==================== design 1
[src/rtl/sram_tap_pkg.sv]
// rtl/sram_tap_pkg.sv - state encoding, width helpers and tap-address math for sram_tap_buffer
package sram_tap_pkg;

  typedef enum logic [1:0] {
    ST_IDLE  = 2'd0,
    ST_BURST = 2'd1,
    ST_CLR   = 2'd2
  } tapState_t;

  function automatic int chWidth(input int numCh);
    return (numCh > 1) ? $clog2(numCh) : 1;
  endfunction

  function automatic int addrWidth(input int depth, input int numCh);
    return chWidth(numCh) + $clog2(depth);
  endfunction

  // Ring slot of tap k behind the write pointer; depth is a power of two so the mask wraps.
  function automatic int tapPtr(input int wptr, input int k, input int depth);
    return (wptr - 1 - k) & (depth - 1);
  endfunction

endpackage

[src/rtl/sram_tap_mem.sv]
// rtl/sram_tap_mem.sv - single-port sample array with registered read data and no array reset
module sram_tap_mem #(
  parameter int DATA_WIDTH = 16,
  parameter int ADDR_W     = 5
) (
  input  logic                  clk,
  input  logic                  we,
  input  logic [ADDR_W-1:0]     addr,
  input  logic [DATA_WIDTH-1:0] wdata,
  output logic [DATA_WIDTH-1:0] rdata
);

  logic [DATA_WIDTH-1:0] mem [2**ADDR_W];

  always_ff @(posedge clk) begin
    if (we) mem[addr] <= wdata;
    rdata <= mem[addr];
  end

endmodule

[src/rtl/sram_tap_buffer.sv]
// rtl/sram_tap_buffer.sv - multi-channel circular tap buffer on one single-port array
// Optional power-up clear sweep of the array: `SRAM_TAP_CLR_EN.
module sram_tap_buffer
  import sram_tap_pkg::*;
#(
  parameter int DATA_WIDTH = 16,
  parameter int DEPTH      = 16,
  parameter int NUM_CH     = 2,
  localparam int PTR_W     = $clog2(DEPTH),
  localparam int CH_W      = chWidth(NUM_CH),
  localparam int ADDR_W    = addrWidth(DEPTH, NUM_CH)
) (
  input  logic                  iClk_12M,
  input  logic                  iRst,
  input  logic                  iWrEn,
  input  logic [CH_W-1:0]       iWrCh,
  input  logic [DATA_WIDTH-1:0] iWrDt,
  input  logic                  iRdStart,
  input  logic [CH_W-1:0]       iRdCh,
  output logic [DATA_WIDTH-1:0] oRdDt,
  output logic                  oRdVld,
  output logic [PTR_W-1:0]      oRdTapIdx,
  output logic                  oRdLast,
  output logic                  oBusy,
  output logic                  oWrDrop
);

  localparam logic [CH_W:0]    NUM_CH_L = (CH_W+1)'(NUM_CH);
  localparam logic [PTR_W-1:0] LAST_TAP = PTR_W'(DEPTH - 1);

`ifdef SRAM_TAP_CLR_EN
  localparam tapState_t         RESET_STATE = ST_CLR;
  localparam logic [ADDR_W-1:0] CLR_LAST    = ADDR_W'(NUM_CH * DEPTH - 1);
  logic [ADDR_W-1:0] clrAddr;
`else
  localparam tapState_t RESET_STATE = ST_IDLE;
`endif

  tapState_t             state;
  logic [PTR_W-1:0]      wptr [NUM_CH];
  logic                  pending;
  logic [CH_W-1:0]       pendCh;
  logic [CH_W-1:0]       burstCh;
  logic [PTR_W-1:0]      burstPtr;
  logic [PTR_W-1:0]      tapCnt;
  logic                  rdVld;
  logic [PTR_W-1:0]      rdTapIdx;
  logic                  rdLast;
  logic [DATA_WIDTH-1:0] rdHold;
  logic                  wrDrop;

  logic                  memWe;
  logic [ADDR_W-1:0]     memAddr;
  logic [DATA_WIDTH-1:0] memWdata;
  logic [DATA_WIDTH-1:0] memRdata;

  logic                  isIdle;
  logic                  wrAccept;
  logic                  startReq;
  logic [CH_W-1:0]       startCh;
  logic [PTR_W-1:0]      tapPtrNow;

  assign isIdle    = (state == ST_IDLE);
  assign wrAccept  = isIdle && iWrEn && ({1'b0, iWrCh} < NUM_CH_L);
  assign startReq  = isIdle && (pending || (iRdStart && ({1'b0, iRdCh} < NUM_CH_L)));
  assign startCh   = pending ? pendCh : iRdCh;
  assign tapPtrNow = PTR_W'(tapPtr(int'(burstPtr), int'(tapCnt), DEPTH));

  always_comb begin
    memWe    = 1'b0;
    memAddr  = {burstCh, tapPtrNow};
    memWdata = iWrDt;
    case (state)
      ST_IDLE: begin
        if (wrAccept) begin
          memWe   = 1'b1;
          memAddr = {iWrCh, wptr[iWrCh]};
        end
      end
`ifdef SRAM_TAP_CLR_EN
      ST_CLR: begin
        memWe    = 1'b1;
        memAddr  = clrAddr;
        memWdata = '0;
      end
`endif
      default: ;
    endcase
  end

  sram_tap_mem #(
    .DATA_WIDTH(DATA_WIDTH),
    .ADDR_W    (ADDR_W)
  ) uMem (
    .clk  (iClk_12M),
    .we   (memWe),
    .addr (memAddr),
    .wdata(memWdata),
    .rdata(memRdata)
  );

  always_ff @(posedge iClk_12M or posedge iRst) begin
    if (iRst) begin
      state    <= RESET_STATE;
      for (int i = 0; i < NUM_CH; i++) wptr[i] <= '0;
      pending  <= 1'b0;
      pendCh   <= '0;
      burstCh  <= '0;
      burstPtr <= '0;
      tapCnt   <= '0;
      rdVld    <= 1'b0;
      rdTapIdx <= '0;
      rdLast   <= 1'b0;
      rdHold   <= '0;
      wrDrop   <= 1'b0;
`ifdef SRAM_TAP_CLR_EN
      clrAddr  <= '0;
`endif
    end else begin
      // Strobes are registered in the address-issue cycle so they line up with memRdata.
      rdVld    <= (state == ST_BURST);
      rdTapIdx <= (state == ST_BURST) ? tapCnt : '0;
      rdLast   <= (state == ST_BURST) && (tapCnt == LAST_TAP);
      if (rdVld) rdHold <= memRdata;
      wrDrop   <= iWrEn && !wrAccept;
      if (wrAccept) wptr[iWrCh] <= wptr[iWrCh] + 1'b1;

      case (state)
        ST_IDLE: begin
          if (startReq) begin
            // A write in the same cycle owns the port; defer the start so tap 0 is the new sample.
            if (wrAccept) begin
              pending <= 1'b1;
              pendCh  <= startCh;
            end else begin
              pending  <= 1'b0;
              burstCh  <= startCh;
              burstPtr <= wptr[startCh];
              tapCnt   <= '0;
              state    <= ST_BURST;
            end
          end
        end
        ST_BURST: begin
          tapCnt <= tapCnt + 1'b1;
          if (tapCnt == LAST_TAP) state <= ST_IDLE;
        end
`ifdef SRAM_TAP_CLR_EN
        ST_CLR: begin
          clrAddr <= clrAddr + 1'b1;
          if (clrAddr == CLR_LAST) state <= ST_IDLE;
        end
`endif
        default: state <= ST_IDLE;
      endcase
    end
  end

  assign oRdDt     = rdVld ? memRdata : rdHold;
  assign oRdVld    = rdVld;
  assign oRdTapIdx = rdTapIdx;
  assign oRdLast   = rdLast;
  assign oBusy     = !isIdle;
  assign oWrDrop   = wrDrop;

endmodule

[config.mk]
export PLATFORM = sky130hd
export DESIGN_NAME = sram_tap_buffer
export DESIGN_NICKNAME = d
export VERILOG_FILES = /design/src/rtl/sram_tap_pkg.sv /design/src/rtl/sram_tap_mem.sv /design/src/rtl/sram_tap_buffer.sv
export SDC_FILE = /design/constraint.sdc
export NUM_CORES = 1
export LEC_CHECK = 0
export CAP_MARGIN = 20
export CELL_PAD_IN_SITES_DETAIL_PLACEMENT = 0
export CELL_PAD_IN_SITES_GLOBAL_PLACEMENT = 1
export CORE_UTILIZATION = 50
export CTS_CLUSTER_DIAMETER = 40
export CTS_CLUSTER_SIZE = 14
export DETAILED_ROUTE_END_ITERATION = 8
export PLACE_DENSITY_LB_ADDON = 0.1
export SETUP_SLACK_MARGIN = 0.3
export SYNTH_ARGS = -nofsm -noshare
export SYNTH_HDL_FRONTEND = slang
export SYNTH_SLANG_ARGS = --single-unit
[constraint.sdc]
create_clock -name iClk_12M -period 5 [get_ports iClk_12M]
set_input_delay 0.5 -clock iClk_12M [delete_from_list [all_inputs] [get_ports iClk_12M]]
set_output_delay 0.5 -clock iClk_12M [all_outputs]
set_load 0.01 [all_outputs]
==> results.toml <==
# synthesis and place-and-route metrics
[route]
wl_met3_um = 3730
wl_per_cell_um = 26.7

[yosys]
yosysWarnings = 0
synth-cells-yosys = 1335
muxShareOfSynthArea = 0.0815
yosys.area_share.aoi = 0.0883
synth-xor-area-share = 0.00395

[cells_and_area]
fill_cells = 3254
top_register = "uMem.mem"
design.seq.count = 571
regArea_sq_um = 16800
drive_gt1_frac = 0.205

[pwr]
p_per_area_nw_per_um2 = 737
clkPwrFrac = 0.278
p_leak_uw = 0.00906
pg_comb_uw = 8370
clock_power_uw = 5420

[die]
ios = 46

[final_timing]
layout_setup_ws_ns = 1.03
rsz0062_at_grt = "false"
report.final.setup_viol = 0
tightest_slew_ns = 1.08
slew_viol_final = 0

[global_routing]
gr-total-overflow = 0
antenna_found_initial = 3

[setup_path]
r2r-end = "uMem.rdata[0]$_DFF_P_"
worstRegToRegCells = 10
cp-startpoint = "iWrCh"
critical_path.max_fanout = 42
critical_path.max_stage_delay_ns = 0.80

[placement]
port_buffers = 45

[run]
warnings = 26

[status]
status = "complete, no violations"
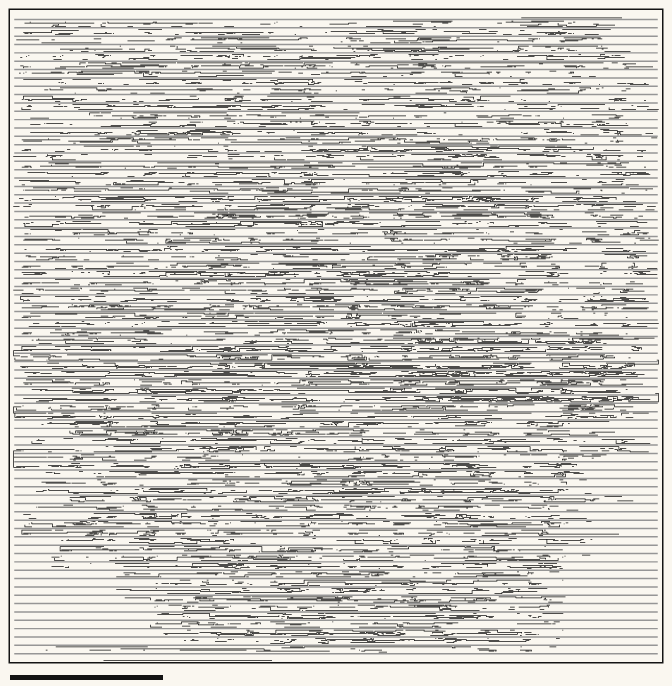
Fig. 1. The metal 1 layer (design 1).
Scale bar: 50 um. Supply wires on this layer in gray.
1409 nets have wire on it. The longest straight run is 82.3 um. The wires run mostly horizontal.
total number of vias: 12400
Routed WL: 55900 um

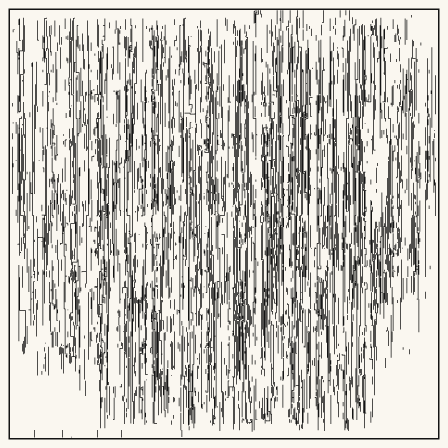
Fig. 2. Metal 2 (design 1).
The layer holds 48% of the routed length. The layer carries 27.1 mm of wire. 1210 nets have wire on it.


==================== design 2
--- config.mk ---
export PLATFORM = sky130hd
export DESIGN_NAME = byte_queue
export DESIGN_NICKNAME = d
export VERILOG_FILES = /design/src/rtl/uart_loopback_checker_byte_queue.sv
export SDC_FILE = /design/constraint.sdc
export NUM_CORES = 1
export LEC_CHECK = 0
export CAP_MARGIN = 20
export CORE_MARGIN = 1.5
export CORE_UTILIZATION = 55
export CTS_CLUSTER_SIZE = 8
export DETAILED_ROUTE_END_ITERATION = 8
export GPL_TIMING_DRIVEN = 1
export MAX_ROUTING_LAYER = met4
export PLACE_DENSITY_LB_ADDON = 0.12
export SLEW_MARGIN = 10
export SYNTH_ARGS = -nofsm -noshare
export SYNTH_HDL_FRONTEND = slang
export SYNTH_SLANG_ARGS = --single-unit
export TNS_END_PERCENT = 5
--- constraint.sdc ---
create_clock -name clk -period 3.26 [get_ports clk]
set_clock_uncertainty 0.05 [all_clocks]
set_input_delay 0.326 -clock clk [delete_from_list [all_inputs] [get_ports clk]]
set_output_delay 0.326 -clock clk [all_outputs]
set_load 0.005 [all_outputs]
--- src/rtl/uart_loopback_checker_byte_queue.sv ---
// Expected-byte FIFO for the loopback checker.
//   clk, sresetn      : clock, async active-low reset
//   clear             : synchronous flush (wins over push/pop)
//   push, push_data   : write one byte (ignored when full unless popping)
//   pop               : discard head (ignored when empty)
//   head              : current head byte (pre-edge value)
//   empty, full, count: occupancy status
// Same-cycle push and pop is legal and leaves count unchanged.
module byte_queue #(
    parameter int unsigned DEPTH = 16
) (
    input  logic                       clk,
    input  logic                       sresetn,
    input  logic                       clear,
    input  logic                       push,
    input  logic [7:0]                 push_data,
    input  logic                       pop,
    output logic [7:0]                 head,
    output logic                       empty,
    output logic                       full,
    output logic [$clog2(DEPTH):0]     count
);

    localparam int unsigned AW = $clog2(DEPTH);
    localparam logic [AW:0] FULL_CNT = DEPTH[AW:0];

    logic [7:0]    mem_r [DEPTH];
    logic [AW-1:0] wr_ptr_r;
    logic [AW-1:0] rd_ptr_r;
    logic [AW:0]   count_r;
    logic          push_ok_s;
    logic          pop_ok_s;

    // Qualify push/pop against occupancy
    always_comb begin
        pop_ok_s  = pop && (count_r != '0);
        push_ok_s = push && ((count_r != FULL_CNT) || pop_ok_s);
    end

    // Storage write; the array needs no reset because occupancy guards reads
    always_ff @(posedge clk) begin
        if (push_ok_s && !clear) begin
            mem_r[wr_ptr_r] <= push_data;
        end
    end

    // Pointer and occupancy tracking
    always_ff @(posedge clk or negedge sresetn) begin
        if (!sresetn) begin
            wr_ptr_r <= '0;
            rd_ptr_r <= '0;
            count_r  <= '0;
        end else if (clear) begin
            wr_ptr_r <= '0;
            rd_ptr_r <= '0;
            count_r  <= '0;
        end else begin
            if (push_ok_s) begin
                wr_ptr_r <= wr_ptr_r + {{(AW-1){1'b0}}, 1'b1};
            end
            if (pop_ok_s) begin
                rd_ptr_r <= rd_ptr_r + {{(AW-1){1'b0}}, 1'b1};
            end
            case ({push_ok_s, pop_ok_s})
                2'b10:   count_r <= count_r + {{AW{1'b0}}, 1'b1};
                2'b01:   count_r <= count_r - {{AW{1'b0}}, 1'b1};
                default: count_r <= count_r;
            endcase
        end
    end

    assign head  = mem_r[rd_ptr_r];
    assign empty = (count_r == '0);
    assign full  = (count_r == FULL_CNT);
    assign count = count_r;

endmodule

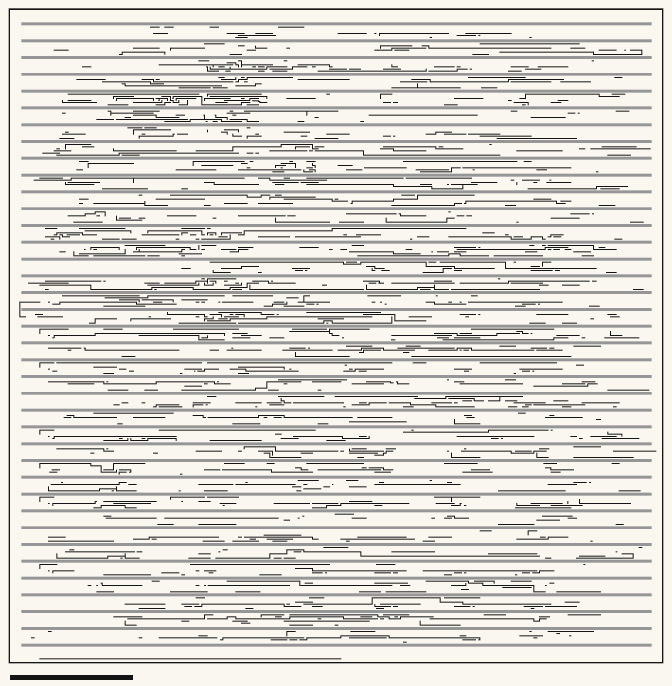
Fig. 3. The metal 1 layer (design 2).
Scale bar: 20 um. Supply wires on this layer in gray.
The layer carries 4700 um of wire. The layer holds 42% of the routed length. 347 nets have wire on it. The longest straight run is 48.8 um.
total number of vias: 2847
GR Util met1: 0.311
Routed WL: 11100 um

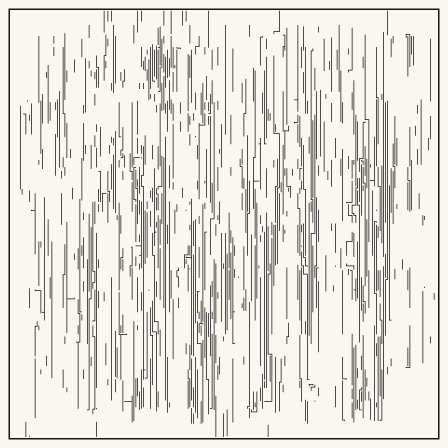
Fig. 4. Metal 2 (design 2).
The layer holds 51% of the routed length. 326 nets have wire on it. The wires run mostly vertical. The layer carries 5650 um of wire. The longest straight run is 64.9 um.

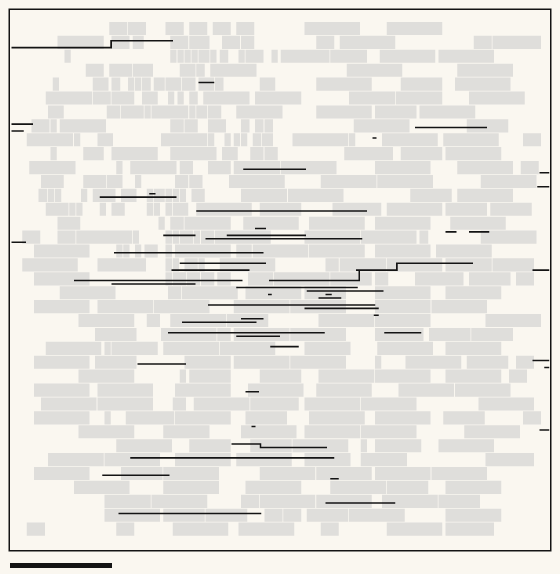
Fig. 5. Met3 routing (design 2).
Scale bar: 20 um.
The layer carries 627 um of wire. The wires run mostly horizontal. 35 nets have wire on it.

==> results.toml <==
# synthesis and place-and-route metrics
[status]
status = "complete, no violations"

[setup_path]
crit_family = "multiplexers"
r2r-end = "count[4]$_DFFE_PN0P_"
r2r-start = "count[1]$_DFFE_PN0P_"

[route]
wl_per_cell_um = 22.4

[pwr]
p_sw_frac = 0.238
pwr-share-seq = 0.428
p_leak_uw = 0.00233
power_sequential_uw = 2080
clock_power_uw = 1840

[global_routing]
grt.total_usage = 0.228
grt_pass1_vias = 2949

[cells_and_area]
comb_share = 0.218
largest_reg_flops = 128
final_layout_top_logic_cells = "edfxtp_1 (128), nor2_1 (34), mux4_2 (30), clkdlybuf4s50_1 (27), buf_4 (22)"
design.seq.count = 141

[die]
fp.dieW_um = 106

[final_timing]
max_slew_margin = 0.519

==================== design 3
===== config.mk =====
export PLATFORM = sky130hd
export DESIGN_NAME = vector_comparison_sequencer
export DESIGN_NICKNAME = d
export VERILOG_FILES = /design/src/rtl/dragonfang_pkg.sv /design/src/rtl/vector_comparison_sequencer.sv
export SDC_FILE = /design/constraint.sdc
export NUM_CORES = 1
export LEC_CHECK = 0
export CORE_ASPECT_RATIO = 0.8
export CORE_MARGIN = 2
export CORE_UTILIZATION = 44
export CTS_CLUSTER_DIAMETER = 40
export CTS_CLUSTER_SIZE = 10
export DETAILED_ROUTE_END_ITERATION = 7
export PLACE_DENSITY = 0.82
export SYNTH_ARGS = -nofsm -noshare
export SYNTH_HDL_FRONTEND = slang
export SYNTH_SLANG_ARGS = --single-unit

===== constraint.sdc =====
create_clock -name clock -period 5.9 [get_ports clock]
set_input_delay 1.18 -clock clock [delete_from_list [all_inputs] [get_ports clock]]
set_output_delay 1.18 -clock clock [all_outputs]
set_load 0.005 [all_outputs]

===== src/rtl/dragonfang_pkg.sv =====
// Shared types for the dragonfang vector datapath.
// execution_vector_t names the compare operation and its element width.
package dragonfang_pkg;

    typedef enum logic [5:0] {
        VOP_NONE  = 6'd0,
        vmseq_8   = 6'd1,
        vmsne_8   = 6'd2,
        vmsltu_8  = 6'd3,
        vmslt_16  = 6'd4,
        vmsle_16  = 6'd5,
        vmsltu_32 = 6'd6,
        vmsgt_64  = 6'd7
    } execution_vector_t;

endpackage


===== src/rtl/vector_comparison_sequencer.sv =====
// Walks a vector compare 64 bits per cycle through vector_comparison_unit and assembles the mask.
// Latency NS+1 (NS+2 with DRAGONFANG_VCMP_OPERAND_REG_EN); holds done_valid until done_ready.
module vector_comparison_sequencer
    import dragonfang_pkg::*;
#(
    parameter int VLEN = 512
) (
    input  logic                                       clock,
    input  logic                                       reset_n,
    input  logic                                       start_valid,
    output logic                                       start_ready,
    input  execution_vector_t                          execution_vector_in,
    input  logic [1:0]                                 sew,
    input  logic [$clog2(VLEN/8):0]                    vl,
    output logic [((VLEN > 64) ? $clog2(VLEN/64) : 1)-1:0] slice_index,
    input  logic [63:0]                                vs2_slice,
    input  logic [63:0]                                vs1_slice,
    output execution_vector_t                          cu_execution_vector,
    output logic [63:0]                                cu_vs2,
    output logic [63:0]                                cu_vs1,
    input  logic [7:0]                                 cu_vd,
    output logic [VLEN/8-1:0]                          mask_result,
    output logic                                       done_valid,
    input  logic                                       done_ready,
    output logic                                       busy
);

    localparam int MW  = VLEN / 8;
    localparam int MIW = $clog2(MW);
    localparam int VLW = $clog2(MW) + 1;
    localparam int SW  = (VLEN > 64) ? $clog2(VLEN/64) : 1;
    localparam int CW  = $clog2(VLEN/64) + 1;

    typedef enum logic [1:0] {
        S_IDLE,
        S_RUN,
        S_DONE
    } state_t;

    state_t            state_q, state_d;
    execution_vector_t ev_q, ev_d;
    logic [1:0]        sew_q, sew_d;
    logic [VLW-1:0]    vl_q, vl_d;
    logic [CW-1:0]     ns_q, ns_d;
    logic [CW-1:0]     cnt_q, cnt_d;
    logic [MW-1:0]     mask_q, mask_d;

    logic              accept;
    logic              issue;
    logic              last;
    logic              wr_en;
    logic [CW-1:0]     wr_idx;
    logic [3:0]        eps_q;
    logic [3:0]        eps_in;
    logic [VLW-1:0]    vlmax;
    logic [VLW-1:0]    vl_clamp;
    logic [VLW:0]      ns_w;
    logic [31:0]       bit_idx;

    assign eps_in   = 4'd8 >> sew;
    assign eps_q    = 4'd8 >> sew_q;
    assign vlmax    = VLW'(MW >> sew);
    assign vl_clamp = (vl > vlmax) ? vlmax : vl;
    assign ns_w     = ({1'b0, vl_clamp} + (VLW+1)'(eps_in - 4'd1)) >> (2'd3 - sew);

`ifdef DRAGONFANG_VCMP_OPERAND_REG_EN
    // Operands are registered, so each cu_vd belongs to the slice issued one cycle earlier;
    // the counter runs one step past NS to drain that final capture.
    logic          pend_vld_q;
    logic [CW-1:0] pend_cnt_q;
    logic [63:0]   cu_vs2_q, cu_vs1_q;

    assign issue  = (state_q == S_RUN) && (cnt_q < ns_q);
    assign last   = (cnt_q == ns_q);
    assign wr_en  = pend_vld_q;
    assign wr_idx = pend_cnt_q;
    assign cu_vs2 = cu_vs2_q;
    assign cu_vs1 = cu_vs1_q;

    always_ff @(posedge clock or negedge reset_n) begin
        if (!reset_n) begin
            pend_vld_q <= 1'b0;
            pend_cnt_q <= '0;
            cu_vs2_q   <= '0;
            cu_vs1_q   <= '0;
        end else begin
            pend_vld_q <= issue;
            pend_cnt_q <= cnt_q;
            cu_vs2_q   <= issue ? vs2_slice : 64'd0;
            cu_vs1_q   <= issue ? vs1_slice : 64'd0;
        end
    end
`else
    assign issue  = (state_q == S_RUN);
    assign last   = (cnt_q == ns_q - 1'b1);
    assign wr_en  = issue;
    assign wr_idx = cnt_q;
    assign cu_vs2 = issue ? vs2_slice : 64'd0;
    assign cu_vs1 = issue ? vs1_slice : 64'd0;
`endif

    assign start_ready         = (state_q == S_IDLE);
    assign busy                = (state_q != S_IDLE);
    assign done_valid          = (state_q == S_DONE);
    assign slice_index         = issue ? SW'(cnt_q) : '0;
    assign cu_execution_vector = busy ? ev_q : VOP_NONE;
    assign mask_result         = mask_q;

    always_comb begin
        state_d = state_q;
        accept  = 1'b0;
        ev_d    = ev_q;
        sew_d   = sew_q;
        vl_d    = vl_q;
        ns_d    = ns_q;
        cnt_d   = cnt_q;
        case (state_q)
            S_IDLE: begin
                if (start_valid) begin
                    accept  = 1'b1;
                    ev_d    = execution_vector_in;
                    sew_d   = sew;
                    vl_d    = vl_clamp;
                    ns_d    = CW'(ns_w);
                    cnt_d   = '0;
                    state_d = (vl_clamp == '0) ? S_DONE : S_RUN;
                end
            end
            S_RUN: begin
                cnt_d = cnt_q + 1'b1;
                if (last) begin
                    state_d = S_DONE;
                end
            end
            S_DONE: begin
                if (done_ready) begin
                    state_d = S_IDLE;
                end
            end
            default: state_d = S_IDLE;
        endcase
    end

    // Bits at or beyond vl are never written, so the tail stays at the zero set on accept.
    always_comb begin
        mask_d  = mask_q;
        bit_idx = '0;
        if (accept) begin
            mask_d = '0;
        end else if (wr_en) begin
            for (int j = 0; j < 8; j++) begin
                bit_idx = 32'(wr_idx) * 32'(eps_q) + 32'(j);
                if ((4'(j) < eps_q) && (bit_idx < 32'(vl_q))) begin
                    mask_d[bit_idx[MIW-1:0]] = cu_vd[3'(j)];
                end
            end
        end
    end

    always_ff @(posedge clock or negedge reset_n) begin
        if (!reset_n) begin
            state_q <= S_IDLE;
            ev_q    <= VOP_NONE;
            sew_q   <= '0;
            vl_q    <= '0;
            ns_q    <= '0;
            cnt_q   <= '0;
            mask_q  <= '0;
        end else begin
            state_q <= state_d;
            ev_q    <= ev_d;
            sew_q   <= sew_d;
            vl_q    <= vl_d;
            ns_q    <= ns_d;
            cnt_q   <= cnt_d;
            mask_q  <= mask_d;
        end
    end

endmodule


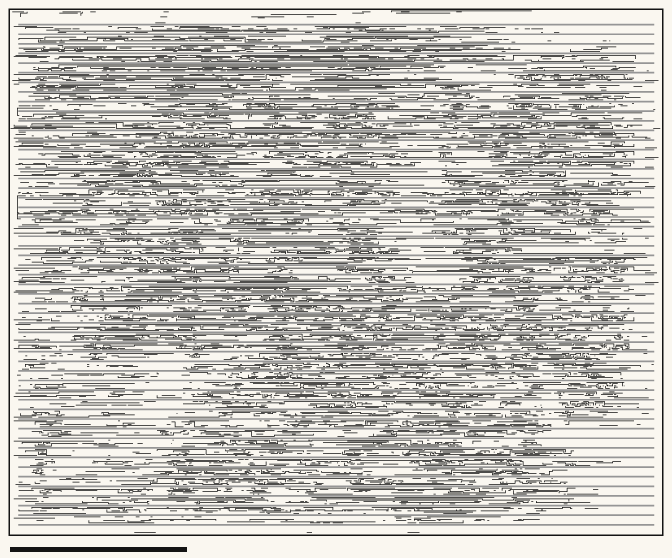
Fig. 6. The metal 1 layer (design 3).
Scale bar: 50 um. Supply wires on this layer in gray.
The longest straight run is 85.1 um. The layer carries 22.9 mm of wire.
GR Util met1: 0.535
Routed WL: 57700 um
total number of vias: 14200

==> results.toml <==
# synthesis and place-and-route metrics
[pwr]
ir_drop_uv = 383

[setup_path]
startpoint_type = "flip-flop"
crit_path_end_kind = "flip-flop"
r2r-end = "mask_result[46]$_DFFE_PN0P_"
path_cells = "nor2_2 > nand2_1 > fa_1 > inv_1 > fa_1 > inv_1 > fa_1 > clkinv_2 > ha_1 > a21oi_2 > xnor2_1 > inv_1 > ha_1 > a21o_1 > a21o_1 > a211oi_2 > nand2_1 > or3_1 > nor3_2 > buf_4 > a221oi_1 > a32o_1"

[final_timing]
finalCritPeriodShare = 0.974
hold_slack_ns = 0.480
slew_viol_final = 0
max_slew_margin = 0.208

[status]
violations = "DRC"
status = "finished, violations left"

[cells_and_area]
seq_share = 0.138
dominant_cells = "logic gates"
final-nonclk-buf-share = 0.264
finalNonFillerCells = 2224

[clock_network]
root_buffer = "clkbuf_16"
cts_buffer_depth = 2

[route]
met1_length_um = 22900
drc = 2

[global_routing]
gr-total-overflow = 0
gr-usage-met3 = 0.153

[die]
chipArea_sq_um = 27300
n_tap_cell = 351

[yosys]
synth_cell_types = 88
synth-xor-area-share = 0.0400
async_flop_share = 1.00

[min_path]
hold_class = "reg2reg"

==================== design 4
Fig. 7: design 4, the metal 1 layer
Scale bar: 200 um. Supply wires on this layer in gray.
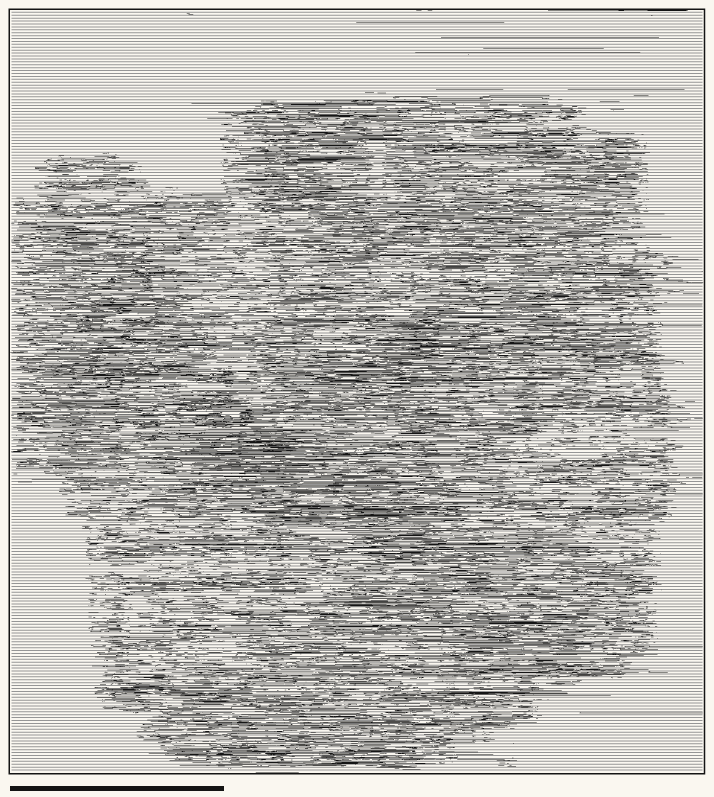
Fig. 8: design 4, metal 2
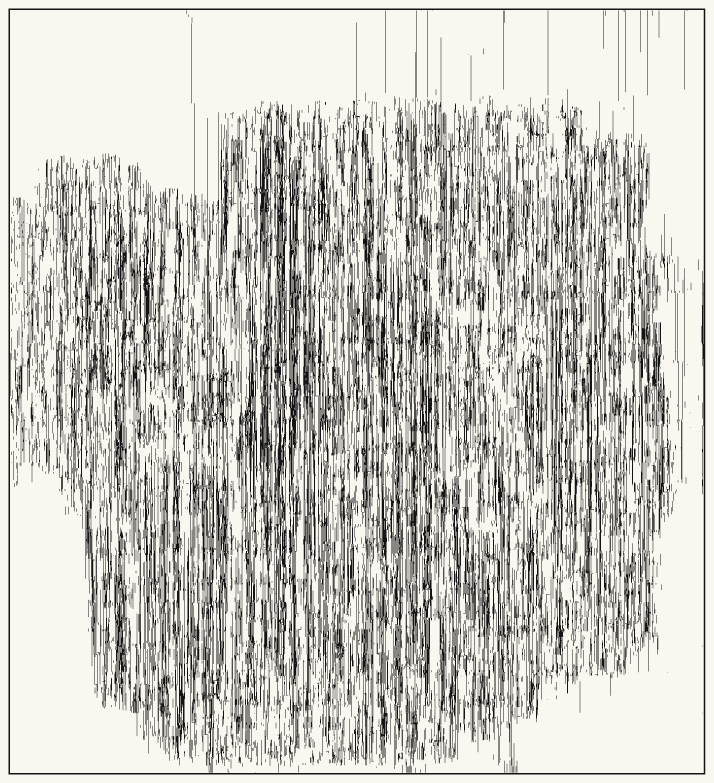
--- src/rtl/icache_ctrl.sv ---
// Direct-mapped read-only instruction cache: 16 lines x 4 words, one-cycle hits,
// 4-beat linear refill over a req/ack memory handshake on a miss.
module icache_ctrl (
    input  logic        clk,
    input  logic        rst,
    input  logic        cpu_req,
    input  logic [31:0] cpu_addr,
    output logic        cpu_ready,
    output logic        cpu_valid,
    output logic [31:0] cpu_rdata,
    input  logic        flush,
    output logic        mem_req,
    output logic [31:0] mem_addr,
    input  logic [31:0] mem_rdata,
    input  logic        mem_ack
);

    typedef enum logic [1:0] {
        IDLE,
        FILL,
        RESP
    } state_e;

    state_e      state_q;
    logic [15:0] valid_q;
    logic [23:0] tag_q  [16];
    logic [31:0] data_q [16][4];
    logic        flush_pend_q;
    logic [1:0]  cnt_q;
    logic [31:2] req_addr_q;
    logic        cpu_valid_q;
    logic [31:0] cpu_rdata_q;
    logic        mem_req_q;
    logic [31:0] mem_addr_q;

    logic [3:0]  cpu_idx;
    logic [1:0]  cpu_word;
    logic        cpu_hit;
    logic [3:0]  req_idx;
    logic [1:0]  req_word;
    logic        flush_now;
    logic [1:0]  cnt_d;
    logic        addr_lsb_unused;

    assign cpu_idx         = cpu_addr[7:4];
    assign cpu_word        = cpu_addr[3:2];
    assign cpu_hit         = valid_q[cpu_idx] && (tag_q[cpu_idx] == cpu_addr[31:8]);
    assign req_idx         = req_addr_q[7:4];
    assign req_word        = req_addr_q[3:2];
    assign flush_now       = flush_pend_q || flush;
    assign cnt_d           = cnt_q + 2'd1;
    assign addr_lsb_unused = ^cpu_addr[1:0];

    assign cpu_ready = (state_q == IDLE) && !flush_now;
    assign cpu_valid = cpu_valid_q;
    assign cpu_rdata = cpu_rdata_q;
    assign mem_req   = mem_req_q;
    assign mem_addr  = mem_addr_q;

    // A flush has priority over a request in IDLE; outside IDLE it is only remembered.
    always_ff @(posedge clk or posedge rst) begin
        if (rst) begin
            state_q      <= IDLE;
            valid_q      <= '0;
            flush_pend_q <= 1'b0;
            cnt_q        <= 2'd0;
            req_addr_q   <= '0;
            cpu_valid_q  <= 1'b0;
            cpu_rdata_q  <= '0;
            mem_req_q    <= 1'b0;
            mem_addr_q   <= '0;
        end else begin
            cpu_valid_q <= 1'b0;
            case (state_q)
                IDLE: begin
                    if (flush_now) begin
                        valid_q      <= '0;
                        flush_pend_q <= 1'b0;
                    end else if (cpu_req) begin
                        req_addr_q <= cpu_addr[31:2];
                        if (cpu_hit) begin
                            cpu_rdata_q <= data_q[cpu_idx][cpu_word];
                            cpu_valid_q <= 1'b1;
                        end else begin
                            valid_q[cpu_idx] <= 1'b0;
                            cnt_q            <= 2'd0;
                            mem_req_q        <= 1'b1;
                            mem_addr_q       <= {cpu_addr[31:4], 4'b0000};
                            state_q          <= FILL;
                        end
                    end
                end
                FILL: begin
                    if (flush) begin
                        flush_pend_q <= 1'b1;
                    end
                    if (mem_ack) begin
                        cnt_q      <= cnt_d;
                        mem_addr_q <= {req_addr_q[31:4], cnt_d, 2'b00};
                        if (cnt_q == 2'd3) begin
                            valid_q[req_idx] <= 1'b1;
                            mem_req_q        <= 1'b0;
                            state_q          <= RESP;
                        end
                    end
                end
                RESP: begin
                    if (flush) begin
                        flush_pend_q <= 1'b1;
                    end
                    cpu_rdata_q <= data_q[req_idx][req_word];
                    cpu_valid_q <= 1'b1;
                    state_q     <= IDLE;
                end
                default: begin
                    state_q <= IDLE;
                end
            endcase
        end
    end

    // Tag and data arrays carry no reset; valid_q alone decides whether they mean anything.
    always_ff @(posedge clk) begin
        if (state_q == FILL && mem_ack) begin
            data_q[req_idx][cnt_q] <= mem_rdata;
            if (cnt_q == 2'd3) begin
                tag_q[req_idx] <= req_addr_q[31:8];
            end
        end
    end

endmodule

--- config.mk ---
export PLATFORM = sky130hd
export DESIGN_NAME = icache_ctrl
export DESIGN_NICKNAME = d
export VERILOG_FILES = /design/src/rtl/icache_ctrl.sv
export SDC_FILE = /design/constraint.sdc
export NUM_CORES = 2
export LEC_CHECK = 0
export CAP_MARGIN = 20
export CORE_ASPECT_RATIO = 1.1
export CORE_UTILIZATION = 25
export DETAILED_ROUTE_END_ITERATION = 7
export GPL_ROUTABILITY_DRIVEN = 0
export HOLD_SLACK_MARGIN = 0.03
export PLACE_DENSITY = 0.38
export SLEW_MARGIN = 20
export SYNTH_ARGS = -nofsm -noshare
export SYNTH_HDL_FRONTEND = slang
export SYNTH_SLANG_ARGS = --single-unit
--- constraint.sdc ---
create_clock -name clk -period 4.4 [get_ports clk]
set_input_delay 0.44 -clock clk [delete_from_list [all_inputs] [get_ports clk]]
set_output_delay 0.44 -clock clk [all_outputs]
set_load 0.005 [all_outputs]
==> results.toml <==
# synthesis and place-and-route metrics
[route]
drc = 0
met1_length_um = 187000
drtIter0Drc = 5993
firstDrtPassIters = 7

[cells_and_area]
comb_share = 0.274
fill_cells = 44100
regArea_sq_um = 75900
areaGrowthSynthToFinish_pct = 19.0
comb_area_sq_um = 37400
antennaDiodeCount = 6
finalNetCount = 5459
dominant_cells = "flip-flops and latches"

[clock_network]
numClockSinks = 2545
cts_tree = "yes"
hold_buffers = 1
worstSkewPairLatency_ns = 0.94

[status]
status = "complete, no violations"

[pwr]
finalPower_uw = 74000
pwr-share-seq = 0.396
internal_power_uw = 52600

[yosys]
ys_area_sq_um = 115000
top_area_cell = "edfxtp_1"
post-synth-top-count-cell = "edfxtp_1"
ys.flops = 2545

[global_routing]
grt_pass1_vias = 63800
met2_usage = 0.305

[setup_path]
endpoint = "cpu_rdata[28]$_DFFE_PP0P_"
worstRegToRegCells = 7
cp.depth = 7
crit_path_end_kind = "flip-flop"

[run]
warnings = 34

[final_timing]
max_freq_mhz = 271

[placement]
dp_hpwl_um = 236000

[die]
core_sq_um = 456000
chipArea_sq_um = 461000
About Fig. 7:
The longest straight run is 210 um. The layer holds 44% of the routed length. The wires run mostly horizontal. 5299 nets have wire on it. The layer carries 187 mm of wire.

About Fig. 8:
The layer holds 49% of the routed length. The longest straight run is 224 um.


==================== design 5
$ cat src/rtl/xor_decrypt_rx_if.sv
`default_nettype none
// ============================================================================
// Module   : xor_decrypt_rx_if
// Brief    : Serial ciphertext input and plaintext byte handshake bundle.
// Revision : 1.0
// ============================================================================
interface xor_decrypt_rx_if #(
    parameter int KEY_SIZE = 32
);
    logic                iEn;
    logic [KEY_SIZE-1:0] iKey;
    logic                iKey_valid;
    logic                iSerial_in;
    logic                iSerial_start;
    logic                iSerial_end;
    logic [7:0]          oByte;
    logic                oByte_valid;
    logic                iByte_ready;
    logic                oFrame_done;
    logic                oFrame_error;
    logic                oOverflow;
    logic                oBusy;

    modport slave (
        input  iEn, iKey, iKey_valid, iSerial_in, iSerial_start, iSerial_end,
        input  iByte_ready,
        output oByte, oByte_valid, oFrame_done, oFrame_error, oOverflow, oBusy
    );

    modport master (
        output iEn, iKey, iKey_valid, iSerial_in, iSerial_start, iSerial_end,
        output iByte_ready,
        input  oByte, oByte_valid, oFrame_done, oFrame_error, oOverflow, oBusy
    );
endinterface
`default_nettype wire

$ cat src/rtl/xor_decrypt_rx.sv
`default_nettype none
// ============================================================================
// Module   : xor_decrypt_rx
// Brief    : Framed serial XOR-cipher receiver with plaintext byte FIFO.
// Revision : 1.0
// ============================================================================
module xor_decrypt_rx #(
    parameter int MSG_SIZE   = 512,
    parameter int KEY_SIZE   = 32,
    parameter int FIFO_DEPTH = 4
) (
    input  logic              iClk,
    input  logic              iRst,
    xor_decrypt_rx_if.slave   bus
);
    localparam int CW = $clog2(MSG_SIZE);
    localparam int KW = (KEY_SIZE > 1) ? $clog2(KEY_SIZE) : 1;
    localparam int PW = $clog2(FIFO_DEPTH);
    localparam int AW = PW + 1;
    localparam logic [CW-1:0] LAST_IDX = CW'(MSG_SIZE - 1);
    localparam logic [KW-1:0] LAST_KEY = KW'(KEY_SIZE - 1);

    typedef enum logic [1:0] {
        S_IDLE = 2'd0,
        S_RECV = 2'd1,
        S_DONE = 2'd2
    } state_t;

    state_t              state_q, state_d;
    logic [CW-1:0]       cnt_q, cnt_d;
    logic [KW-1:0]       kidx_q, kidx_d;
    logic [KEY_SIZE-1:0] key_q, key_d;
    logic                key_loaded_q, key_loaded_d;
    logic [6:0]          sr_q, sr_d;
    logic                done_q, done_d;
    logic                err_q, err_d;
    logic                ovf_q, ovf_d;
    logic [AW-1:0]       wr_q, wr_d;
    logic [AW-1:0]       rd_q, rd_d;
    logic [7:0]          mem_q [FIFO_DEPTH];
    logic [7:0]          mem_d [FIFO_DEPTH];

    logic          take;
    logic [CW-1:0] idx;
    logic [KW-1:0] kidx;
    logic          plain;
    logic [7:0]    push_byte;
    logic          push;
    logic          pop;
    logic          full;
    logic          empty;

    always_comb begin
        state_d      = (state_q == S_DONE) ? S_IDLE : state_q;
        cnt_d        = cnt_q;
        kidx_d       = kidx_q;
        key_d        = key_q;
        key_loaded_d = key_loaded_q;
        sr_d         = sr_q;
        done_d       = 1'b0;
        err_d        = 1'b0;
        ovf_d        = ovf_q;
        wr_d         = wr_q;
        rd_d         = rd_q;
        mem_d        = mem_q;
        take         = 1'b0;
        idx          = cnt_q;
        kidx         = kidx_q;
        plain        = 1'b0;
        push_byte    = 8'h00;
        push         = 1'b0;

        empty = (wr_q == rd_q);
        full  = (wr_q[PW] != rd_q[PW]) && (wr_q[PW-1:0] == rd_q[PW-1:0]);
        pop   = !empty && bus.iByte_ready;

        case (state_q)
            S_IDLE, S_DONE: begin
                if (bus.iKey_valid) begin
                    key_d        = bus.iKey;
                    key_loaded_d = 1'b1;
                end
                if (bus.iEn && bus.iSerial_start) begin
                    if (key_loaded_q) begin
                        take  = 1'b1;
                        idx   = '0;
                        kidx  = '0;
                        ovf_d = 1'b0;
                    end else begin
                        err_d = 1'b1;
                    end
                end
            end
            S_RECV: begin
                if (bus.iEn) begin
                    take = 1'b1;
                    // A start mid-frame aborts the old frame and restarts on this bit.
                    if (bus.iSerial_start) begin
                        err_d = 1'b1;
                        idx   = '0;
                        kidx  = '0;
                        ovf_d = 1'b0;
                    end
                end
            end
            default: state_d = S_IDLE;
        endcase

        if (take) begin
            plain     = bus.iSerial_in ^ key_q[kidx];
            push_byte = {plain, sr_q};
            sr_d      = {plain, sr_q[6:1]};
            push      = (idx[2:0] == 3'd7);
            cnt_d     = idx + CW'(1);
            kidx_d    = (kidx == LAST_KEY) ? '0 : kidx + KW'(1);
            state_d   = S_RECV;
            if (bus.iSerial_end || idx == LAST_IDX) begin
                cnt_d  = '0;
                kidx_d = '0;
                if (bus.iSerial_end && idx == LAST_IDX) begin
                    done_d  = 1'b1;
                    state_d = S_DONE;
                end else begin
                    err_d   = 1'b1;
                    state_d = S_IDLE;
                end
            end
        end

        // A pop in the same cycle frees the slot, so a full FIFO still accepts.
        if (push) begin
            if (!full || pop) begin
                mem_d[wr_q[PW-1:0]] = push_byte;
                wr_d                = wr_q + AW'(1);
            end else begin
                ovf_d = 1'b1;
            end
        end
        if (pop) begin
            rd_d = rd_q + AW'(1);
        end
    end

    always_ff @(posedge iClk) begin
        if (iRst) begin
            state_q      <= S_IDLE;
            cnt_q        <= '0;
            kidx_q       <= '0;
            key_q        <= '0;
            key_loaded_q <= 1'b0;
            sr_q         <= '0;
            done_q       <= 1'b0;
            err_q        <= 1'b0;
            ovf_q        <= 1'b0;
            wr_q         <= '0;
            rd_q         <= '0;
            for (int i = 0; i < FIFO_DEPTH; i++) begin
                mem_q[i] <= 8'h00;
            end
        end else begin
            state_q      <= state_d;
            cnt_q        <= cnt_d;
            kidx_q       <= kidx_d;
            key_q        <= key_d;
            key_loaded_q <= key_loaded_d;
            sr_q         <= sr_d;
            done_q       <= done_d;
            err_q        <= err_d;
            ovf_q        <= ovf_d;
            wr_q         <= wr_d;
            rd_q         <= rd_d;
            mem_q        <= mem_d;
        end
    end

    assign bus.oByte        = (wr_q == rd_q) ? 8'h00 : mem_q[rd_q[PW-1:0]];
    assign bus.oByte_valid  = (wr_q != rd_q);
    assign bus.oFrame_done  = done_q;
    assign bus.oFrame_error = err_q;
    assign bus.oOverflow    = ovf_q;
    assign bus.oBusy        = (state_q == S_RECV);
endmodule
`default_nettype wire

$ cat src/flat_wrapper.sv
// flat-port wrapper written by rule: the top's interface ports become plain ports
module xor_decrypt_rx_flat 
#(
    parameter int MSG_SIZE   = 512,
    parameter int KEY_SIZE   = 32,
    parameter int FIFO_DEPTH = 4
)
  (iClk, iRst, bus_iEn, bus_iKey, bus_iKey_valid, bus_iSerial_in, bus_iSerial_start, bus_iSerial_end, bus_iByte_ready, bus_oByte, bus_oByte_valid, bus_oFrame_done, bus_oFrame_error, bus_oOverflow, bus_oBusy);
  xor_decrypt_rx_if #(.KEY_SIZE(KEY_SIZE)) bus_i ();
  input  logic iClk;
  input  logic iRst;
  input wire logic [$bits(bus_i.iEn)-1:0] bus_iEn;
  input wire logic [$bits(bus_i.iKey)-1:0] bus_iKey;
  input wire logic [$bits(bus_i.iKey_valid)-1:0] bus_iKey_valid;
  input wire logic [$bits(bus_i.iSerial_in)-1:0] bus_iSerial_in;
  input wire logic [$bits(bus_i.iSerial_start)-1:0] bus_iSerial_start;
  input wire logic [$bits(bus_i.iSerial_end)-1:0] bus_iSerial_end;
  input wire logic [$bits(bus_i.iByte_ready)-1:0] bus_iByte_ready;
  output wire logic [$bits(bus_i.oByte)-1:0] bus_oByte;
  output wire logic [$bits(bus_i.oByte_valid)-1:0] bus_oByte_valid;
  output wire logic [$bits(bus_i.oFrame_done)-1:0] bus_oFrame_done;
  output wire logic [$bits(bus_i.oFrame_error)-1:0] bus_oFrame_error;
  output wire logic [$bits(bus_i.oOverflow)-1:0] bus_oOverflow;
  output wire logic [$bits(bus_i.oBusy)-1:0] bus_oBusy;
  assign bus_i.iEn = bus_iEn;
  assign bus_i.iKey = bus_iKey;
  assign bus_i.iKey_valid = bus_iKey_valid;
  assign bus_i.iSerial_in = bus_iSerial_in;
  assign bus_i.iSerial_start = bus_iSerial_start;
  assign bus_i.iSerial_end = bus_iSerial_end;
  assign bus_i.iByte_ready = bus_iByte_ready;
  assign bus_oByte = bus_i.oByte;
  assign bus_oByte_valid = bus_i.oByte_valid;
  assign bus_oFrame_done = bus_i.oFrame_done;
  assign bus_oFrame_error = bus_i.oFrame_error;
  assign bus_oOverflow = bus_i.oOverflow;
  assign bus_oBusy = bus_i.oBusy;
  xor_decrypt_rx #(.MSG_SIZE(MSG_SIZE), .KEY_SIZE(KEY_SIZE), .FIFO_DEPTH(FIFO_DEPTH)) u_core (.iClk(iClk), .iRst(iRst), .bus(bus_i));
endmodule
$ cat config.mk
export PLATFORM = sky130hd
export DESIGN_NAME = xor_decrypt_rx_flat
export DESIGN_NICKNAME = d
export VERILOG_FILES = /design/src/rtl/xor_decrypt_rx_if.sv /design/src/rtl/xor_decrypt_rx.sv /design/src/flat_wrapper.sv
export SDC_FILE = /design/constraint.sdc
export NUM_CORES = 1
export LEC_CHECK = 0
export CORE_MARGIN = 2
export CORE_UTILIZATION = 30
export CTS_BUF_LIST = sky130_fd_sc_hd__clkbuf_2 sky130_fd_sc_hd__clkbuf_4 sky130_fd_sc_hd__clkbuf_8
export DETAILED_ROUTE_END_ITERATION = 12
export HOLD_SLACK_MARGIN = 0.05
export PLACE_DENSITY_LB_ADDON = 0.05
export SETUP_SLACK_MARGIN = 0.02
export SKIP_LAST_GASP = 1
export SYNTH_ARGS = -nofsm -noshare
export SYNTH_HDL_FRONTEND = slang
export SYNTH_SLANG_ARGS = --single-unit
$ cat constraint.sdc
create_clock -name iClk -period 4.3 [get_ports iClk]
set_clock_uncertainty 0.15 [all_clocks]
set_input_delay 0.86 -clock iClk [delete_from_list [all_inputs] [get_ports iClk]]
set_output_delay 0.86 -clock iClk [all_outputs]
set_load 0.05 [all_outputs]
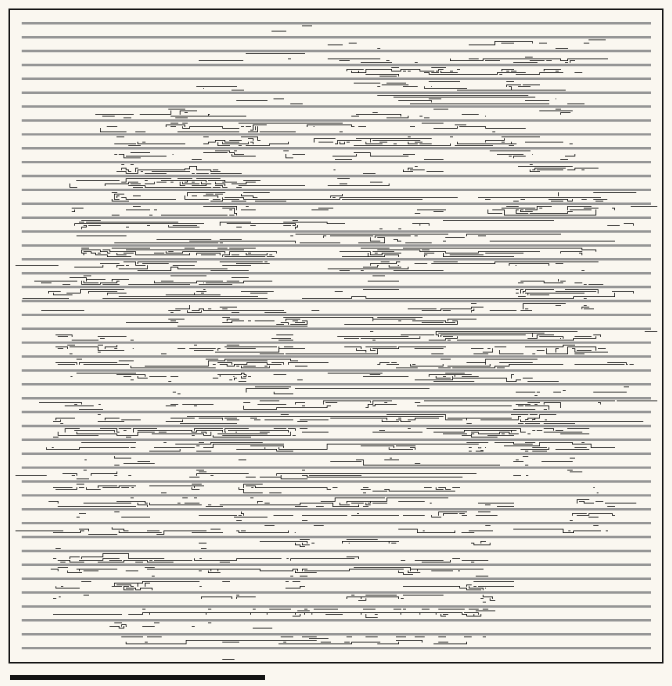
Fig. 9. The metal 1 layer (design 5).
Scale bar: 50 um. Supply wires on this layer in gray.
The layer holds 50% of the routed length. The wires run mostly horizontal.

==> results.toml <==
# synthesis and place-and-route metrics
[status]
status = "complete, no violations"

[yosys]
adder_share = 0.0272
post-synth-top-count-cell = "dfxtp_1"
ys_area_sq_um = 4590

[cells_and_area]
comb_area_sq_um = 2430
comb_share = 0.448
n_all_buffers = 62
drive_gt1_frac = 0.0893
finalNonFillerCells = 748
final_layout_top_logic_cells = "dfxtp_1 (97), nand2_1 (89), nor2_1 (63), a21oi_1 (55), clkdlybuf4s50_1 (51)"

[setup_path]
endpoint = "u_core.cnt_q[3]$_SDFFE_PP0P_"
crit_family = "simple AND/OR/NAND/NOR gates"
cp-startpoint = "bus_iEn"

[global_routing]
grt_pass1_wl_um = 18600

[pwr]
clock_power_uw = 619
p_leak_uw = 0.00190

[min_path]
min_to = "u_core.key_q[26]$_SDFFE_PP0P_"

[route]
firstDrtPassIters = 4

[run]
cap_viol_max_count = 0

[clock_network]
cts_buffers = 9
htree_levels = 3

[final_timing]
rsz0062_at_grt = "false"
layout_setup_ws_ns = 0.652

[die]
core_sq_um = 15100

[placement]
dpl_cell_area_sq_um = 5220

==================== design 6
### src/rtl/loopyV_data_types.sv
// Shared pipeline types: funct3 load/store width codes and the LSU state enum.
package loopyV_data_types;

  localparam logic [2:0] FUNCT3_BYTE   = 3'b000;
  localparam logic [2:0] FUNCT3_HALF   = 3'b001;
  localparam logic [2:0] FUNCT3_WORD   = 3'b010;
  localparam logic [2:0] FUNCT3_BYTE_U = 3'b100;
  localparam logic [2:0] FUNCT3_HALF_U = 3'b101;

  typedef enum logic [1:0] {
    LSU_IDLE,
    LSU_REQ,
    LSU_WAIT,
    LSU_DONE
  } lsu_state_e;

endpackage

### src/rtl/load_store_unit_if.sv
// Data-memory request/grant/response port between the LSU (master) and memory (slave).
interface load_store_unit_if;
  logic        dmemReq;
  logic        dmemWe;
  logic [31:0] dmemAddr;
  logic [3:0]  dmemBe;
  logic [31:0] dmemWdata;
  logic        dmemGnt;
  logic        dmemRvalid;
  logic [31:0] dmemRdata;

  modport master (
    output dmemReq, dmemWe, dmemAddr, dmemBe, dmemWdata,
    input  dmemGnt, dmemRvalid, dmemRdata
  );

  modport slave (
    input  dmemReq, dmemWe, dmemAddr, dmemBe, dmemWdata,
    output dmemGnt, dmemRvalid, dmemRdata
  );
endinterface

### src/rtl/lsu_align.sv
// Byte-lane steering for the LSU: store byte enables/replication, load extraction
// with sign/zero extension, and misalignment detection.
module lsu_align
  import loopyV_data_types::*;
(
  input  logic [2:0]  funct3,
  input  logic [1:0]  offset,
  input  logic [31:0] store_data,
  input  logic [31:0] rdata,
  output logic [3:0]  be,
  output logic [31:0] wdata,
  output logic [31:0] load_data,
  output logic        misaligned
);
  logic [1:0]  eff_off;
  logic [31:0] shifted;

  always_comb begin
    eff_off    = 2'b00;
    be         = 4'b1111;
    wdata      = store_data;
    misaligned = 1'b0;
    // Halfwords drop address[0] and words drop address[1:0] when not trapping.
    case (funct3)
      FUNCT3_BYTE, FUNCT3_BYTE_U: begin
        eff_off = offset;
        be      = 4'b0001 << offset;
        wdata   = {4{store_data[7:0]}};
      end
      FUNCT3_HALF, FUNCT3_HALF_U: begin
        eff_off    = {offset[1], 1'b0};
        be         = 4'b0011 << eff_off;
        wdata      = {2{store_data[15:0]}};
        misaligned = offset[0];
      end
      default: misaligned = |offset;
    endcase

    shifted = rdata >> {eff_off, 3'b000};
    case (funct3)
      FUNCT3_BYTE:   load_data = {{24{shifted[7]}}, shifted[7:0]};
      FUNCT3_BYTE_U: load_data = {24'h0, shifted[7:0]};
      FUNCT3_HALF:   load_data = {{16{shifted[15]}}, shifted[15:0]};
      FUNCT3_HALF_U: load_data = {16'h0, shifted[15:0]};
      default:       load_data = shifted;
    endcase
  end
endmodule

### src/rtl/load_store_unit.sv
// Memory-stage load/store unit: IDLE/REQ/WAIT/DONE access sequencer with upstream stall.
// Define LSU_MISALIGNED_TRAP_EN to fault misaligned H/W accesses instead of issuing them.
module load_store_unit
  import loopyV_data_types::*;
(
  input  logic              clk,
  input  logic              rst,
  input  logic              exValid,
  input  logic              loadSignal,
  input  logic              storeSignal,
  input  logic [2:0]        loadStoreByteSelect,
  input  logic [31:0]       address,
  input  logic [31:0]       storeData,
  input  logic [4:0]        rdAddr,
  input  logic              rdWriteEn,
  output logic              stall,
  load_store_unit_if.master dmem,
  output logic              wbValid,
  output logic [4:0]        wbRdAddr,
  output logic [31:0]       wbData,
  output logic              wbWriteEn,
  output logic              misalignedFault
);
  lsu_state_e  state_q, state_d;
  logic        req_q, req_d, we_q, we_d, is_load_q, is_load_d, rd_we_q, rd_we_d;
  logic [31:0] addr_q, addr_d, wdata_q, wdata_d, wb_data_q, wb_data_d;
  logic [3:0]  be_q, be_d;
  logic [2:0]  funct3_q, funct3_d, sel_funct3;
  logic [1:0]  offset_q, offset_d, sel_offset;
  logic [4:0]  rd_addr_q, rd_addr_d, wb_rd_addr_q, wb_rd_addr_d;
  logic        wb_valid_q, wb_valid_d, wb_we_q, wb_we_d, fault_q, fault_d;
  logic        mem_op, in_idle;
  logic [3:0]  align_be;
  logic [31:0] align_wdata, align_load;
  logic        align_misaligned;

  assign in_idle = (state_q == LSU_IDLE);
  assign mem_op  = exValid & (loadSignal | storeSignal);

  // In IDLE the aligner formats the incoming store; afterwards it formats the load response.
  assign sel_funct3 = in_idle ? loadStoreByteSelect : funct3_q;
  assign sel_offset = in_idle ? address[1:0]        : offset_q;

  lsu_align u_align (
    .funct3     (sel_funct3),
    .offset     (sel_offset),
    .store_data (storeData),
    .rdata      (dmem.dmemRdata),
    .be         (align_be),
    .wdata      (align_wdata),
    .load_data  (align_load),
    .misaligned (align_misaligned)
  );

  always_comb begin
    state_d      = state_q;
    req_d        = req_q;
    we_d         = we_q;
    addr_d       = addr_q;
    be_d         = be_q;
    wdata_d      = wdata_q;
    is_load_d    = is_load_q;
    funct3_d     = funct3_q;
    offset_d     = offset_q;
    rd_addr_d    = rd_addr_q;
    rd_we_d      = rd_we_q;
    wb_data_d    = wb_data_q;
    wb_rd_addr_d = wb_rd_addr_q;
    wb_valid_d   = 1'b0;
    wb_we_d      = 1'b0;
    fault_d      = 1'b0;
    stall        = 1'b0;
    case (state_q)
      LSU_IDLE: if (mem_op) begin
        stall     = 1'b1;
        is_load_d = loadSignal;
        funct3_d  = loadStoreByteSelect;
        offset_d  = address[1:0];
        rd_addr_d = rdAddr;
        rd_we_d   = rdWriteEn;
`ifdef LSU_MISALIGNED_TRAP_EN
        if (align_misaligned) begin
          state_d = LSU_DONE;
          fault_d = 1'b1;
        end else
`endif
        begin
          state_d = LSU_REQ;
          req_d   = 1'b1;
          we_d    = ~loadSignal;
          addr_d  = {address[31:2], 2'b00};
          be_d    = align_be;
          wdata_d = align_wdata;
        end
      end
      LSU_REQ: begin
        stall = 1'b1;
        if (dmem.dmemGnt) begin
          req_d   = 1'b0;
          state_d = is_load_q ? LSU_WAIT : LSU_DONE;
        end
      end
      LSU_WAIT: begin
        stall = 1'b1;
        if (dmem.dmemRvalid) begin
          wb_data_d    = align_load;
          wb_rd_addr_d = rd_addr_q;
          wb_valid_d   = 1'b1;
          wb_we_d      = rd_we_q;
          state_d      = LSU_DONE;
        end
      end
      LSU_DONE: state_d = LSU_IDLE;
      default:  state_d = LSU_IDLE;
    endcase
  end

  always_ff @(posedge clk) begin
    if (rst) begin
      state_q      <= LSU_IDLE;
      req_q        <= 1'b0;
      we_q         <= 1'b0;
      addr_q       <= '0;
      be_q         <= '0;
      wdata_q      <= '0;
      is_load_q    <= 1'b0;
      funct3_q     <= '0;
      offset_q     <= '0;
      rd_addr_q    <= '0;
      rd_we_q      <= 1'b0;
      wb_data_q    <= '0;
      wb_rd_addr_q <= '0;
      wb_valid_q   <= 1'b0;
      wb_we_q      <= 1'b0;
      fault_q      <= 1'b0;
    end else begin
      state_q      <= state_d;
      req_q        <= req_d;
      we_q         <= we_d;
      addr_q       <= addr_d;
      be_q         <= be_d;
      wdata_q      <= wdata_d;
      is_load_q    <= is_load_d;
      funct3_q     <= funct3_d;
      offset_q     <= offset_d;
      rd_addr_q    <= rd_addr_d;
      rd_we_q      <= rd_we_d;
      wb_data_q    <= wb_data_d;
      wb_rd_addr_q <= wb_rd_addr_d;
      wb_valid_q   <= wb_valid_d;
      wb_we_q      <= wb_we_d;
      fault_q      <= fault_d;
    end
  end

  assign dmem.dmemReq   = req_q;
  assign dmem.dmemWe    = we_q;
  assign dmem.dmemAddr  = addr_q;
  assign dmem.dmemBe    = be_q;
  assign dmem.dmemWdata = wdata_q;
  assign wbValid        = wb_valid_q;
  assign wbRdAddr       = wb_rd_addr_q;
  assign wbData         = wb_data_q;
  assign wbWriteEn      = wb_we_q;

`ifdef LSU_MISALIGNED_TRAP_EN
  assign misalignedFault = fault_q;
`else
  logic unused_fault;
  assign unused_fault    = align_misaligned | fault_q;
  assign misalignedFault = 1'b0;
`endif
endmodule

### src/flat_wrapper.sv
// flat-port wrapper written by rule: the top's interface ports become plain ports
module load_store_unit_flat import loopyV_data_types::*;
  (clk, rst, exValid, loadSignal, storeSignal, loadStoreByteSelect, address, storeData, rdAddr, rdWriteEn, stall, wbValid, wbRdAddr, wbData, wbWriteEn, misalignedFault, dmem_dmemReq, dmem_dmemWe, dmem_dmemAddr, dmem_dmemBe, dmem_dmemWdata, dmem_dmemGnt, dmem_dmemRvalid, dmem_dmemRdata);
  load_store_unit_if dmem_i ();
  input  logic clk;
  input  logic rst;
  input  logic exValid;
  input  logic loadSignal;
  input  logic storeSignal;
  input  logic [2:0] loadStoreByteSelect;
  input  logic [31:0] address;
  input  logic [31:0] storeData;
  input  logic [4:0] rdAddr;
  input  logic rdWriteEn;
  output logic stall;
  output logic wbValid;
  output logic [4:0] wbRdAddr;
  output logic [31:0] wbData;
  output logic wbWriteEn;
  output logic misalignedFault;
  output wire logic [$bits(dmem_i.dmemReq)-1:0] dmem_dmemReq;
  output wire logic [$bits(dmem_i.dmemWe)-1:0] dmem_dmemWe;
  output wire logic [$bits(dmem_i.dmemAddr)-1:0] dmem_dmemAddr;
  output wire logic [$bits(dmem_i.dmemBe)-1:0] dmem_dmemBe;
  output wire logic [$bits(dmem_i.dmemWdata)-1:0] dmem_dmemWdata;
  input wire logic [$bits(dmem_i.dmemGnt)-1:0] dmem_dmemGnt;
  input wire logic [$bits(dmem_i.dmemRvalid)-1:0] dmem_dmemRvalid;
  input wire logic [$bits(dmem_i.dmemRdata)-1:0] dmem_dmemRdata;
  assign dmem_dmemReq = dmem_i.dmemReq;
  assign dmem_dmemWe = dmem_i.dmemWe;
  assign dmem_dmemAddr = dmem_i.dmemAddr;
  assign dmem_dmemBe = dmem_i.dmemBe;
  assign dmem_dmemWdata = dmem_i.dmemWdata;
  assign dmem_i.dmemGnt = dmem_dmemGnt;
  assign dmem_i.dmemRvalid = dmem_dmemRvalid;
  assign dmem_i.dmemRdata = dmem_dmemRdata;
  load_store_unit u_core (.clk(clk), .rst(rst), .exValid(exValid), .loadSignal(loadSignal), .storeSignal(storeSignal), .loadStoreByteSelect(loadStoreByteSelect), .address(address), .storeData(storeData), .rdAddr(rdAddr), .rdWriteEn(rdWriteEn), .stall(stall), .dmem(dmem_i), .wbValid(wbValid), .wbRdAddr(wbRdAddr), .wbData(wbData), .wbWriteEn(wbWriteEn), .misalignedFault(misalignedFault));
endmodule
### config.mk
export PLATFORM = sky130hd
export DESIGN_NAME = load_store_unit_flat
export DESIGN_NICKNAME = d
export VERILOG_FILES = /design/src/rtl/loopyV_data_types.sv /design/src/rtl/load_store_unit_if.sv /design/src/rtl/lsu_align.sv /design/src/rtl/load_store_unit.sv /design/src/flat_wrapper.sv
export SDC_FILE = /design/constraint.sdc
export NUM_CORES = 1
export LEC_CHECK = 0
export CAP_MARGIN = 20
export CORE_MARGIN = 5
export CORE_UTILIZATION = 42
export CTS_CLUSTER_SIZE = 16
export DETAILED_ROUTE_END_ITERATION = 7
export PLACE_DENSITY = 0.82
export SLEW_MARGIN = 25
export SYNTH_ARGS = -nofsm -noshare
export SYNTH_HDL_FRONTEND = slang
export SYNTH_SLANG_ARGS = --single-unit
### constraint.sdc
create_clock -name clk -period 2.55 [get_ports clk]
set_clock_uncertainty 0.1 [all_clocks]
set_input_delay 0.51 -clock clk [delete_from_list [all_inputs] [get_ports clk]]
set_output_delay 0.51 -clock clk [all_outputs]
set_load 0.02 [all_outputs]
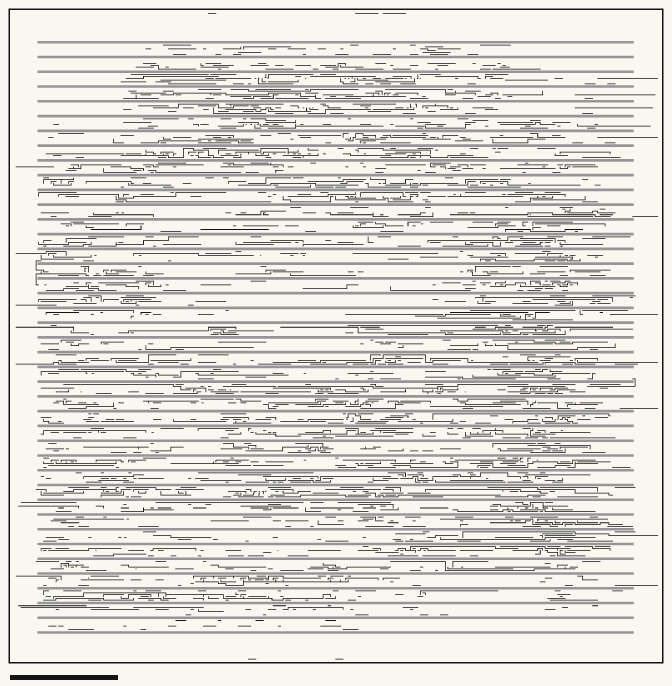
Fig. 10. The metal 1 layer (design 6).
Scale bar: 20 um. Supply wires on this layer in gray.
The layer holds 38% of the routed length. The longest straight run is 32.4 um. The wires run mostly horizontal. 826 nets have wire on it. The layer carries 6880 um of wire.
total number of vias: 5422
Routed WL: 18000 um
GR Util met1: 0.264

==> results.toml <==
# synthesis and place-and-route metrics
[status]
status = "complete, no violations"

[pwr]
finalPower_uw = 8290
pwr-share-seq = 0.295
comb_power_share = 0.416
internal_power_uw = 5300
p_sw_uw = 2990

[min_path]
holdPathStages = 2

[yosys]
flop_cell = "dfxtp_1"
synth_cell_types = 51
async_flop_share = 0
yosys.area_share.aoi = 0.223
synth_top_area_share = 0.475
yosysWarnings = 0
muxShareOfSynthArea = 0.0316
synth-xor-area-share = 0

[clock_network]
path_clk_slew_ns = 0.06
numClockSinks = 121
cts_buffer_depth = 2

[placement]
port_buffers = 219

[cells_and_area]
n_all_buffers = 246
seq_share = 0.296
fill_cells = 941
dominant_cells = "logic gates"
final_util = 0.684

[setup_path]
worstRegToRegCells = 9
crit_slowest_cell = "dfxtp_1"
critical_path.max_fanout = 8
r2r-end = "u_core.wbData[16]$_SDFFE_PP0P_"
startpoint_type = "flip-flop"
crit_required_ns = 1.94

[global_routing]
grt.total_usage = 0.238
met2_usage = 0.406
antenna_found_initial = 0

[route]
dr.max_layer_used = "met4"
drt-vias-per-instance = 5.48
wl_met3_um = 1740
wl_met2_um = 8990

[final_timing]
max_freq_mhz = 418
tightest_slew_ns = 0.687

[die]
chipArea_sq_um = 14400
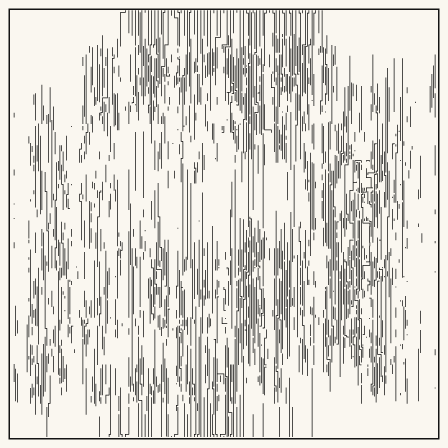
Fig. 11. Metal 2 (design 6).
828 nets have wire on it. The wires run mostly vertical. The layer holds 50% of the routed length.


==================== design 7
Fig. 12: design 7, the metal 1 layer
Scale bar: 20 um. Supply wires on this layer in gray.
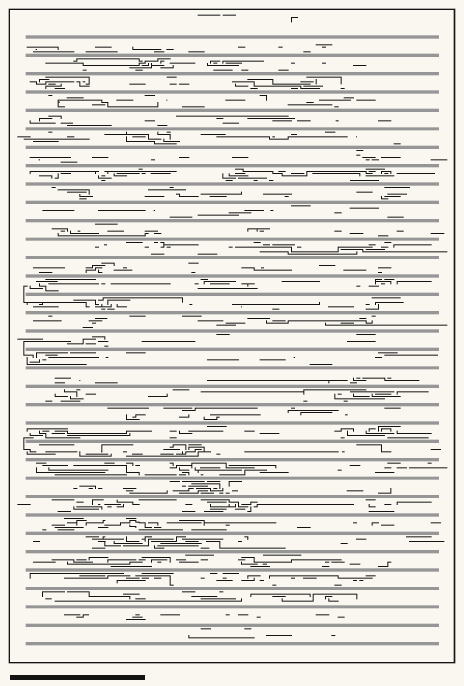
--- src/rtl/mux_if_pkg.sv ---
// Shared definitions for the mux host driver: bus widths, field positions, FSM states.
// Latency: n/a (types and constants only).
// Backpressure: n/a.
//
// iw  [0] project clk, [1] project rst_n, [9:2] ui_in, [17:10] uio_in
// ow  [7:0] uo_out, [15:8] uio_out, [23:16] uio_oe
package mux_if_pkg;

  localparam int IW_W = 18;
  localparam int OW_W = 24;

  localparam int IW_CLK_BIT  = 0;
  localparam int IW_PRST_BIT = 1;
  localparam int IW_UI_LSB   = 2;
  localparam int IW_UIO_LSB  = 10;

  localparam int OW_UO_LSB      = 0;
  localparam int OW_UIO_OUT_LSB = 8;
  localparam int OW_UIO_OE_LSB  = 16;

  typedef enum logic [2:0] {
    IDLE    = 3'd0,
    SETTLE  = 3'd1,
    CLK_HI  = 3'd2,
    CLK_LO  = 3'd3,
    CAPTURE = 3'd4,
    RESP    = 3'd5
  } state_t;

  // Assemble the packed project input word from its fields.
  function automatic logic [IW_W-1:0] pack_iw(input logic [7:0] ui,
                                              input logic [7:0] uio,
                                              input logic       prst_n,
                                              input logic       pclk);
    logic [IW_W-1:0] w;
    w                    = '0;
    w[IW_CLK_BIT]        = pclk;
    w[IW_PRST_BIT]       = prst_n;
    w[IW_UI_LSB +: 8]    = ui;
    w[IW_UIO_LSB +: 8]   = uio;
    return w;
  endfunction

endpackage

--- src/rtl/mux_pulse_gen.sv ---
// Phase/pulse timing for the host driver: times SETTLE and each clock half, counts pulses.
// Latency: combinational strobes from registered counters; counters update every cycle.
// Backpressure: none; follows the FSM state supplied by the parent.
//
// Ports: clk, rst_n (sync, active low); load/load_pulses arm a new command;
//        state is the parent FSM state; proj_clk drives iw[0];
//        phase_done marks the last cycle of a timed state; done marks the
//        last cycle before CAPTURE (end of settle with 0 pulses, or end of last CLK_LO).
module mux_pulse_gen
  import mux_if_pkg::*;
#(
  parameter int SETTLE_CYCLES = 1,
  parameter int HALF_CYCLES   = 1
) (
  input  logic       clk,
  input  logic       rst_n,
  input  logic       load,
  input  logic [3:0] load_pulses,
  input  state_t     state,
  output logic       proj_clk,
  output logic       phase_done,
  output logic       done
);

  localparam int PH_MAX = (SETTLE_CYCLES > HALF_CYCLES) ? SETTLE_CYCLES : HALF_CYCLES;
  localparam int PH_W   = $clog2(PH_MAX + 1);

  logic [PH_W-1:0] phase_cnt;
  logic [PH_W-1:0] phase_last;
  logic [3:0]      pulse_cnt;
  logic            timed;

  // Terminal count for whichever timed state is active.
  always_comb begin
    timed      = 1'b0;
    phase_last = '0;
    case (state)
      SETTLE: begin
        timed      = 1'b1;
        phase_last = PH_W'(SETTLE_CYCLES - 1);
      end
      CLK_HI, CLK_LO: begin
        timed      = 1'b1;
        phase_last = PH_W'(HALF_CYCLES - 1);
      end
      default: begin
        timed      = 1'b0;
        phase_last = '0;
      end
    endcase
  end

  assign phase_done = timed && (phase_cnt == phase_last);
  assign proj_clk   = (state == CLK_HI);

  // pulse_cnt still holds the pre-decrement value here, so "1" means this
  // CLK_LO is the final low half.
  assign done = phase_done &&
                (((state == SETTLE) && (pulse_cnt == 4'd0)) ||
                 ((state == CLK_LO) && (pulse_cnt == 4'd1)));

  always_ff @(posedge clk) begin
    if (!rst_n) begin
      phase_cnt <= '0;
      pulse_cnt <= '0;
    end else if (load) begin
      phase_cnt <= '0;
      pulse_cnt <= load_pulses;
    end else begin
      // Phase counter restarts at every state boundary so each timed state
      // begins counting from zero; it can never exceed phase_last.
      if (!timed || phase_done) begin
        phase_cnt <= '0;
      end else begin
        phase_cnt <= phase_cnt + PH_W'(1);
      end
      // Guarded decrement: the count saturates at zero instead of wrapping.
      if ((state == CLK_LO) && phase_done && (pulse_cnt != 4'd0)) begin
        pulse_cnt <= pulse_cnt - 4'd1;
      end
    end
  end

endmodule

--- src/rtl/mux_host_driver.sv ---
// Host-side driver for a muxed project: applies a command on iw, pulses the project clock, captures ow.
// Latency: response valid SETTLE_CYCLES + 2*pulses*HALF_CYCLES + 2 cycles after command accept.
// Backpressure: one command in flight; cmd_ready low until the response is taken; response held until rsp_ready.
//
// Ports: clk, rst_n (sync, active low); cmd_valid/cmd_ready with cmd_ui, cmd_uio,
//        cmd_prst_n, cmd_pulses; rsp_valid/rsp_ready with rsp_data (captured ow);
//        ena project enable; iw packed project inputs; ow packed project outputs; busy.
module mux_host_driver
  import mux_if_pkg::*;
#(
  parameter int SETTLE_CYCLES = 1,
  parameter int HALF_CYCLES   = 1
) (
  input  logic            clk,
  input  logic            rst_n,
  input  logic            cmd_valid,
  output logic            cmd_ready,
  input  logic [7:0]      cmd_ui,
  input  logic [7:0]      cmd_uio,
  input  logic            cmd_prst_n,
  input  logic [3:0]      cmd_pulses,
  output logic            rsp_valid,
  input  logic            rsp_ready,
  output logic [OW_W-1:0] rsp_data,
  output logic            ena,
  output logic [IW_W-1:0] iw,
  input  logic [OW_W-1:0] ow,
  output logic            busy
);

  state_t state;
  state_t next_state;

  logic       accept;
  logic       proj_clk;
  logic       phase_done;
  logic       done;
  logic [7:0] ui_q;
  logic [7:0] uio_q;
  logic       prst_n_q;

  assign accept = cmd_valid && cmd_ready;

  mux_pulse_gen #(
    .SETTLE_CYCLES (SETTLE_CYCLES),
    .HALF_CYCLES   (HALF_CYCLES)
  ) u_pulse_gen (
    .clk         (clk),
    .rst_n       (rst_n),
    .load        (accept),
    .load_pulses (cmd_pulses),
    .state       (state),
    .proj_clk    (proj_clk),
    .phase_done  (phase_done),
    .done        (done)
  );

  // State register.
  always_ff @(posedge clk) begin
    if (!rst_n) begin
      state <= IDLE;
    end else begin
      state <= next_state;
    end
  end

  // Next-state logic.
  always_comb begin
    next_state = state;
    case (state)
      IDLE: begin
        if (accept) next_state = SETTLE;
      end
      SETTLE: begin
        if (phase_done) next_state = done ? CAPTURE : CLK_HI;
      end
      CLK_HI: begin
        if (phase_done) next_state = CLK_LO;
      end
      CLK_LO: begin
        if (phase_done) next_state = done ? CAPTURE : CLK_HI;
      end
      CAPTURE: begin
        next_state = RESP;
      end
      RESP: begin
        if (rsp_ready) next_state = IDLE;
      end
      default: begin
        next_state = IDLE;
      end
    endcase
  end

  // Outputs decoded from state. cmd_ready also looks at rst_n so nothing is
  // offered while reset is asserted.
  always_comb begin
    cmd_ready = rst_n && (state == IDLE);
    rsp_valid = (state == RESP);
    busy      = (state != IDLE);
  end

  // Command fields are latched only at accept and drive iw until the next one.
  always_ff @(posedge clk) begin
    if (!rst_n) begin
      ui_q     <= '0;
      uio_q    <= '0;
      prst_n_q <= 1'b0;
      ena      <= 1'b0;
    end else if (accept) begin
      ui_q     <= cmd_ui;
      uio_q    <= cmd_uio;
      prst_n_q <= cmd_prst_n;
      ena      <= 1'b1;
    end
  end

  // ow is registered at the end of the single CAPTURE cycle and then frozen
  // for the whole response.
  always_ff @(posedge clk) begin
    if (!rst_n) begin
      rsp_data <= '0;
    end else if (state == CAPTURE) begin
      rsp_data <= ow;
    end
  end

  assign iw = pack_iw(ui_q, uio_q, prst_n_q, proj_clk);

endmodule

--- config.mk ---
export PLATFORM = sky130hd
export DESIGN_NAME = mux_host_driver
export DESIGN_NICKNAME = d
export VERILOG_FILES = /design/src/rtl/mux_if_pkg.sv /design/src/rtl/mux_pulse_gen.sv /design/src/rtl/mux_host_driver.sv
export SDC_FILE = /design/constraint.sdc
export NUM_CORES = 1
export LEC_CHECK = 0
export CAP_MARGIN = 20
export CORE_ASPECT_RATIO = 1.5
export CORE_MARGIN = 2
export CORE_UTILIZATION = 38
export DETAILED_ROUTE_END_ITERATION = 10
export GPL_TIMING_DRIVEN = 1
export PLACE_DENSITY = 0.76
export SLEW_MARGIN = 30
export SYNTH_ARGS = -nofsm -noshare
export SYNTH_HDL_FRONTEND = slang
export SYNTH_HIERARCHICAL = 1
export SYNTH_SLANG_ARGS = --single-unit
export TNS_END_PERCENT = 100
--- constraint.sdc ---
create_clock -name clk -period 1.55 [get_ports clk]
set_input_delay 0.3875 -clock clk [delete_from_list [all_inputs] [get_ports clk]]
set_output_delay 0.3875 -clock clk [all_outputs]
set_load 0.05 [all_outputs]
==> results.toml <==
# synthesis and place-and-route metrics
[placement]
dpl_cell_area_sq_um = 3630
dp_hpwl_um = 4010
pre_cts_ws_ns = -0.145
place_inst = 407

[die]
n_tap_cell = 70

[yosys]
syn_area_sq_um = 2170
ys.flops = 50
yosys.area_share.aoi = 0.167
synth_top_area_share = 0.462
synth.area.top_cells = "dfxtp_1 (46%), nand2_1 (12%), a21boi_0 (5.9%)"
flop_cell = "dfxtp_1"
syn_nets = 304

[route]
firstDrtPassIters = 4
drtIter0Drc = 62
drt-vias-per-instance = 4.90
routed_wl_um = 5370

[pwr]
p_sw_uw = 812
p_per_area_nw_per_um2 = 748

[clock_network]
htree_levels = 2
cts_tree = "yes"
ctsResizeCount = 9
cts_buffers = 5
root_buffer = "clkbuf_8"
postCtsSetupBuffers = 2

[setup_path]
critical_path.max_fanout = 3
crit_path_end_kind = "output pin"
r2r-end = "u_pulse_gen/pulse_cnt[0]$_SDFFE_PN0P_"
path_cells = "nor3_4 > and2_4 > buf_12"

[cells_and_area]
top_register = "rsp_data"
dominant_cells = "non-clock buffers"
n_all_buffers = 109
seq_share = 0.264
fill_cells = 413

[final_timing]
rsz0062_at_grt = "true"
report.final.setup_viol = 4
layout_setup_ws_ns = -0.0351
fin_tns_setup_ns = -0.0912
finalCritPeriodShare = 1.02
hold_viol_final = 0

[status]
violations = "setup timing"
status = "finished, violations left"

[global_routing]
grt_pass1_vias = 1920

[min_path]
holdPathStages = 3
## Picture notes: Fig. 12
The layer carries 2090 um of wire. The wires run mostly horizontal. 331 nets have wire on it. The longest straight run is 27.6 um.


==================== design 8
Fig. 13: design 8, the metal 1 layer
Scale bar: 50 um. Supply wires on this layer in gray.
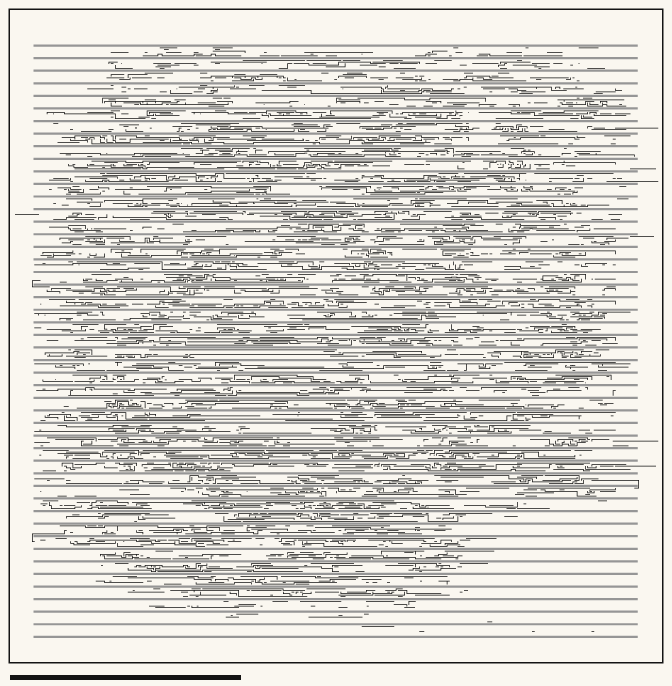
Fig. 14: design 8, metal 2
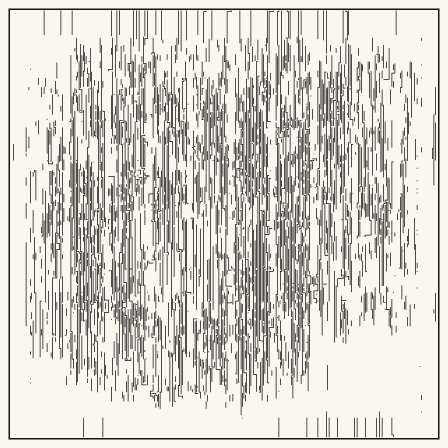
Fig. 15: design 8, met3 routing
Scale bar: 50 um.
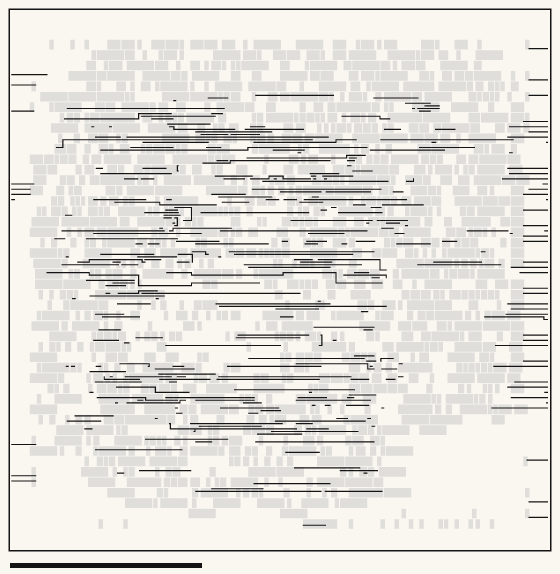
<file path="config.mk">
export PLATFORM = sky130hd
export DESIGN_NAME = ai_shot_sequencer_flat
export DESIGN_NICKNAME = d
export VERILOG_FILES = /design/src/rtl/ai_shot_sequencer_if.sv /design/src/rtl/ai_shot_sequencer.sv /design/src/flat_wrapper.sv
export SDC_FILE = /design/constraint.sdc
export NUM_CORES = 1
export LEC_CHECK = 0
export CAP_MARGIN = 5
export CORE_MARGIN = 5
export CORE_UTILIZATION = 50
export DETAILED_ROUTE_END_ITERATION = 12
export MAX_ROUTING_LAYER = met4
export PLACE_DENSITY = 0.77
export SYNTH_ARGS = -nofsm -noshare
export SYNTH_HDL_FRONTEND = slang
export SYNTH_SLANG_ARGS = --single-unit
</file>
<file path="constraint.sdc">
create_clock -name clock -period 2.8 [get_ports clock]
set_clock_uncertainty 0.05 [all_clocks]
set_input_delay 0.42 -clock clock [delete_from_list [all_inputs] [get_ports clock]]
set_output_delay 0.42 -clock clock [all_outputs]
set_load 0.02 [all_outputs]
</file>
<file path="src/rtl/ai_shot_sequencer_if.sv">
// rtl/ai_shot_sequencer_if.sv - Avalon-MM link between the shot sequencer and the ai targeting core
interface ai_shot_sequencer_if;
    logic [2:0]  ai_addr;
    logic        ai_write_en;
    logic        ai_read_en;
    logic [63:0] ai_data_in;
    logic        ai_wait_request;
    logic [63:0] ai_data_out;

    modport master (
        output ai_addr,
        output ai_write_en,
        output ai_read_en,
        output ai_data_in,
        input  ai_wait_request,
        input  ai_data_out
    );

    modport slave (
        input  ai_addr,
        input  ai_write_en,
        input  ai_read_en,
        input  ai_data_in,
        output ai_wait_request,
        output ai_data_out
    );
endinterface

</file>
<file path="src/rtl/ai_shot_sequencer.sv">
// rtl/ai_shot_sequencer.sv - board/ship tracker that drives the ai core over Avalon-MM and presents its chosen shot
module ai_shot_sequencer #(
    parameter int CELLS      = 100,
    parameter int WORD_CELLS = 25
) (
    input  logic                   clock,
    input  logic                   reset,
    input  logic                   new_game,
    input  logic                   res_valid,
    output logic                   res_ready,
    input  logic [6:0]             res_index,
    input  logic                   res_sunk,
    input  logic [2:0]             res_sunk_id,
    input  logic                   shot_req,
    output logic                   shot_valid,
    input  logic                   shot_ready,
    output logic [6:0]             shot_index,
    output logic                   fallback,
    output logic                   game_over,
    ai_shot_sequencer_if.master    ai
);

    typedef enum logic [2:0] {
        IDLE,
        WR_BOARD,
        WR_SHIPS,
        WR_START,
        RD_RESULT,
        CHECK,
        PRESENT
    } state_t;

    state_t           state;
    logic [CELLS-1:0] fired;
    logic [CELLS-1:0] fired_nxt;
    logic [4:0]       alive;
    logic [4:0]       alive_nxt;
    logic [6:0]       ai_capt;
    logic             clear_pend;
    logic             pend_any;
    logic             do_clear;
    logic             accept;
    logic [6:0]       lowest_free;
    logic             ai_ok;
    logic             unused_ok;

    // Only the cell index is meaningful in the ai read word.
    assign unused_ok = ^ai.ai_data_out[63:7];

    assign res_ready = (state == IDLE);
    assign accept    = res_valid & res_ready;
    assign pend_any  = clear_pend | new_game;

    function automatic logic [63:0] board_word(input logic [CELLS-1:0] f, input logic [2:0] a);
        case (a)
            3'd1:    return {{(64-WORD_CELLS){1'b0}}, f[0*WORD_CELLS +: WORD_CELLS]};
            3'd2:    return {{(64-WORD_CELLS){1'b0}}, f[1*WORD_CELLS +: WORD_CELLS]};
            3'd3:    return {{(64-WORD_CELLS){1'b0}}, f[2*WORD_CELLS +: WORD_CELLS]};
            3'd4:    return {{(64-WORD_CELLS){1'b0}}, f[3*WORD_CELLS +: WORD_CELLS]};
            default: return '0;
        endcase
    endfunction

    // A deferred new_game only takes effect once the ai read has completed.
    always_comb begin
        do_clear = 1'b0;
        case (state)
            IDLE, PRESENT: do_clear = new_game;
            RD_RESULT:     do_clear = pend_any & ~ai.ai_wait_request;
            CHECK:         do_clear = pend_any;
            default:       do_clear = 1'b0;
        endcase
    end

    always_comb begin
        fired_nxt = fired;
        alive_nxt = alive;
        if (do_clear) begin
            fired_nxt = '0;
            alive_nxt = 5'b11111;
        end else if (accept) begin
            if (res_index < 7'(CELLS))
                fired_nxt[res_index] = 1'b1;
            if (res_sunk && (res_sunk_id <= 3'd4))
                alive_nxt[res_sunk_id] = 1'b0;
        end
    end

    // Lowest unfired cell, used whenever the ai answer is unusable.
    always_comb begin
        lowest_free = '0;
        for (int i = CELLS - 1; i >= 0; i--) begin
            if (!fired[i])
                lowest_free = 7'(i);
        end
        ai_ok = (ai_capt < 7'(CELLS)) && !fired[ai_capt];
    end

    always_ff @(posedge clock) begin
        if (reset) begin
            state          <= IDLE;
            fired          <= '0;
            alive          <= 5'b11111;
            game_over      <= 1'b0;
            clear_pend     <= 1'b0;
            ai_capt        <= '0;
            ai.ai_addr     <= '0;
            ai.ai_write_en <= 1'b0;
            ai.ai_read_en  <= 1'b0;
            ai.ai_data_in  <= '0;
            shot_valid     <= 1'b0;
            shot_index     <= '0;
            fallback       <= 1'b0;
        end else begin
            fired     <= fired_nxt;
            alive     <= alive_nxt;
            game_over <= (alive_nxt == 5'd0);

            if (new_game && (state inside {WR_BOARD, WR_SHIPS, WR_START, RD_RESULT}))
                clear_pend <= 1'b1;

            case (state)
                IDLE: begin
                    if (!new_game && !res_valid && shot_req && !game_over) begin
                        state          <= WR_BOARD;
                        ai.ai_addr     <= 3'd1;
                        ai.ai_write_en <= 1'b1;
                        ai.ai_data_in  <= board_word(fired, 3'd1);
                    end
                end

                WR_BOARD: begin
                    if (!ai.ai_wait_request) begin
                        if (ai.ai_addr == 3'd4) begin
                            state         <= WR_SHIPS;
                            ai.ai_addr    <= 3'd5;
                            ai.ai_data_in <= {59'b0, alive};
                        end else begin
                            ai.ai_addr    <= ai.ai_addr + 3'd1;
                            ai.ai_data_in <= board_word(fired, ai.ai_addr + 3'd1);
                        end
                    end
                end

                WR_SHIPS: begin
                    if (!ai.ai_wait_request) begin
                        state         <= WR_START;
                        ai.ai_addr    <= 3'd0;
                        ai.ai_data_in <= '0;
                    end
                end

                WR_START: begin
                    if (!ai.ai_wait_request) begin
                        state          <= RD_RESULT;
                        ai.ai_write_en <= 1'b0;
                        ai.ai_read_en  <= 1'b1;
                    end
                end

                RD_RESULT: begin
                    if (!ai.ai_wait_request) begin
                        ai.ai_read_en <= 1'b0;
                        ai_capt       <= ai.ai_data_out[6:0];
                        if (pend_any) begin
                            clear_pend <= 1'b0;
                            state      <= IDLE;
                        end else begin
                            state <= CHECK;
                        end
                    end
                end

                CHECK: begin
                    if (pend_any) begin
                        clear_pend <= 1'b0;
                        state      <= IDLE;
                    end else begin
                        shot_valid <= 1'b1;
                        shot_index <= ai_ok ? ai_capt : lowest_free;
                        fallback   <= ~ai_ok;
                        state      <= PRESENT;
                    end
                end

                PRESENT: begin
                    if (new_game || shot_ready) begin
                        shot_valid <= 1'b0;
                        state      <= IDLE;
                    end
                end

                default: state <= IDLE;
            endcase
        end
    end

endmodule

</file>
<file path="src/flat_wrapper.sv">
// flat-port wrapper written by rule: the top's interface ports become plain ports
module ai_shot_sequencer_flat 
#(
    parameter int CELLS      = 100,
    parameter int WORD_CELLS = 25
)
  (clock, reset, new_game, res_valid, res_ready, res_index, res_sunk, res_sunk_id, shot_req, shot_valid, shot_ready, shot_index, fallback, game_over, ai_ai_addr, ai_ai_write_en, ai_ai_read_en, ai_ai_data_in, ai_ai_wait_request, ai_ai_data_out);
  ai_shot_sequencer_if ai_i ();
  input  logic clock;
  input  logic reset;
  input  logic new_game;
  input  logic res_valid;
  output logic res_ready;
  input  logic [6:0] res_index;
  input  logic res_sunk;
  input  logic [2:0] res_sunk_id;
  input  logic shot_req;
  output logic shot_valid;
  input  logic shot_ready;
  output logic [6:0] shot_index;
  output logic fallback;
  output logic game_over;
  output wire logic [$bits(ai_i.ai_addr)-1:0] ai_ai_addr;
  output wire logic [$bits(ai_i.ai_write_en)-1:0] ai_ai_write_en;
  output wire logic [$bits(ai_i.ai_read_en)-1:0] ai_ai_read_en;
  output wire logic [$bits(ai_i.ai_data_in)-1:0] ai_ai_data_in;
  input wire logic [$bits(ai_i.ai_wait_request)-1:0] ai_ai_wait_request;
  input wire logic [$bits(ai_i.ai_data_out)-1:0] ai_ai_data_out;
  assign ai_ai_addr = ai_i.ai_addr;
  assign ai_ai_write_en = ai_i.ai_write_en;
  assign ai_ai_read_en = ai_i.ai_read_en;
  assign ai_ai_data_in = ai_i.ai_data_in;
  assign ai_i.ai_wait_request = ai_ai_wait_request;
  assign ai_i.ai_data_out = ai_ai_data_out;
  ai_shot_sequencer #(.CELLS(CELLS), .WORD_CELLS(WORD_CELLS)) u_core (.clock(clock), .reset(reset), .new_game(new_game), .res_valid(res_valid), .res_ready(res_ready), .res_index(res_index), .res_sunk(res_sunk), .res_sunk_id(res_sunk_id), .shot_req(shot_req), .shot_valid(shot_valid), .shot_ready(shot_ready), .shot_index(shot_index), .fallback(fallback), .game_over(game_over), .ai(ai_i));
endmodule
</file>
==> results.toml <==
# synthesis and place-and-route metrics
[pwr]
finalPower_uw = 5920
pg_comb_uw = 1270
p_leak_uw = 0.00343
power_leader = "sequential cells"

[setup_path]
r2r-start = "u_core.ai_capt[0]$_SDFFE_PP0P_"
critical_path.max_fanout = 10
crit_family = "multiplexers"
cp-startpoint = "u_core.ai_capt[0]$_SDFFE_PP0P_"

[global_routing]
grt_busiest_layer = "met2"
grt_util_met1 = 0.390

[yosys]
adder_share = 0.00875
ys_area_sq_um = 8580
synth_seq_share = 0.364

[final_timing]
slew_viol_final = 0
max_slew_margin = 0.438
layout_setup_ws_ns = 0.132
rsz0062_at_grt = "false"

[run]
warnings = 90

[cells_and_area]
fill_cells = 1515
comb_area_sq_um = 4920
final-nonclk-buf-share = 0.121

[die]
row_count = 47

[min_path]
min_to = "u_core.alive[3]$_SDFF_PP1_"

[clock_network]
path_clk_slew_ns = 0.07

[status]
status = "complete, no violations"

[route]
drtIter0Drc = 1163
wl_met3_um = 3240
met1_length_um = 11900
Notes on Fig. 13 above:
The wires run mostly horizontal. The layer holds 40% of the routed length. The longest straight run is 43.7 um. The layer carries 11900 um of wire. 1087 nets have wire on it.

Notes on Fig. 14 above:
The longest straight run is 53.7 um. The layer holds 44% of the routed length. 987 nets have wire on it.
total number of vias: 8755
Routed WL: 29900 um
GR Layer Usage met2: 0.446

Notes on Fig. 15 above:
The longest straight run is 65.1 um. The layer holds 11% of the routed length. The layer carries 3240 um of wire.
met3 usage: 0.0725


==================== design 9
Fig. 16: design 9, the metal 1 layer
Scale bar: 50 um. Supply wires on this layer in gray.
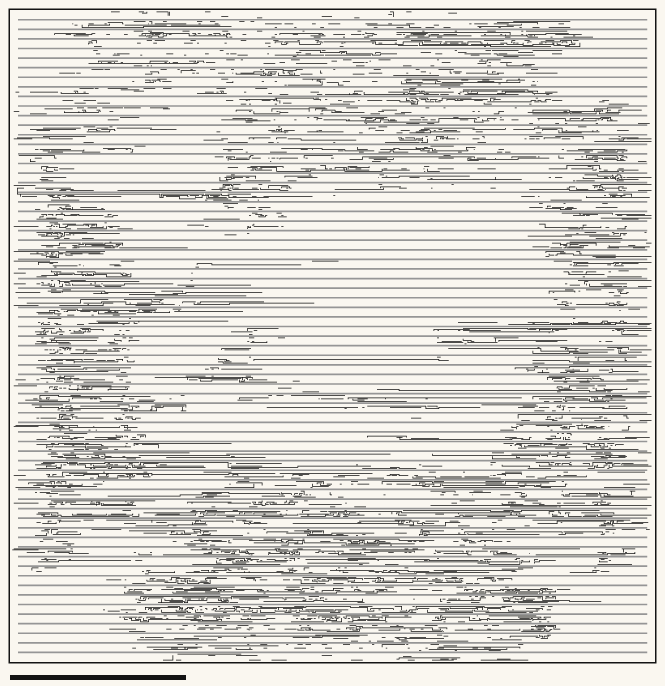
Fig. 17: design 9, metal 2
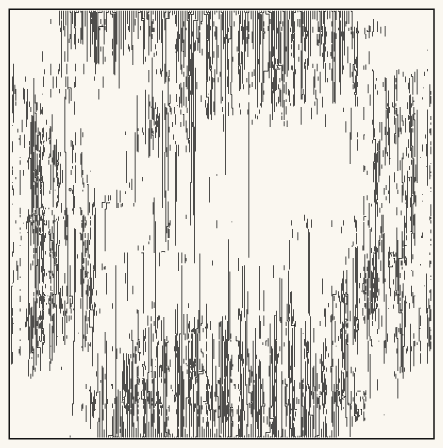
===== src/rtl/exc_unit.sv =====
// Trap/return sequencer feeding the csr exception write port and redirecting fetch.
// Optional macro EXC_UNIT_IRQ_EN enables external interrupt traps taken in IDLE.
module exc_unit (
    input  logic        clk_i,
    input  logic        rst_i,
    input  logic        valid_i,
    input  logic [31:0] pc_i,
    input  logic [31:0] instr_i,
    input  logic [31:0] badaddr_i,
    input  logic        exc_fetch_mis_i,
    input  logic        exc_illegal_i,
    input  logic        exc_ebreak_i,
    input  logic        exc_ecall_i,
    input  logic        exc_load_mis_i,
    input  logic        exc_store_mis_i,
    input  logic        mret_i,
    input  logic [31:0] mstatus_i,
    input  logic [31:0] mepc_i,
    input  logic [31:0] mcause_i,
    input  logic [31:0] mtval_i,
    input  logic [31:0] mie_i,
    input  logic        irq_i,
    input  logic [31:0] exc_ret_addr_i,
    output logic        we_exc_o,
    output logic [31:0] mcause_d_o,
    output logic [31:0] mepc_d_o,
    output logic [31:0] mstatus_d_o,
    output logic [31:0] mtval_d_o,
    output logic        sel_exc_nret_o,
    output logic        stall_o,
    output logic        flush_o,
    output logic        redirect_o,
    output logic [31:0] redirect_pc_o
);

    typedef enum logic [1:0] {
        IDLE,
        COMMIT,
        REDIRECT
    } state_t;

    state_t      state_q;
    logic [31:0] mcause_q, mepc_q, mstatus_q, mtval_q;
    logic        sel_q, we_q, flush_q, stall_q, redirect_q;

    logic        exc_any, irq_take, accept, ret_d;
    logic [31:0] mcause_d, mepc_d, mstatus_d, mtval_d;
    logic [31:0] trap_mstatus, ret_mstatus;

`ifdef EXC_UNIT_IRQ_EN
    assign irq_take = irq_i & mstatus_i[3] & mie_i[11] & valid_i;
    logic unused_mie;
    assign unused_mie = ^{mie_i[31:12], mie_i[10:0]};
`else
    assign irq_take = 1'b0;
    logic unused_irq;
    assign unused_irq = ^{irq_i, mie_i};
`endif

    assign exc_any = exc_fetch_mis_i | exc_illegal_i | exc_ebreak_i
                   | exc_ecall_i | exc_load_mis_i | exc_store_mis_i;
    assign accept  = (state_q == IDLE) && (irq_take || (valid_i && (exc_any || mret_i)));

    // NOTE: every variable gets a default before the priority chain so no latch is inferred.
    always_comb begin
        trap_mstatus        = mstatus_i;
        trap_mstatus[7]     = mstatus_i[3];
        trap_mstatus[3]     = 1'b0;
        trap_mstatus[12:11] = 2'b11;
        ret_mstatus         = mstatus_i;
        ret_mstatus[3]      = mstatus_i[7];
        ret_mstatus[7]      = 1'b1;
        ret_mstatus[12:11]  = 2'b11;

        ret_d     = 1'b0;
        mepc_d    = pc_i;
        mstatus_d = trap_mstatus;
        mcause_d  = '0;
        mtval_d   = '0;
        if (irq_take) begin
            mcause_d = 32'h8000_000B;
        end else if (exc_fetch_mis_i) begin
            mcause_d = 32'd0;
            mtval_d  = badaddr_i;
        end else if (exc_illegal_i) begin
            mcause_d = 32'd2;
            mtval_d  = instr_i;
        end else if (exc_ebreak_i) begin
            mcause_d = 32'd3;
            mtval_d  = pc_i;
        end else if (exc_ecall_i) begin
            mcause_d = 32'd11;
        end else if (exc_load_mis_i) begin
            mcause_d = 32'd4;
            mtval_d  = badaddr_i;
        end else if (exc_store_mis_i) begin
            mcause_d = 32'd6;
            mtval_d  = badaddr_i;
        end else begin
            // mret: CSR state passes through except the mstatus stack pop.
            ret_d     = 1'b1;
            mepc_d    = mepc_i;
            mcause_d  = mcause_i;
            mtval_d   = mtval_i;
            mstatus_d = ret_mstatus;
        end
    end

    // NOTE: sequential state uses non-blocking assignments only; reset is synchronous.
    always_ff @(posedge clk_i) begin
        if (rst_i) begin
            state_q    <= IDLE;
            mcause_q   <= '0;
            mepc_q     <= '0;
            mstatus_q  <= '0;
            mtval_q    <= '0;
            sel_q      <= 1'b0;
            we_q       <= 1'b0;
            flush_q    <= 1'b0;
            stall_q    <= 1'b0;
            redirect_q <= 1'b0;
        end else begin
            case (state_q)
                IDLE: begin
                    if (accept) begin
                        mcause_q  <= mcause_d;
                        mepc_q    <= mepc_d;
                        mstatus_q <= mstatus_d;
                        mtval_q   <= mtval_d;
                        sel_q     <= ret_d;
                        we_q      <= 1'b1;
                        flush_q   <= 1'b1;
                        stall_q   <= 1'b1;
                        state_q   <= COMMIT;
                    end
                end
                COMMIT: begin
                    we_q       <= 1'b0;
                    flush_q    <= 1'b0;
                    redirect_q <= 1'b1;
                    state_q    <= REDIRECT;
                end
                REDIRECT: begin
                    redirect_q <= 1'b0;
                    stall_q    <= 1'b0;
                    sel_q      <= 1'b0;
                    state_q    <= IDLE;
                end
                default: state_q <= IDLE;
            endcase
        end
    end

    assign we_exc_o       = we_q;
    assign flush_o        = flush_q;
    assign redirect_o     = redirect_q;
    assign sel_exc_nret_o = sel_q;
    assign mcause_d_o     = mcause_q;
    assign mepc_d_o       = mepc_q;
    assign mstatus_d_o    = mstatus_q;
    assign mtval_d_o      = mtval_q;
    // Stall must hold the faulting instruction in the very cycle it is accepted.
    assign stall_o        = stall_q | accept;
    assign redirect_pc_o  = redirect_q ? {exc_ret_addr_i[31:2], 2'b00} : 32'h0;

endmodule


===== config.mk =====
export PLATFORM = sky130hd
export DESIGN_NAME = exc_unit
export DESIGN_NICKNAME = d
export VERILOG_FILES = /design/src/rtl/exc_unit.sv
export SDC_FILE = /design/constraint.sdc
export NUM_CORES = 1
export LEC_CHECK = 0
export ABC_AREA = 1
export CORE_AREA = 2 2 181 183
export DETAILED_ROUTE_END_ITERATION = 8
export DIE_AREA = 0 0 183 185
export GPL_ROUTABILITY_DRIVEN = 0
export SYNTH_ARGS = -nofsm -noshare
export SYNTH_HDL_FRONTEND = slang
export SYNTH_SLANG_ARGS = --single-unit

===== constraint.sdc =====
create_clock -name clk_i -period 2.2 [get_ports clk_i]
set_input_delay 0.33 -clock clk_i [delete_from_list [all_inputs] [get_ports clk_i]]
set_output_delay 0.33 -clock clk_i [all_outputs]
set_load 0.02 [all_outputs]

==> results.toml <==
# synthesis and place-and-route metrics
[die]
chipArea_sq_um = 33900
fp.dieW_um = 183
ios = 464

[clock_network]
hold_buffers = 0
postCtsSetupBuffers = 0
cts_tree = "yes"
root_buffer = "clkbuf_16"
cts_buffers = 17

[setup_path]
critical_path.max_fanout = 32
critical_path.max_stage_delay_ns = 0.62
cp.arrival_ns = 1.74
endpoint = "redirect_pc_o[14]"
crit_required_ns = 1.87
cp-startpoint = "redirect_o$_SDFFE_PP0P_"
crit_family = "buffers and inverters"

[yosys]
synth-cells-yosys = 1219
synth_seq_share = 0.361
adder_share = 0.00678
muxShareOfSynthArea = 0

[pwr]
comb_power_share = 0.328
clkPwrFrac = 0.335
ir_drop_uv = 506
finalPower_uw = 8090
pwr-share-seq = 0.337

[final_timing]
finalCriticalPeriod_ns = 2.07
skew_ns = 0.0124
fin_tns_setup_ns = 0
layout_setup_ws_ns = 0.125

[route]
dr.max_layer_used = "met5"
antenna_left = 0

[status]
status = "complete, no violations"

[min_path]
min_to = "mstatus_d_o[19]$_SDFFE_PP0P_"

[run]
cap_viol_max_count = 0
warnings = 66

[cells_and_area]
seq_share = 0.211
nClkBuffers = 18
comb_cells = 868
comb_area_sq_um = 3730
clkCellAreaFrac = 0.0430
n_all_buffers = 459
antennaDiodeCount = 1

[placement]
port_buffers = 424

[global_routing]
grt_busiest_layer = "met2"
## Picture notes: Fig. 16
The longest straight run is 62.6 um. The layer holds 41% of the routed length. 1683 nets have wire on it. The wires run mostly horizontal.

## Picture notes: Fig. 17
The wires run mostly vertical. The longest straight run is 84.1 um.
Routed WL: 31500 um
total number of vias: 8823
GR Layer Usage met2: 0.315


==================== design 10
Fig. 18: design 10, the metal 1 layer
Scale bar: 50 um. Supply wires on this layer in gray.
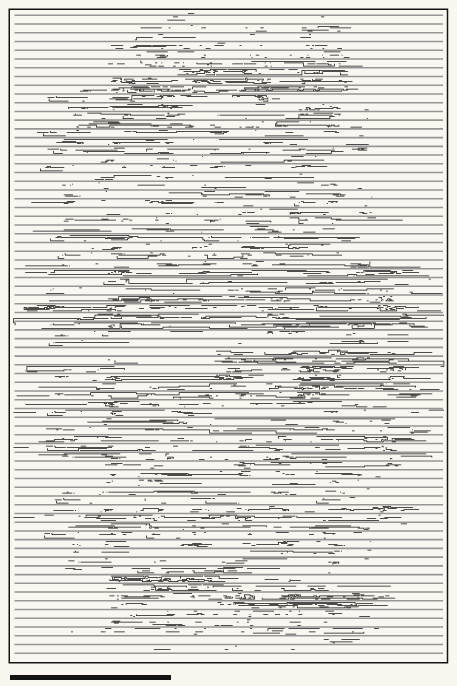
Fig. 19: design 10, metal 2
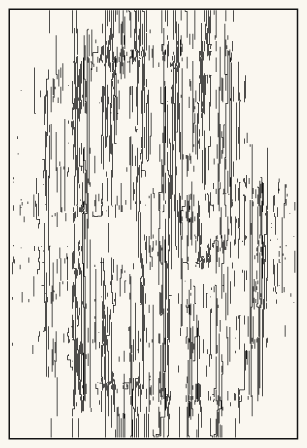
--- src/rtl/wb_port_arbiter_if.sv ---
// Writeback-port arbiter bus: pipeline writeback request, multi-cycle
// result channel, registered register-file write port and FIFO occupancy.
// slave  = arbiter view, master = pipeline / mul-div / register-file view.
interface wb_port_arbiter_if #(
  parameter int XLEN  = 32,
  parameter int DEPTH = 4
);
  logic                    pl_rf_en;
  logic [4:0]              pl_rd;
  logic [XLEN-1:0]         pl_wdata;
  logic                    pl_stall;
  logic                    mc_valid;
  logic                    mc_ready;
  logic [4:0]              mc_rd;
  logic [XLEN-1:0]         mc_wdata;
  logic                    rf_we;
  logic [4:0]              rf_waddr;
  logic [XLEN-1:0]         rf_wdata;
  logic [$clog2(DEPTH):0]  fifo_count;

  modport slave (
    input  pl_rf_en, pl_rd, pl_wdata, mc_valid, mc_rd, mc_wdata,
    output pl_stall, mc_ready, rf_we, rf_waddr, rf_wdata, fifo_count
  );

  modport master (
    output pl_rf_en, pl_rd, pl_wdata, mc_valid, mc_rd, mc_wdata,
    input  pl_stall, mc_ready, rf_we, rf_waddr, rf_wdata, fifo_count
  );
endinterface

--- src/rtl/wb_port_arbiter.sv ---
// wb_port_arbiter: shares the single register-file write port between the
// in-order pipeline writeback and out-of-band multi-cycle (mul/div) results.
// Multi-cycle results queue in a DEPTH-entry FIFO and drain into free slots;
// a head entry that has waited MAX_WAIT cycles (or a full FIFO) forces a
// FIFO grant and stalls the pipeline write for one cycle.
// Optional feature macro: WB_PORT_ARBITER_STATS_EN adds stall_cnt and
// conflict_cnt performance counters.
module wb_port_arbiter #(
  parameter int XLEN     = 32,
  parameter int DEPTH    = 4,
  parameter int MAX_WAIT = 3
) (
  input  logic                 clk,
  input  logic                 rst,
`ifdef WB_PORT_ARBITER_STATS_EN
  wb_port_arbiter_if.slave     bus,
  output logic [31:0]          stall_cnt,
  output logic [31:0]          conflict_cnt
`else
  wb_port_arbiter_if.slave     bus
`endif
);

  localparam int AW = $clog2(DEPTH);
  localparam int CW = AW + 1;
  localparam int WW = $clog2(MAX_WAIT + 1);

  typedef struct packed {
    logic [4:0]      rd;
    logic [XLEN-1:0] data;
  } entry_t;

  entry_t          mem [DEPTH];
  logic [AW-1:0]   wr_ptr;
  logic [AW-1:0]   rd_ptr;
  logic [CW-1:0]   count;
  logic [WW-1:0]   wait_cnt;

  logic            pl_req;
  logic            empty;
  logic            full;
  logic            push;
  logic            pop;
  logic            grant_pl;
  entry_t          head;

  // Request qualification and arbitration decision for this cycle
  always_comb begin
    pl_req   = bus.pl_rf_en && (bus.pl_rd != 5'd0);
    empty    = (count == '0);
    full     = (count == CW'(DEPTH));
    push     = bus.mc_valid && !full && (bus.mc_rd != 5'd0);
    pop      = !empty && (!pl_req || (wait_cnt == WW'(MAX_WAIT)) || full);
    grant_pl = pl_req && !pop;
    head     = mem[rd_ptr];
  end

  assign bus.mc_ready   = !full;
  assign bus.pl_stall   = pop && pl_req;
  assign bus.fifo_count = count;

  // FIFO storage; written only on accepted, non-x0 results
  always_ff @(posedge clk) begin
    if (push) begin
      mem[wr_ptr] <= '{rd: bus.mc_rd, data: bus.mc_wdata};
    end
  end

  // FIFO pointers and occupancy
  always_ff @(posedge clk or posedge rst) begin
    if (rst) begin
      wr_ptr <= '0;
      rd_ptr <= '0;
      count  <= '0;
    end else begin
      if (push) wr_ptr <= wr_ptr + 1'b1;
      if (pop)  rd_ptr <= rd_ptr + 1'b1;
      if (push && !pop)      count <= count + 1'b1;
      else if (pop && !push) count <= count - 1'b1;
    end
  end

  // Head age: cleared when the head leaves or nothing is queued, saturates
  always_ff @(posedge clk or posedge rst) begin
    if (rst) begin
      wait_cnt <= '0;
    end else if (pop || empty) begin
      wait_cnt <= '0;
    end else if (wait_cnt != WW'(MAX_WAIT)) begin
      wait_cnt <= wait_cnt + 1'b1;
    end
  end

  // Registered register-file write port; address/data hold when idle
  always_ff @(posedge clk or posedge rst) begin
    if (rst) begin
      bus.rf_we    <= 1'b0;
      bus.rf_waddr <= '0;
      bus.rf_wdata <= '0;
    end else if (pop) begin
      bus.rf_we    <= 1'b1;
      bus.rf_waddr <= head.rd;
      bus.rf_wdata <= head.data;
    end else if (grant_pl) begin
      bus.rf_we    <= 1'b1;
      bus.rf_waddr <= bus.pl_rd;
      bus.rf_wdata <= bus.pl_wdata;
    end else begin
      bus.rf_we    <= 1'b0;
    end
  end

`ifdef WB_PORT_ARBITER_STATS_EN
  // Wrapping performance counters for forced stalls and port conflicts
  always_ff @(posedge clk or posedge rst) begin
    if (rst) begin
      stall_cnt    <= '0;
      conflict_cnt <= '0;
    end else begin
      if (bus.pl_stall)     stall_cnt    <= stall_cnt + 1'b1;
      if (pl_req && !empty) conflict_cnt <= conflict_cnt + 1'b1;
    end
  end
`endif

endmodule
--- src/flat_wrapper.sv ---
// flat-port wrapper written by rule: the top's interface ports become plain ports
module wb_port_arbiter_flat 
#(
  parameter int XLEN     = 32,
  parameter int DEPTH    = 4,
  parameter int MAX_WAIT = 3
)
  (clk, rst, bus_pl_rf_en, bus_pl_rd, bus_pl_wdata, bus_mc_valid, bus_mc_rd, bus_mc_wdata, bus_pl_stall, bus_mc_ready, bus_rf_we, bus_rf_waddr, bus_rf_wdata, bus_fifo_count);
  wb_port_arbiter_if #(.XLEN(XLEN), .DEPTH(DEPTH)) bus_i ();
  input  logic clk;
  input  logic rst;
  input wire logic [$bits(bus_i.pl_rf_en)-1:0] bus_pl_rf_en;
  input wire logic [$bits(bus_i.pl_rd)-1:0] bus_pl_rd;
  input wire logic [$bits(bus_i.pl_wdata)-1:0] bus_pl_wdata;
  input wire logic [$bits(bus_i.mc_valid)-1:0] bus_mc_valid;
  input wire logic [$bits(bus_i.mc_rd)-1:0] bus_mc_rd;
  input wire logic [$bits(bus_i.mc_wdata)-1:0] bus_mc_wdata;
  output wire logic [$bits(bus_i.pl_stall)-1:0] bus_pl_stall;
  output wire logic [$bits(bus_i.mc_ready)-1:0] bus_mc_ready;
  output wire logic [$bits(bus_i.rf_we)-1:0] bus_rf_we;
  output wire logic [$bits(bus_i.rf_waddr)-1:0] bus_rf_waddr;
  output wire logic [$bits(bus_i.rf_wdata)-1:0] bus_rf_wdata;
  output wire logic [$bits(bus_i.fifo_count)-1:0] bus_fifo_count;
  assign bus_i.pl_rf_en = bus_pl_rf_en;
  assign bus_i.pl_rd = bus_pl_rd;
  assign bus_i.pl_wdata = bus_pl_wdata;
  assign bus_i.mc_valid = bus_mc_valid;
  assign bus_i.mc_rd = bus_mc_rd;
  assign bus_i.mc_wdata = bus_mc_wdata;
  assign bus_pl_stall = bus_i.pl_stall;
  assign bus_mc_ready = bus_i.mc_ready;
  assign bus_rf_we = bus_i.rf_we;
  assign bus_rf_waddr = bus_i.rf_waddr;
  assign bus_rf_wdata = bus_i.rf_wdata;
  assign bus_fifo_count = bus_i.fifo_count;
  wb_port_arbiter #(.XLEN(XLEN), .DEPTH(DEPTH), .MAX_WAIT(MAX_WAIT)) u_core (.clk(clk), .rst(rst), .bus(bus_i));
endmodule
--- config.mk ---
export PLATFORM = sky130hd
export DESIGN_NAME = wb_port_arbiter_flat
export DESIGN_NICKNAME = d
export VERILOG_FILES = /design/src/rtl/wb_port_arbiter_if.sv /design/src/rtl/wb_port_arbiter.sv /design/src/flat_wrapper.sv
export SDC_FILE = /design/constraint.sdc
export NUM_CORES = 1
export LEC_CHECK = 0
export CAP_MARGIN = 20
export CORE_ASPECT_RATIO = 1.5
export CORE_UTILIZATION = 30
export DETAILED_ROUTE_END_ITERATION = 10
export GPL_TIMING_DRIVEN = 0
export HOLD_SLACK_MARGIN = 0.05
export PLACE_DENSITY_LB_ADDON = 0.12
export SKIP_LAST_GASP = 1
export SYNTH_ARGS = -nofsm -noshare
export SYNTH_HDL_FRONTEND = slang
export SYNTH_SLANG_ARGS = --single-unit
export TNS_END_PERCENT = 100
--- constraint.sdc ---
create_clock -name clk -period 6.52 [get_ports clk]
set_input_delay 1.304 -clock clk [delete_from_list [all_inputs] [get_ports clk]]
set_output_delay 1.304 -clock clk [all_outputs]
set_load 0.02 [all_outputs]
==> results.toml <==
# synthesis and place-and-route metrics
[status]
status = "complete, no violations"

[route]
antenna_left = 0
drtIter0Drc = 290
wl_met3_um = 776
dr.max_layer_used = "met4"

[cells_and_area]
largest_reg_flops = 148
design.seq.count = 195
comb_share = 0.202
reg_top3 = "u_core.mem: 148 flops, u_core.bus.rf_wdata: 32 flops, u_core.bus.rf_waddr: 5 flops"
finalNonFillerCells = 955
nClkBuffers = 18
drive_gt1_frac = 0.165

[yosys]
synth-cells-yosys = 462
yosysWarnings = 0
syn_area_sq_um = 8070
yosys.area_share.aoi = 0.0770
synth-xor-area-share = 0.00434
synth_top_area_share = 0.550
common_cells = "edfxtp_1 (148), dfrtp_1 (47), inv_1 (41)"

[pwr]
power_leader = "sequential cells"
p_leak_uw = 0.00385
power_sequential_uw = 1830
ir_drop_uv = 281

[final_timing]
fin_tns_setup_ns = 0

[setup_path]
cp.depth = 5
regToRegSetupSlack_ns = 3.90
worstRegToRegCells = 11
crit_family = "buffers and inverters"
path_cells = "clkdlybuf4s50_1 > or4_4 > o21ai_1 > a21oi_1 > clkdlybuf4s50_1"
r2r-start = "u_core.bus.fifo_count[0]$_DFFE_PP0P_"

[global_routing]
gr-usage-met3 = 0.0282

[run]
cap_viol_max_count = 0

[die]
chipArea_sq_um = 27600
ios = 121

[clock_network]
root_buffer = "clkbuf_16"
cts_buffers = 17

[placement]
pre_cts_ws_ns = 1.86
place_inst = 923
gp_congestion = 0.741
About Fig. 18:
The layer carries 7860 um of wire. 627 nets have wire on it. The wires run mostly horizontal. The layer holds 40% of the routed length.
GR Util met1: 0.179
total number of vias: 4644
Routed WL: 19600 um

About Fig. 19:
The layer carries 10800 um of wire. The layer holds 55% of the routed length. 646 nets have wire on it.
GR Layer Usage met2: 0.272


==================== design 11
[src/rtl/loader_pkg.sv]
// loader_pkg: shared FSM state encoding and header width for the instruction loader.
//   HDR_W   - width of the little-endian word-count header
//   state_t - loader FSM states
package loader_pkg;
    localparam int unsigned HDR_W = 16;
    typedef enum logic [2:0] {
        LEN_LO,
        LEN_HI,
        DATA,
        WRITE,
        DONE,
        ERROR
    } state_t;
endpackage

[src/rtl/word_assembler.sv]
// word_assembler: packs little-endian bytes into a 32-bit word.
//   clk, reset - clock and asynchronous active-high reset
//   clear      - zero the assembled word
//   byte_en    - write byte_in into lane idx
//   byte_in    - incoming byte
//   idx        - 2-bit byte lane, lane k occupies bits [8k+7:8k]
//   word_out   - assembled word
module word_assembler (
    input  logic        clk,
    input  logic        reset,
    input  logic        clear,
    input  logic        byte_en,
    input  logic [7:0]  byte_in,
    input  logic [1:0]  idx,
    output logic [31:0] word_out
);
    logic [31:0] word_q, word_d;
    always_comb begin
        word_d = word_q;
        for (int i = 0; i < 4; i++)
            if (byte_en && idx == 2'(i)) word_d[8*i +: 8] = byte_in;
        if (clear) word_d = '0;
    end
    always_ff @(posedge clk or posedge reset) begin
        if (reset) word_q <= '0;
        else       word_q <= word_d;
    end
    assign word_out = word_q;
endmodule

[src/rtl/instr_loader.sv]
// instr_loader: loads a length-prefixed byte stream into instruction memory.
//   clk, reset      - clock and asynchronous active-high reset
//   in_valid/in_data/in_ready - byte stream handshake
//   restart         - reload request, honoured only when done
//   mem_write_*     - instruction memory write port (one word per WRITE cycle)
//   cpu_reset       - core held in reset until the program is fully written
//   done / error    - load complete / header length exceeded MAX_WORDS (sticky)
module instr_loader
    import loader_pkg::*;
#(
    parameter int unsigned  MAX_WORDS = 256,
    parameter logic [31:0]  BASE_ADDR = 32'h0
) (
    input  logic        clk,
    input  logic        reset,
    input  logic        in_valid,
    input  logic [7:0]  in_data,
    output logic        in_ready,
    input  logic        restart,
    output logic        mem_write_en,
    output logic [31:0] mem_write_addr,
    output logic [31:0] mem_write_data,
    output logic        cpu_reset,
    output logic        done,
    output logic        error
);
    state_t           state_q, state_d;
    logic [HDR_W-1:0] count_q, count_d;
    logic [HDR_W-1:0] word_idx_q, word_idx_d;
    logic [1:0]       k_q, k_d;
    logic             accept;
    logic             asm_clear;
    logic [HDR_W-1:0] hdr_n;
    logic [HDR_W-1:0] idx_inc;
    logic [31:0]      word;

    assign in_ready       = state_q == LEN_LO || state_q == LEN_HI || state_q == DATA;
    assign accept         = in_valid && in_ready;
    assign asm_clear      = state_q == DONE && restart;
    // Full header as it will be once the high byte in flight is latched.
    assign hdr_n          = {in_data, count_q[7:0]};
    assign idx_inc        = word_idx_q + 16'd1;
    assign mem_write_en   = state_q == WRITE;
    assign mem_write_addr = BASE_ADDR + {14'd0, word_idx_q, 2'b00};
    assign mem_write_data = word;
    assign cpu_reset      = state_q != DONE;
    assign done           = state_q == DONE;
    assign error          = state_q == ERROR;

    word_assembler u_asm (
        .clk      (clk),
        .reset    (reset),
        .clear    (asm_clear),
        .byte_en  (accept && state_q == DATA),
        .byte_in  (in_data),
        .idx      (k_q),
        .word_out (word)
    );

    always_comb begin
        state_d    = state_q;
        count_d    = count_q;
        word_idx_d = word_idx_q;
        k_d        = k_q;
        case (state_q)
            LEN_LO: if (accept) begin
                count_d[7:0] = in_data;
                state_d      = LEN_HI;
            end
            LEN_HI: if (accept) begin
                count_d[15:8] = in_data;
                state_d = hdr_n == '0 ? DONE :
                          {16'd0, hdr_n} > MAX_WORDS ? ERROR : DATA;
            end
            // k wraps to 0 on the fourth byte, ready for the next word.
            DATA: if (accept) begin
                k_d = k_q + 2'd1;
                if (k_q == 2'd3) state_d = WRITE;
            end
            WRITE: begin
                word_idx_d = idx_inc;
                state_d    = idx_inc == count_q ? DONE : DATA;
            end
            DONE: if (restart) begin
                count_d    = '0;
                word_idx_d = '0;
                k_d        = '0;
                state_d    = LEN_LO;
            end
            default: ;
        endcase
    end

    always_ff @(posedge clk or posedge reset) begin
        if (reset) begin
            state_q    <= LEN_LO;
            count_q    <= '0;
            word_idx_q <= '0;
            k_q        <= '0;
        end else begin
            state_q    <= state_d;
            count_q    <= count_d;
            word_idx_q <= word_idx_d;
            k_q        <= k_d;
        end
    end
endmodule
[config.mk]
export PLATFORM = sky130hd
export DESIGN_NAME = instr_loader
export DESIGN_NICKNAME = d
export VERILOG_FILES = /design/src/rtl/loader_pkg.sv /design/src/rtl/word_assembler.sv /design/src/rtl/instr_loader.sv
export SDC_FILE = /design/constraint.sdc
export NUM_CORES = 1
export LEC_CHECK = 0
export CAP_MARGIN = 20
export CORE_MARGIN = 5
export CORE_UTILIZATION = 55
export DETAILED_ROUTE_END_ITERATION = 6
export PLACE_DENSITY_LB_ADDON = 0.25
export REMOVE_ABC_BUFFERS = 1
export SYNTH_ARGS = -nofsm -noshare
export SYNTH_HDL_FRONTEND = slang
export SYNTH_SLANG_ARGS = --single-unit
[constraint.sdc]
create_clock -name clk -period 4.02 [get_ports clk]
set_clock_uncertainty 0.15 [all_clocks]
set_input_delay 0.804 -clock clk [delete_from_list [all_inputs] [get_ports clk]]
set_output_delay 0.804 -clock clk [all_outputs]
set_load 0.05 [all_outputs]
==> results.toml <==
# synthesis and place-and-route metrics
[route]
met1_length_um = 4170

[placement]
gp_congestion = 0.824

[cells_and_area]
n_all_buffers = 70
drive_gt1_frac = 0.0708
clkCellAreaFrac = 0.0506
comb_area_sq_um = 1840
nClkBuffers = 11

[clock_network]
cts_tree = "yes"
hold_buffers = 0

[yosys]
synth-xor-area-share = 0.0509
top_area_cell = "dfrtp_1"
syn_area_sq_um = 3780

[setup_path]
crit_path_end_kind = "output pin"
regToRegSetupSlack_ns = 1.38

[pwr]
finalPower_uw = 2590
p_sw_frac = 0.398
pwr-share-seq = 0.388

[status]
status = "complete, no violations"

[final_timing]
hold_viol_final = 0
hold_slack_ns = 0.346

[run]
warnings = 28

[min_path]
hold_start = "count_q[9]$_DFFE_PP0P_"
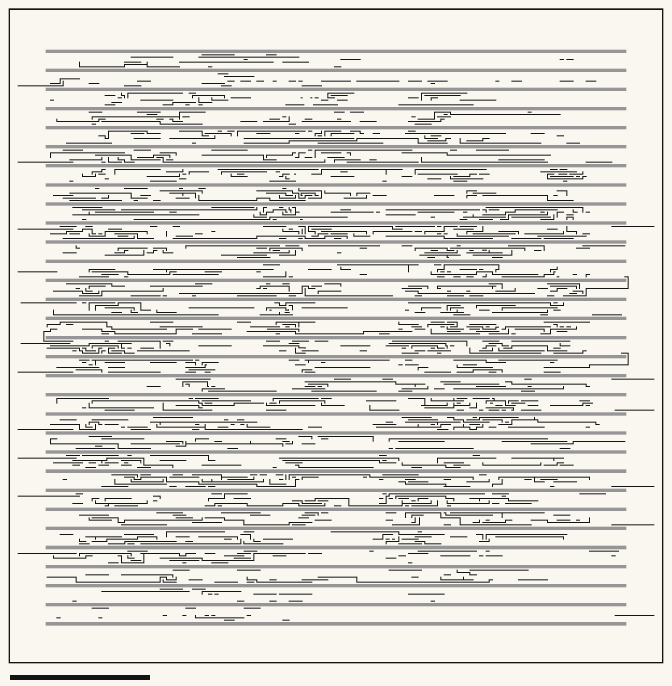
Fig. 20. The metal 1 layer (design 11).
Scale bar: 20 um. Supply wires on this layer in gray.
The longest straight run is 23.5 um. The wires run mostly horizontal. The layer holds 42% of the routed length. 426 nets have wire on it.

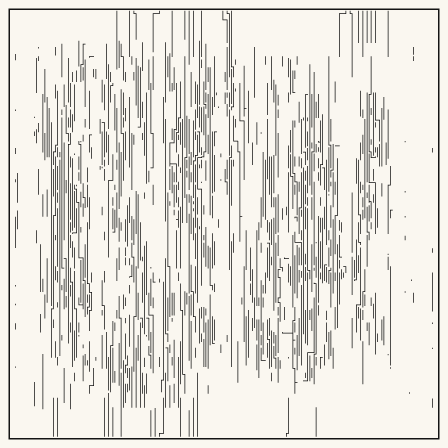
Fig. 21. Metal 2 (design 11).
The wires run mostly vertical. The layer carries 4800 um of wire. The layer holds 49% of the routed length. The longest straight run is 43.2 um.
Routed WL: 9840 um
total number of vias: 3328
GR Layer Usage met2: 0.382



==> layout pictures side by side <==
M4 wires.
Supply wires on this layer in gray.
Plate I
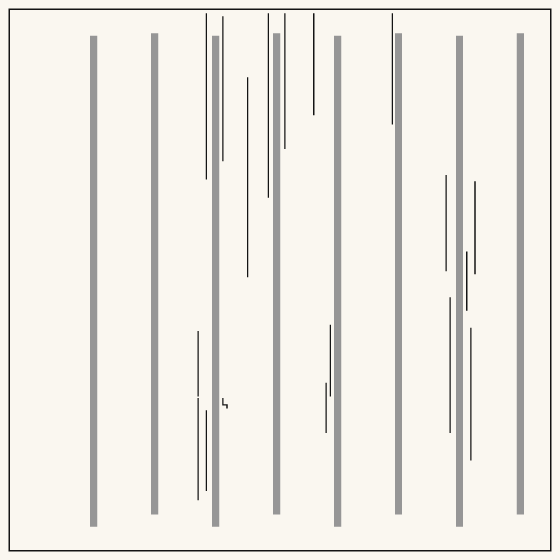
Plate II
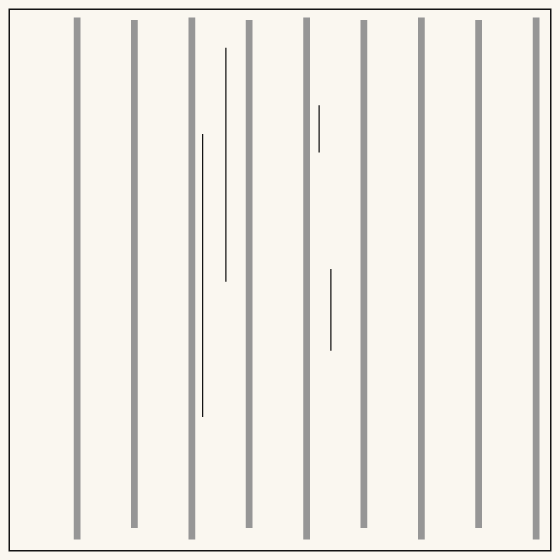
Plate III
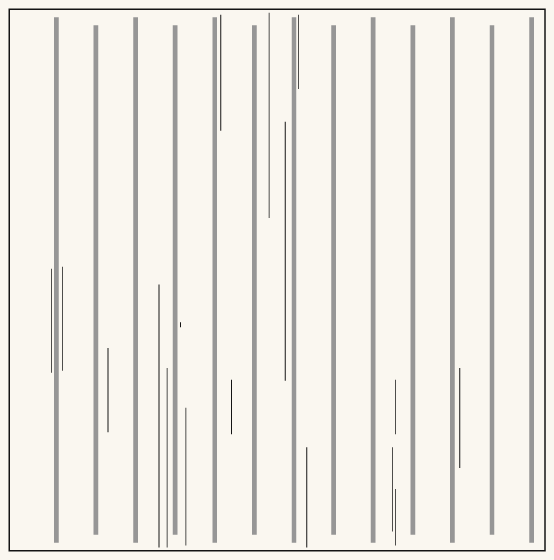
Plate IV
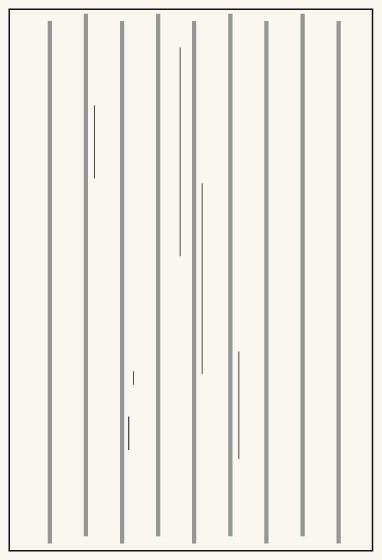
Plate V
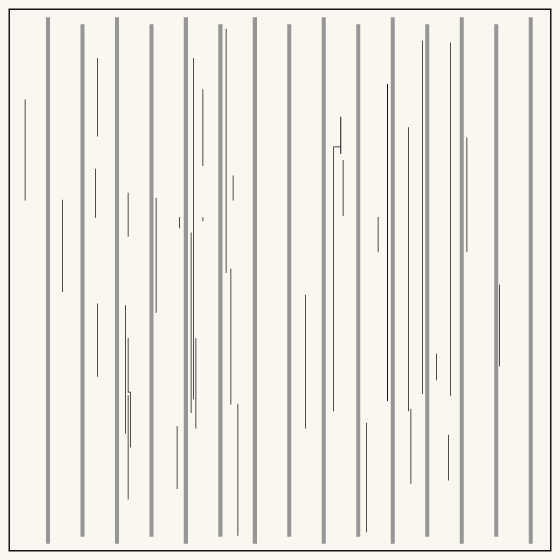
Plate VI
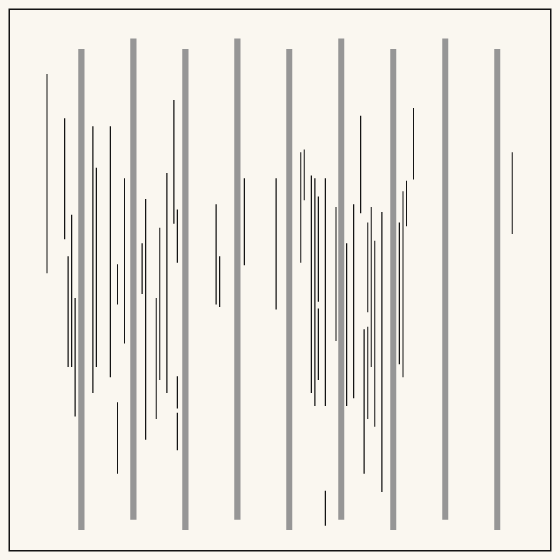
Plate I is design 6.
Plate V is design 1.
Plate VI is design 8.
Plate IV is design 10.
Plate II is design 5.
Plate III is design 9.

Key to Plate III:
The layer holds 2.1% of the routed length. The longest straight run is 89.8 um. The wires run mostly vertical. 15 nets have wire on it. The layer carries 674 um of wire.


## Gallery

M4 wires.
Supply wires on this layer in gray.
image #1
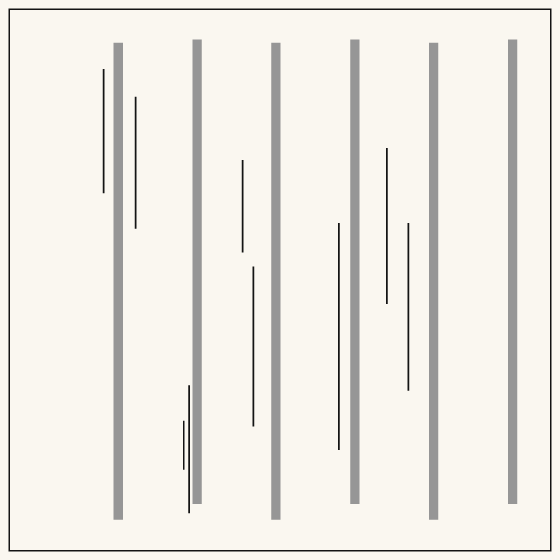
image #2
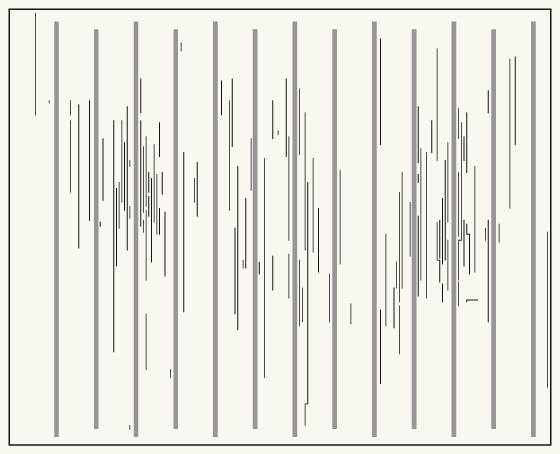
image #3
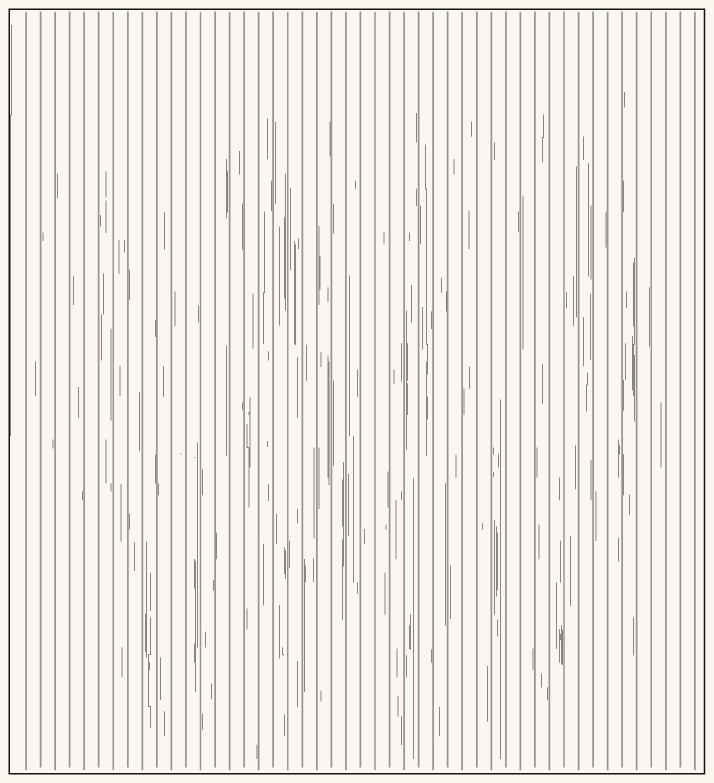
| picture | from |
|---|---|
| image #1 | design 11 |
| image #2 | design 3 |
| image #3 | design 4 |

Power and IR drop assume default switching activity.
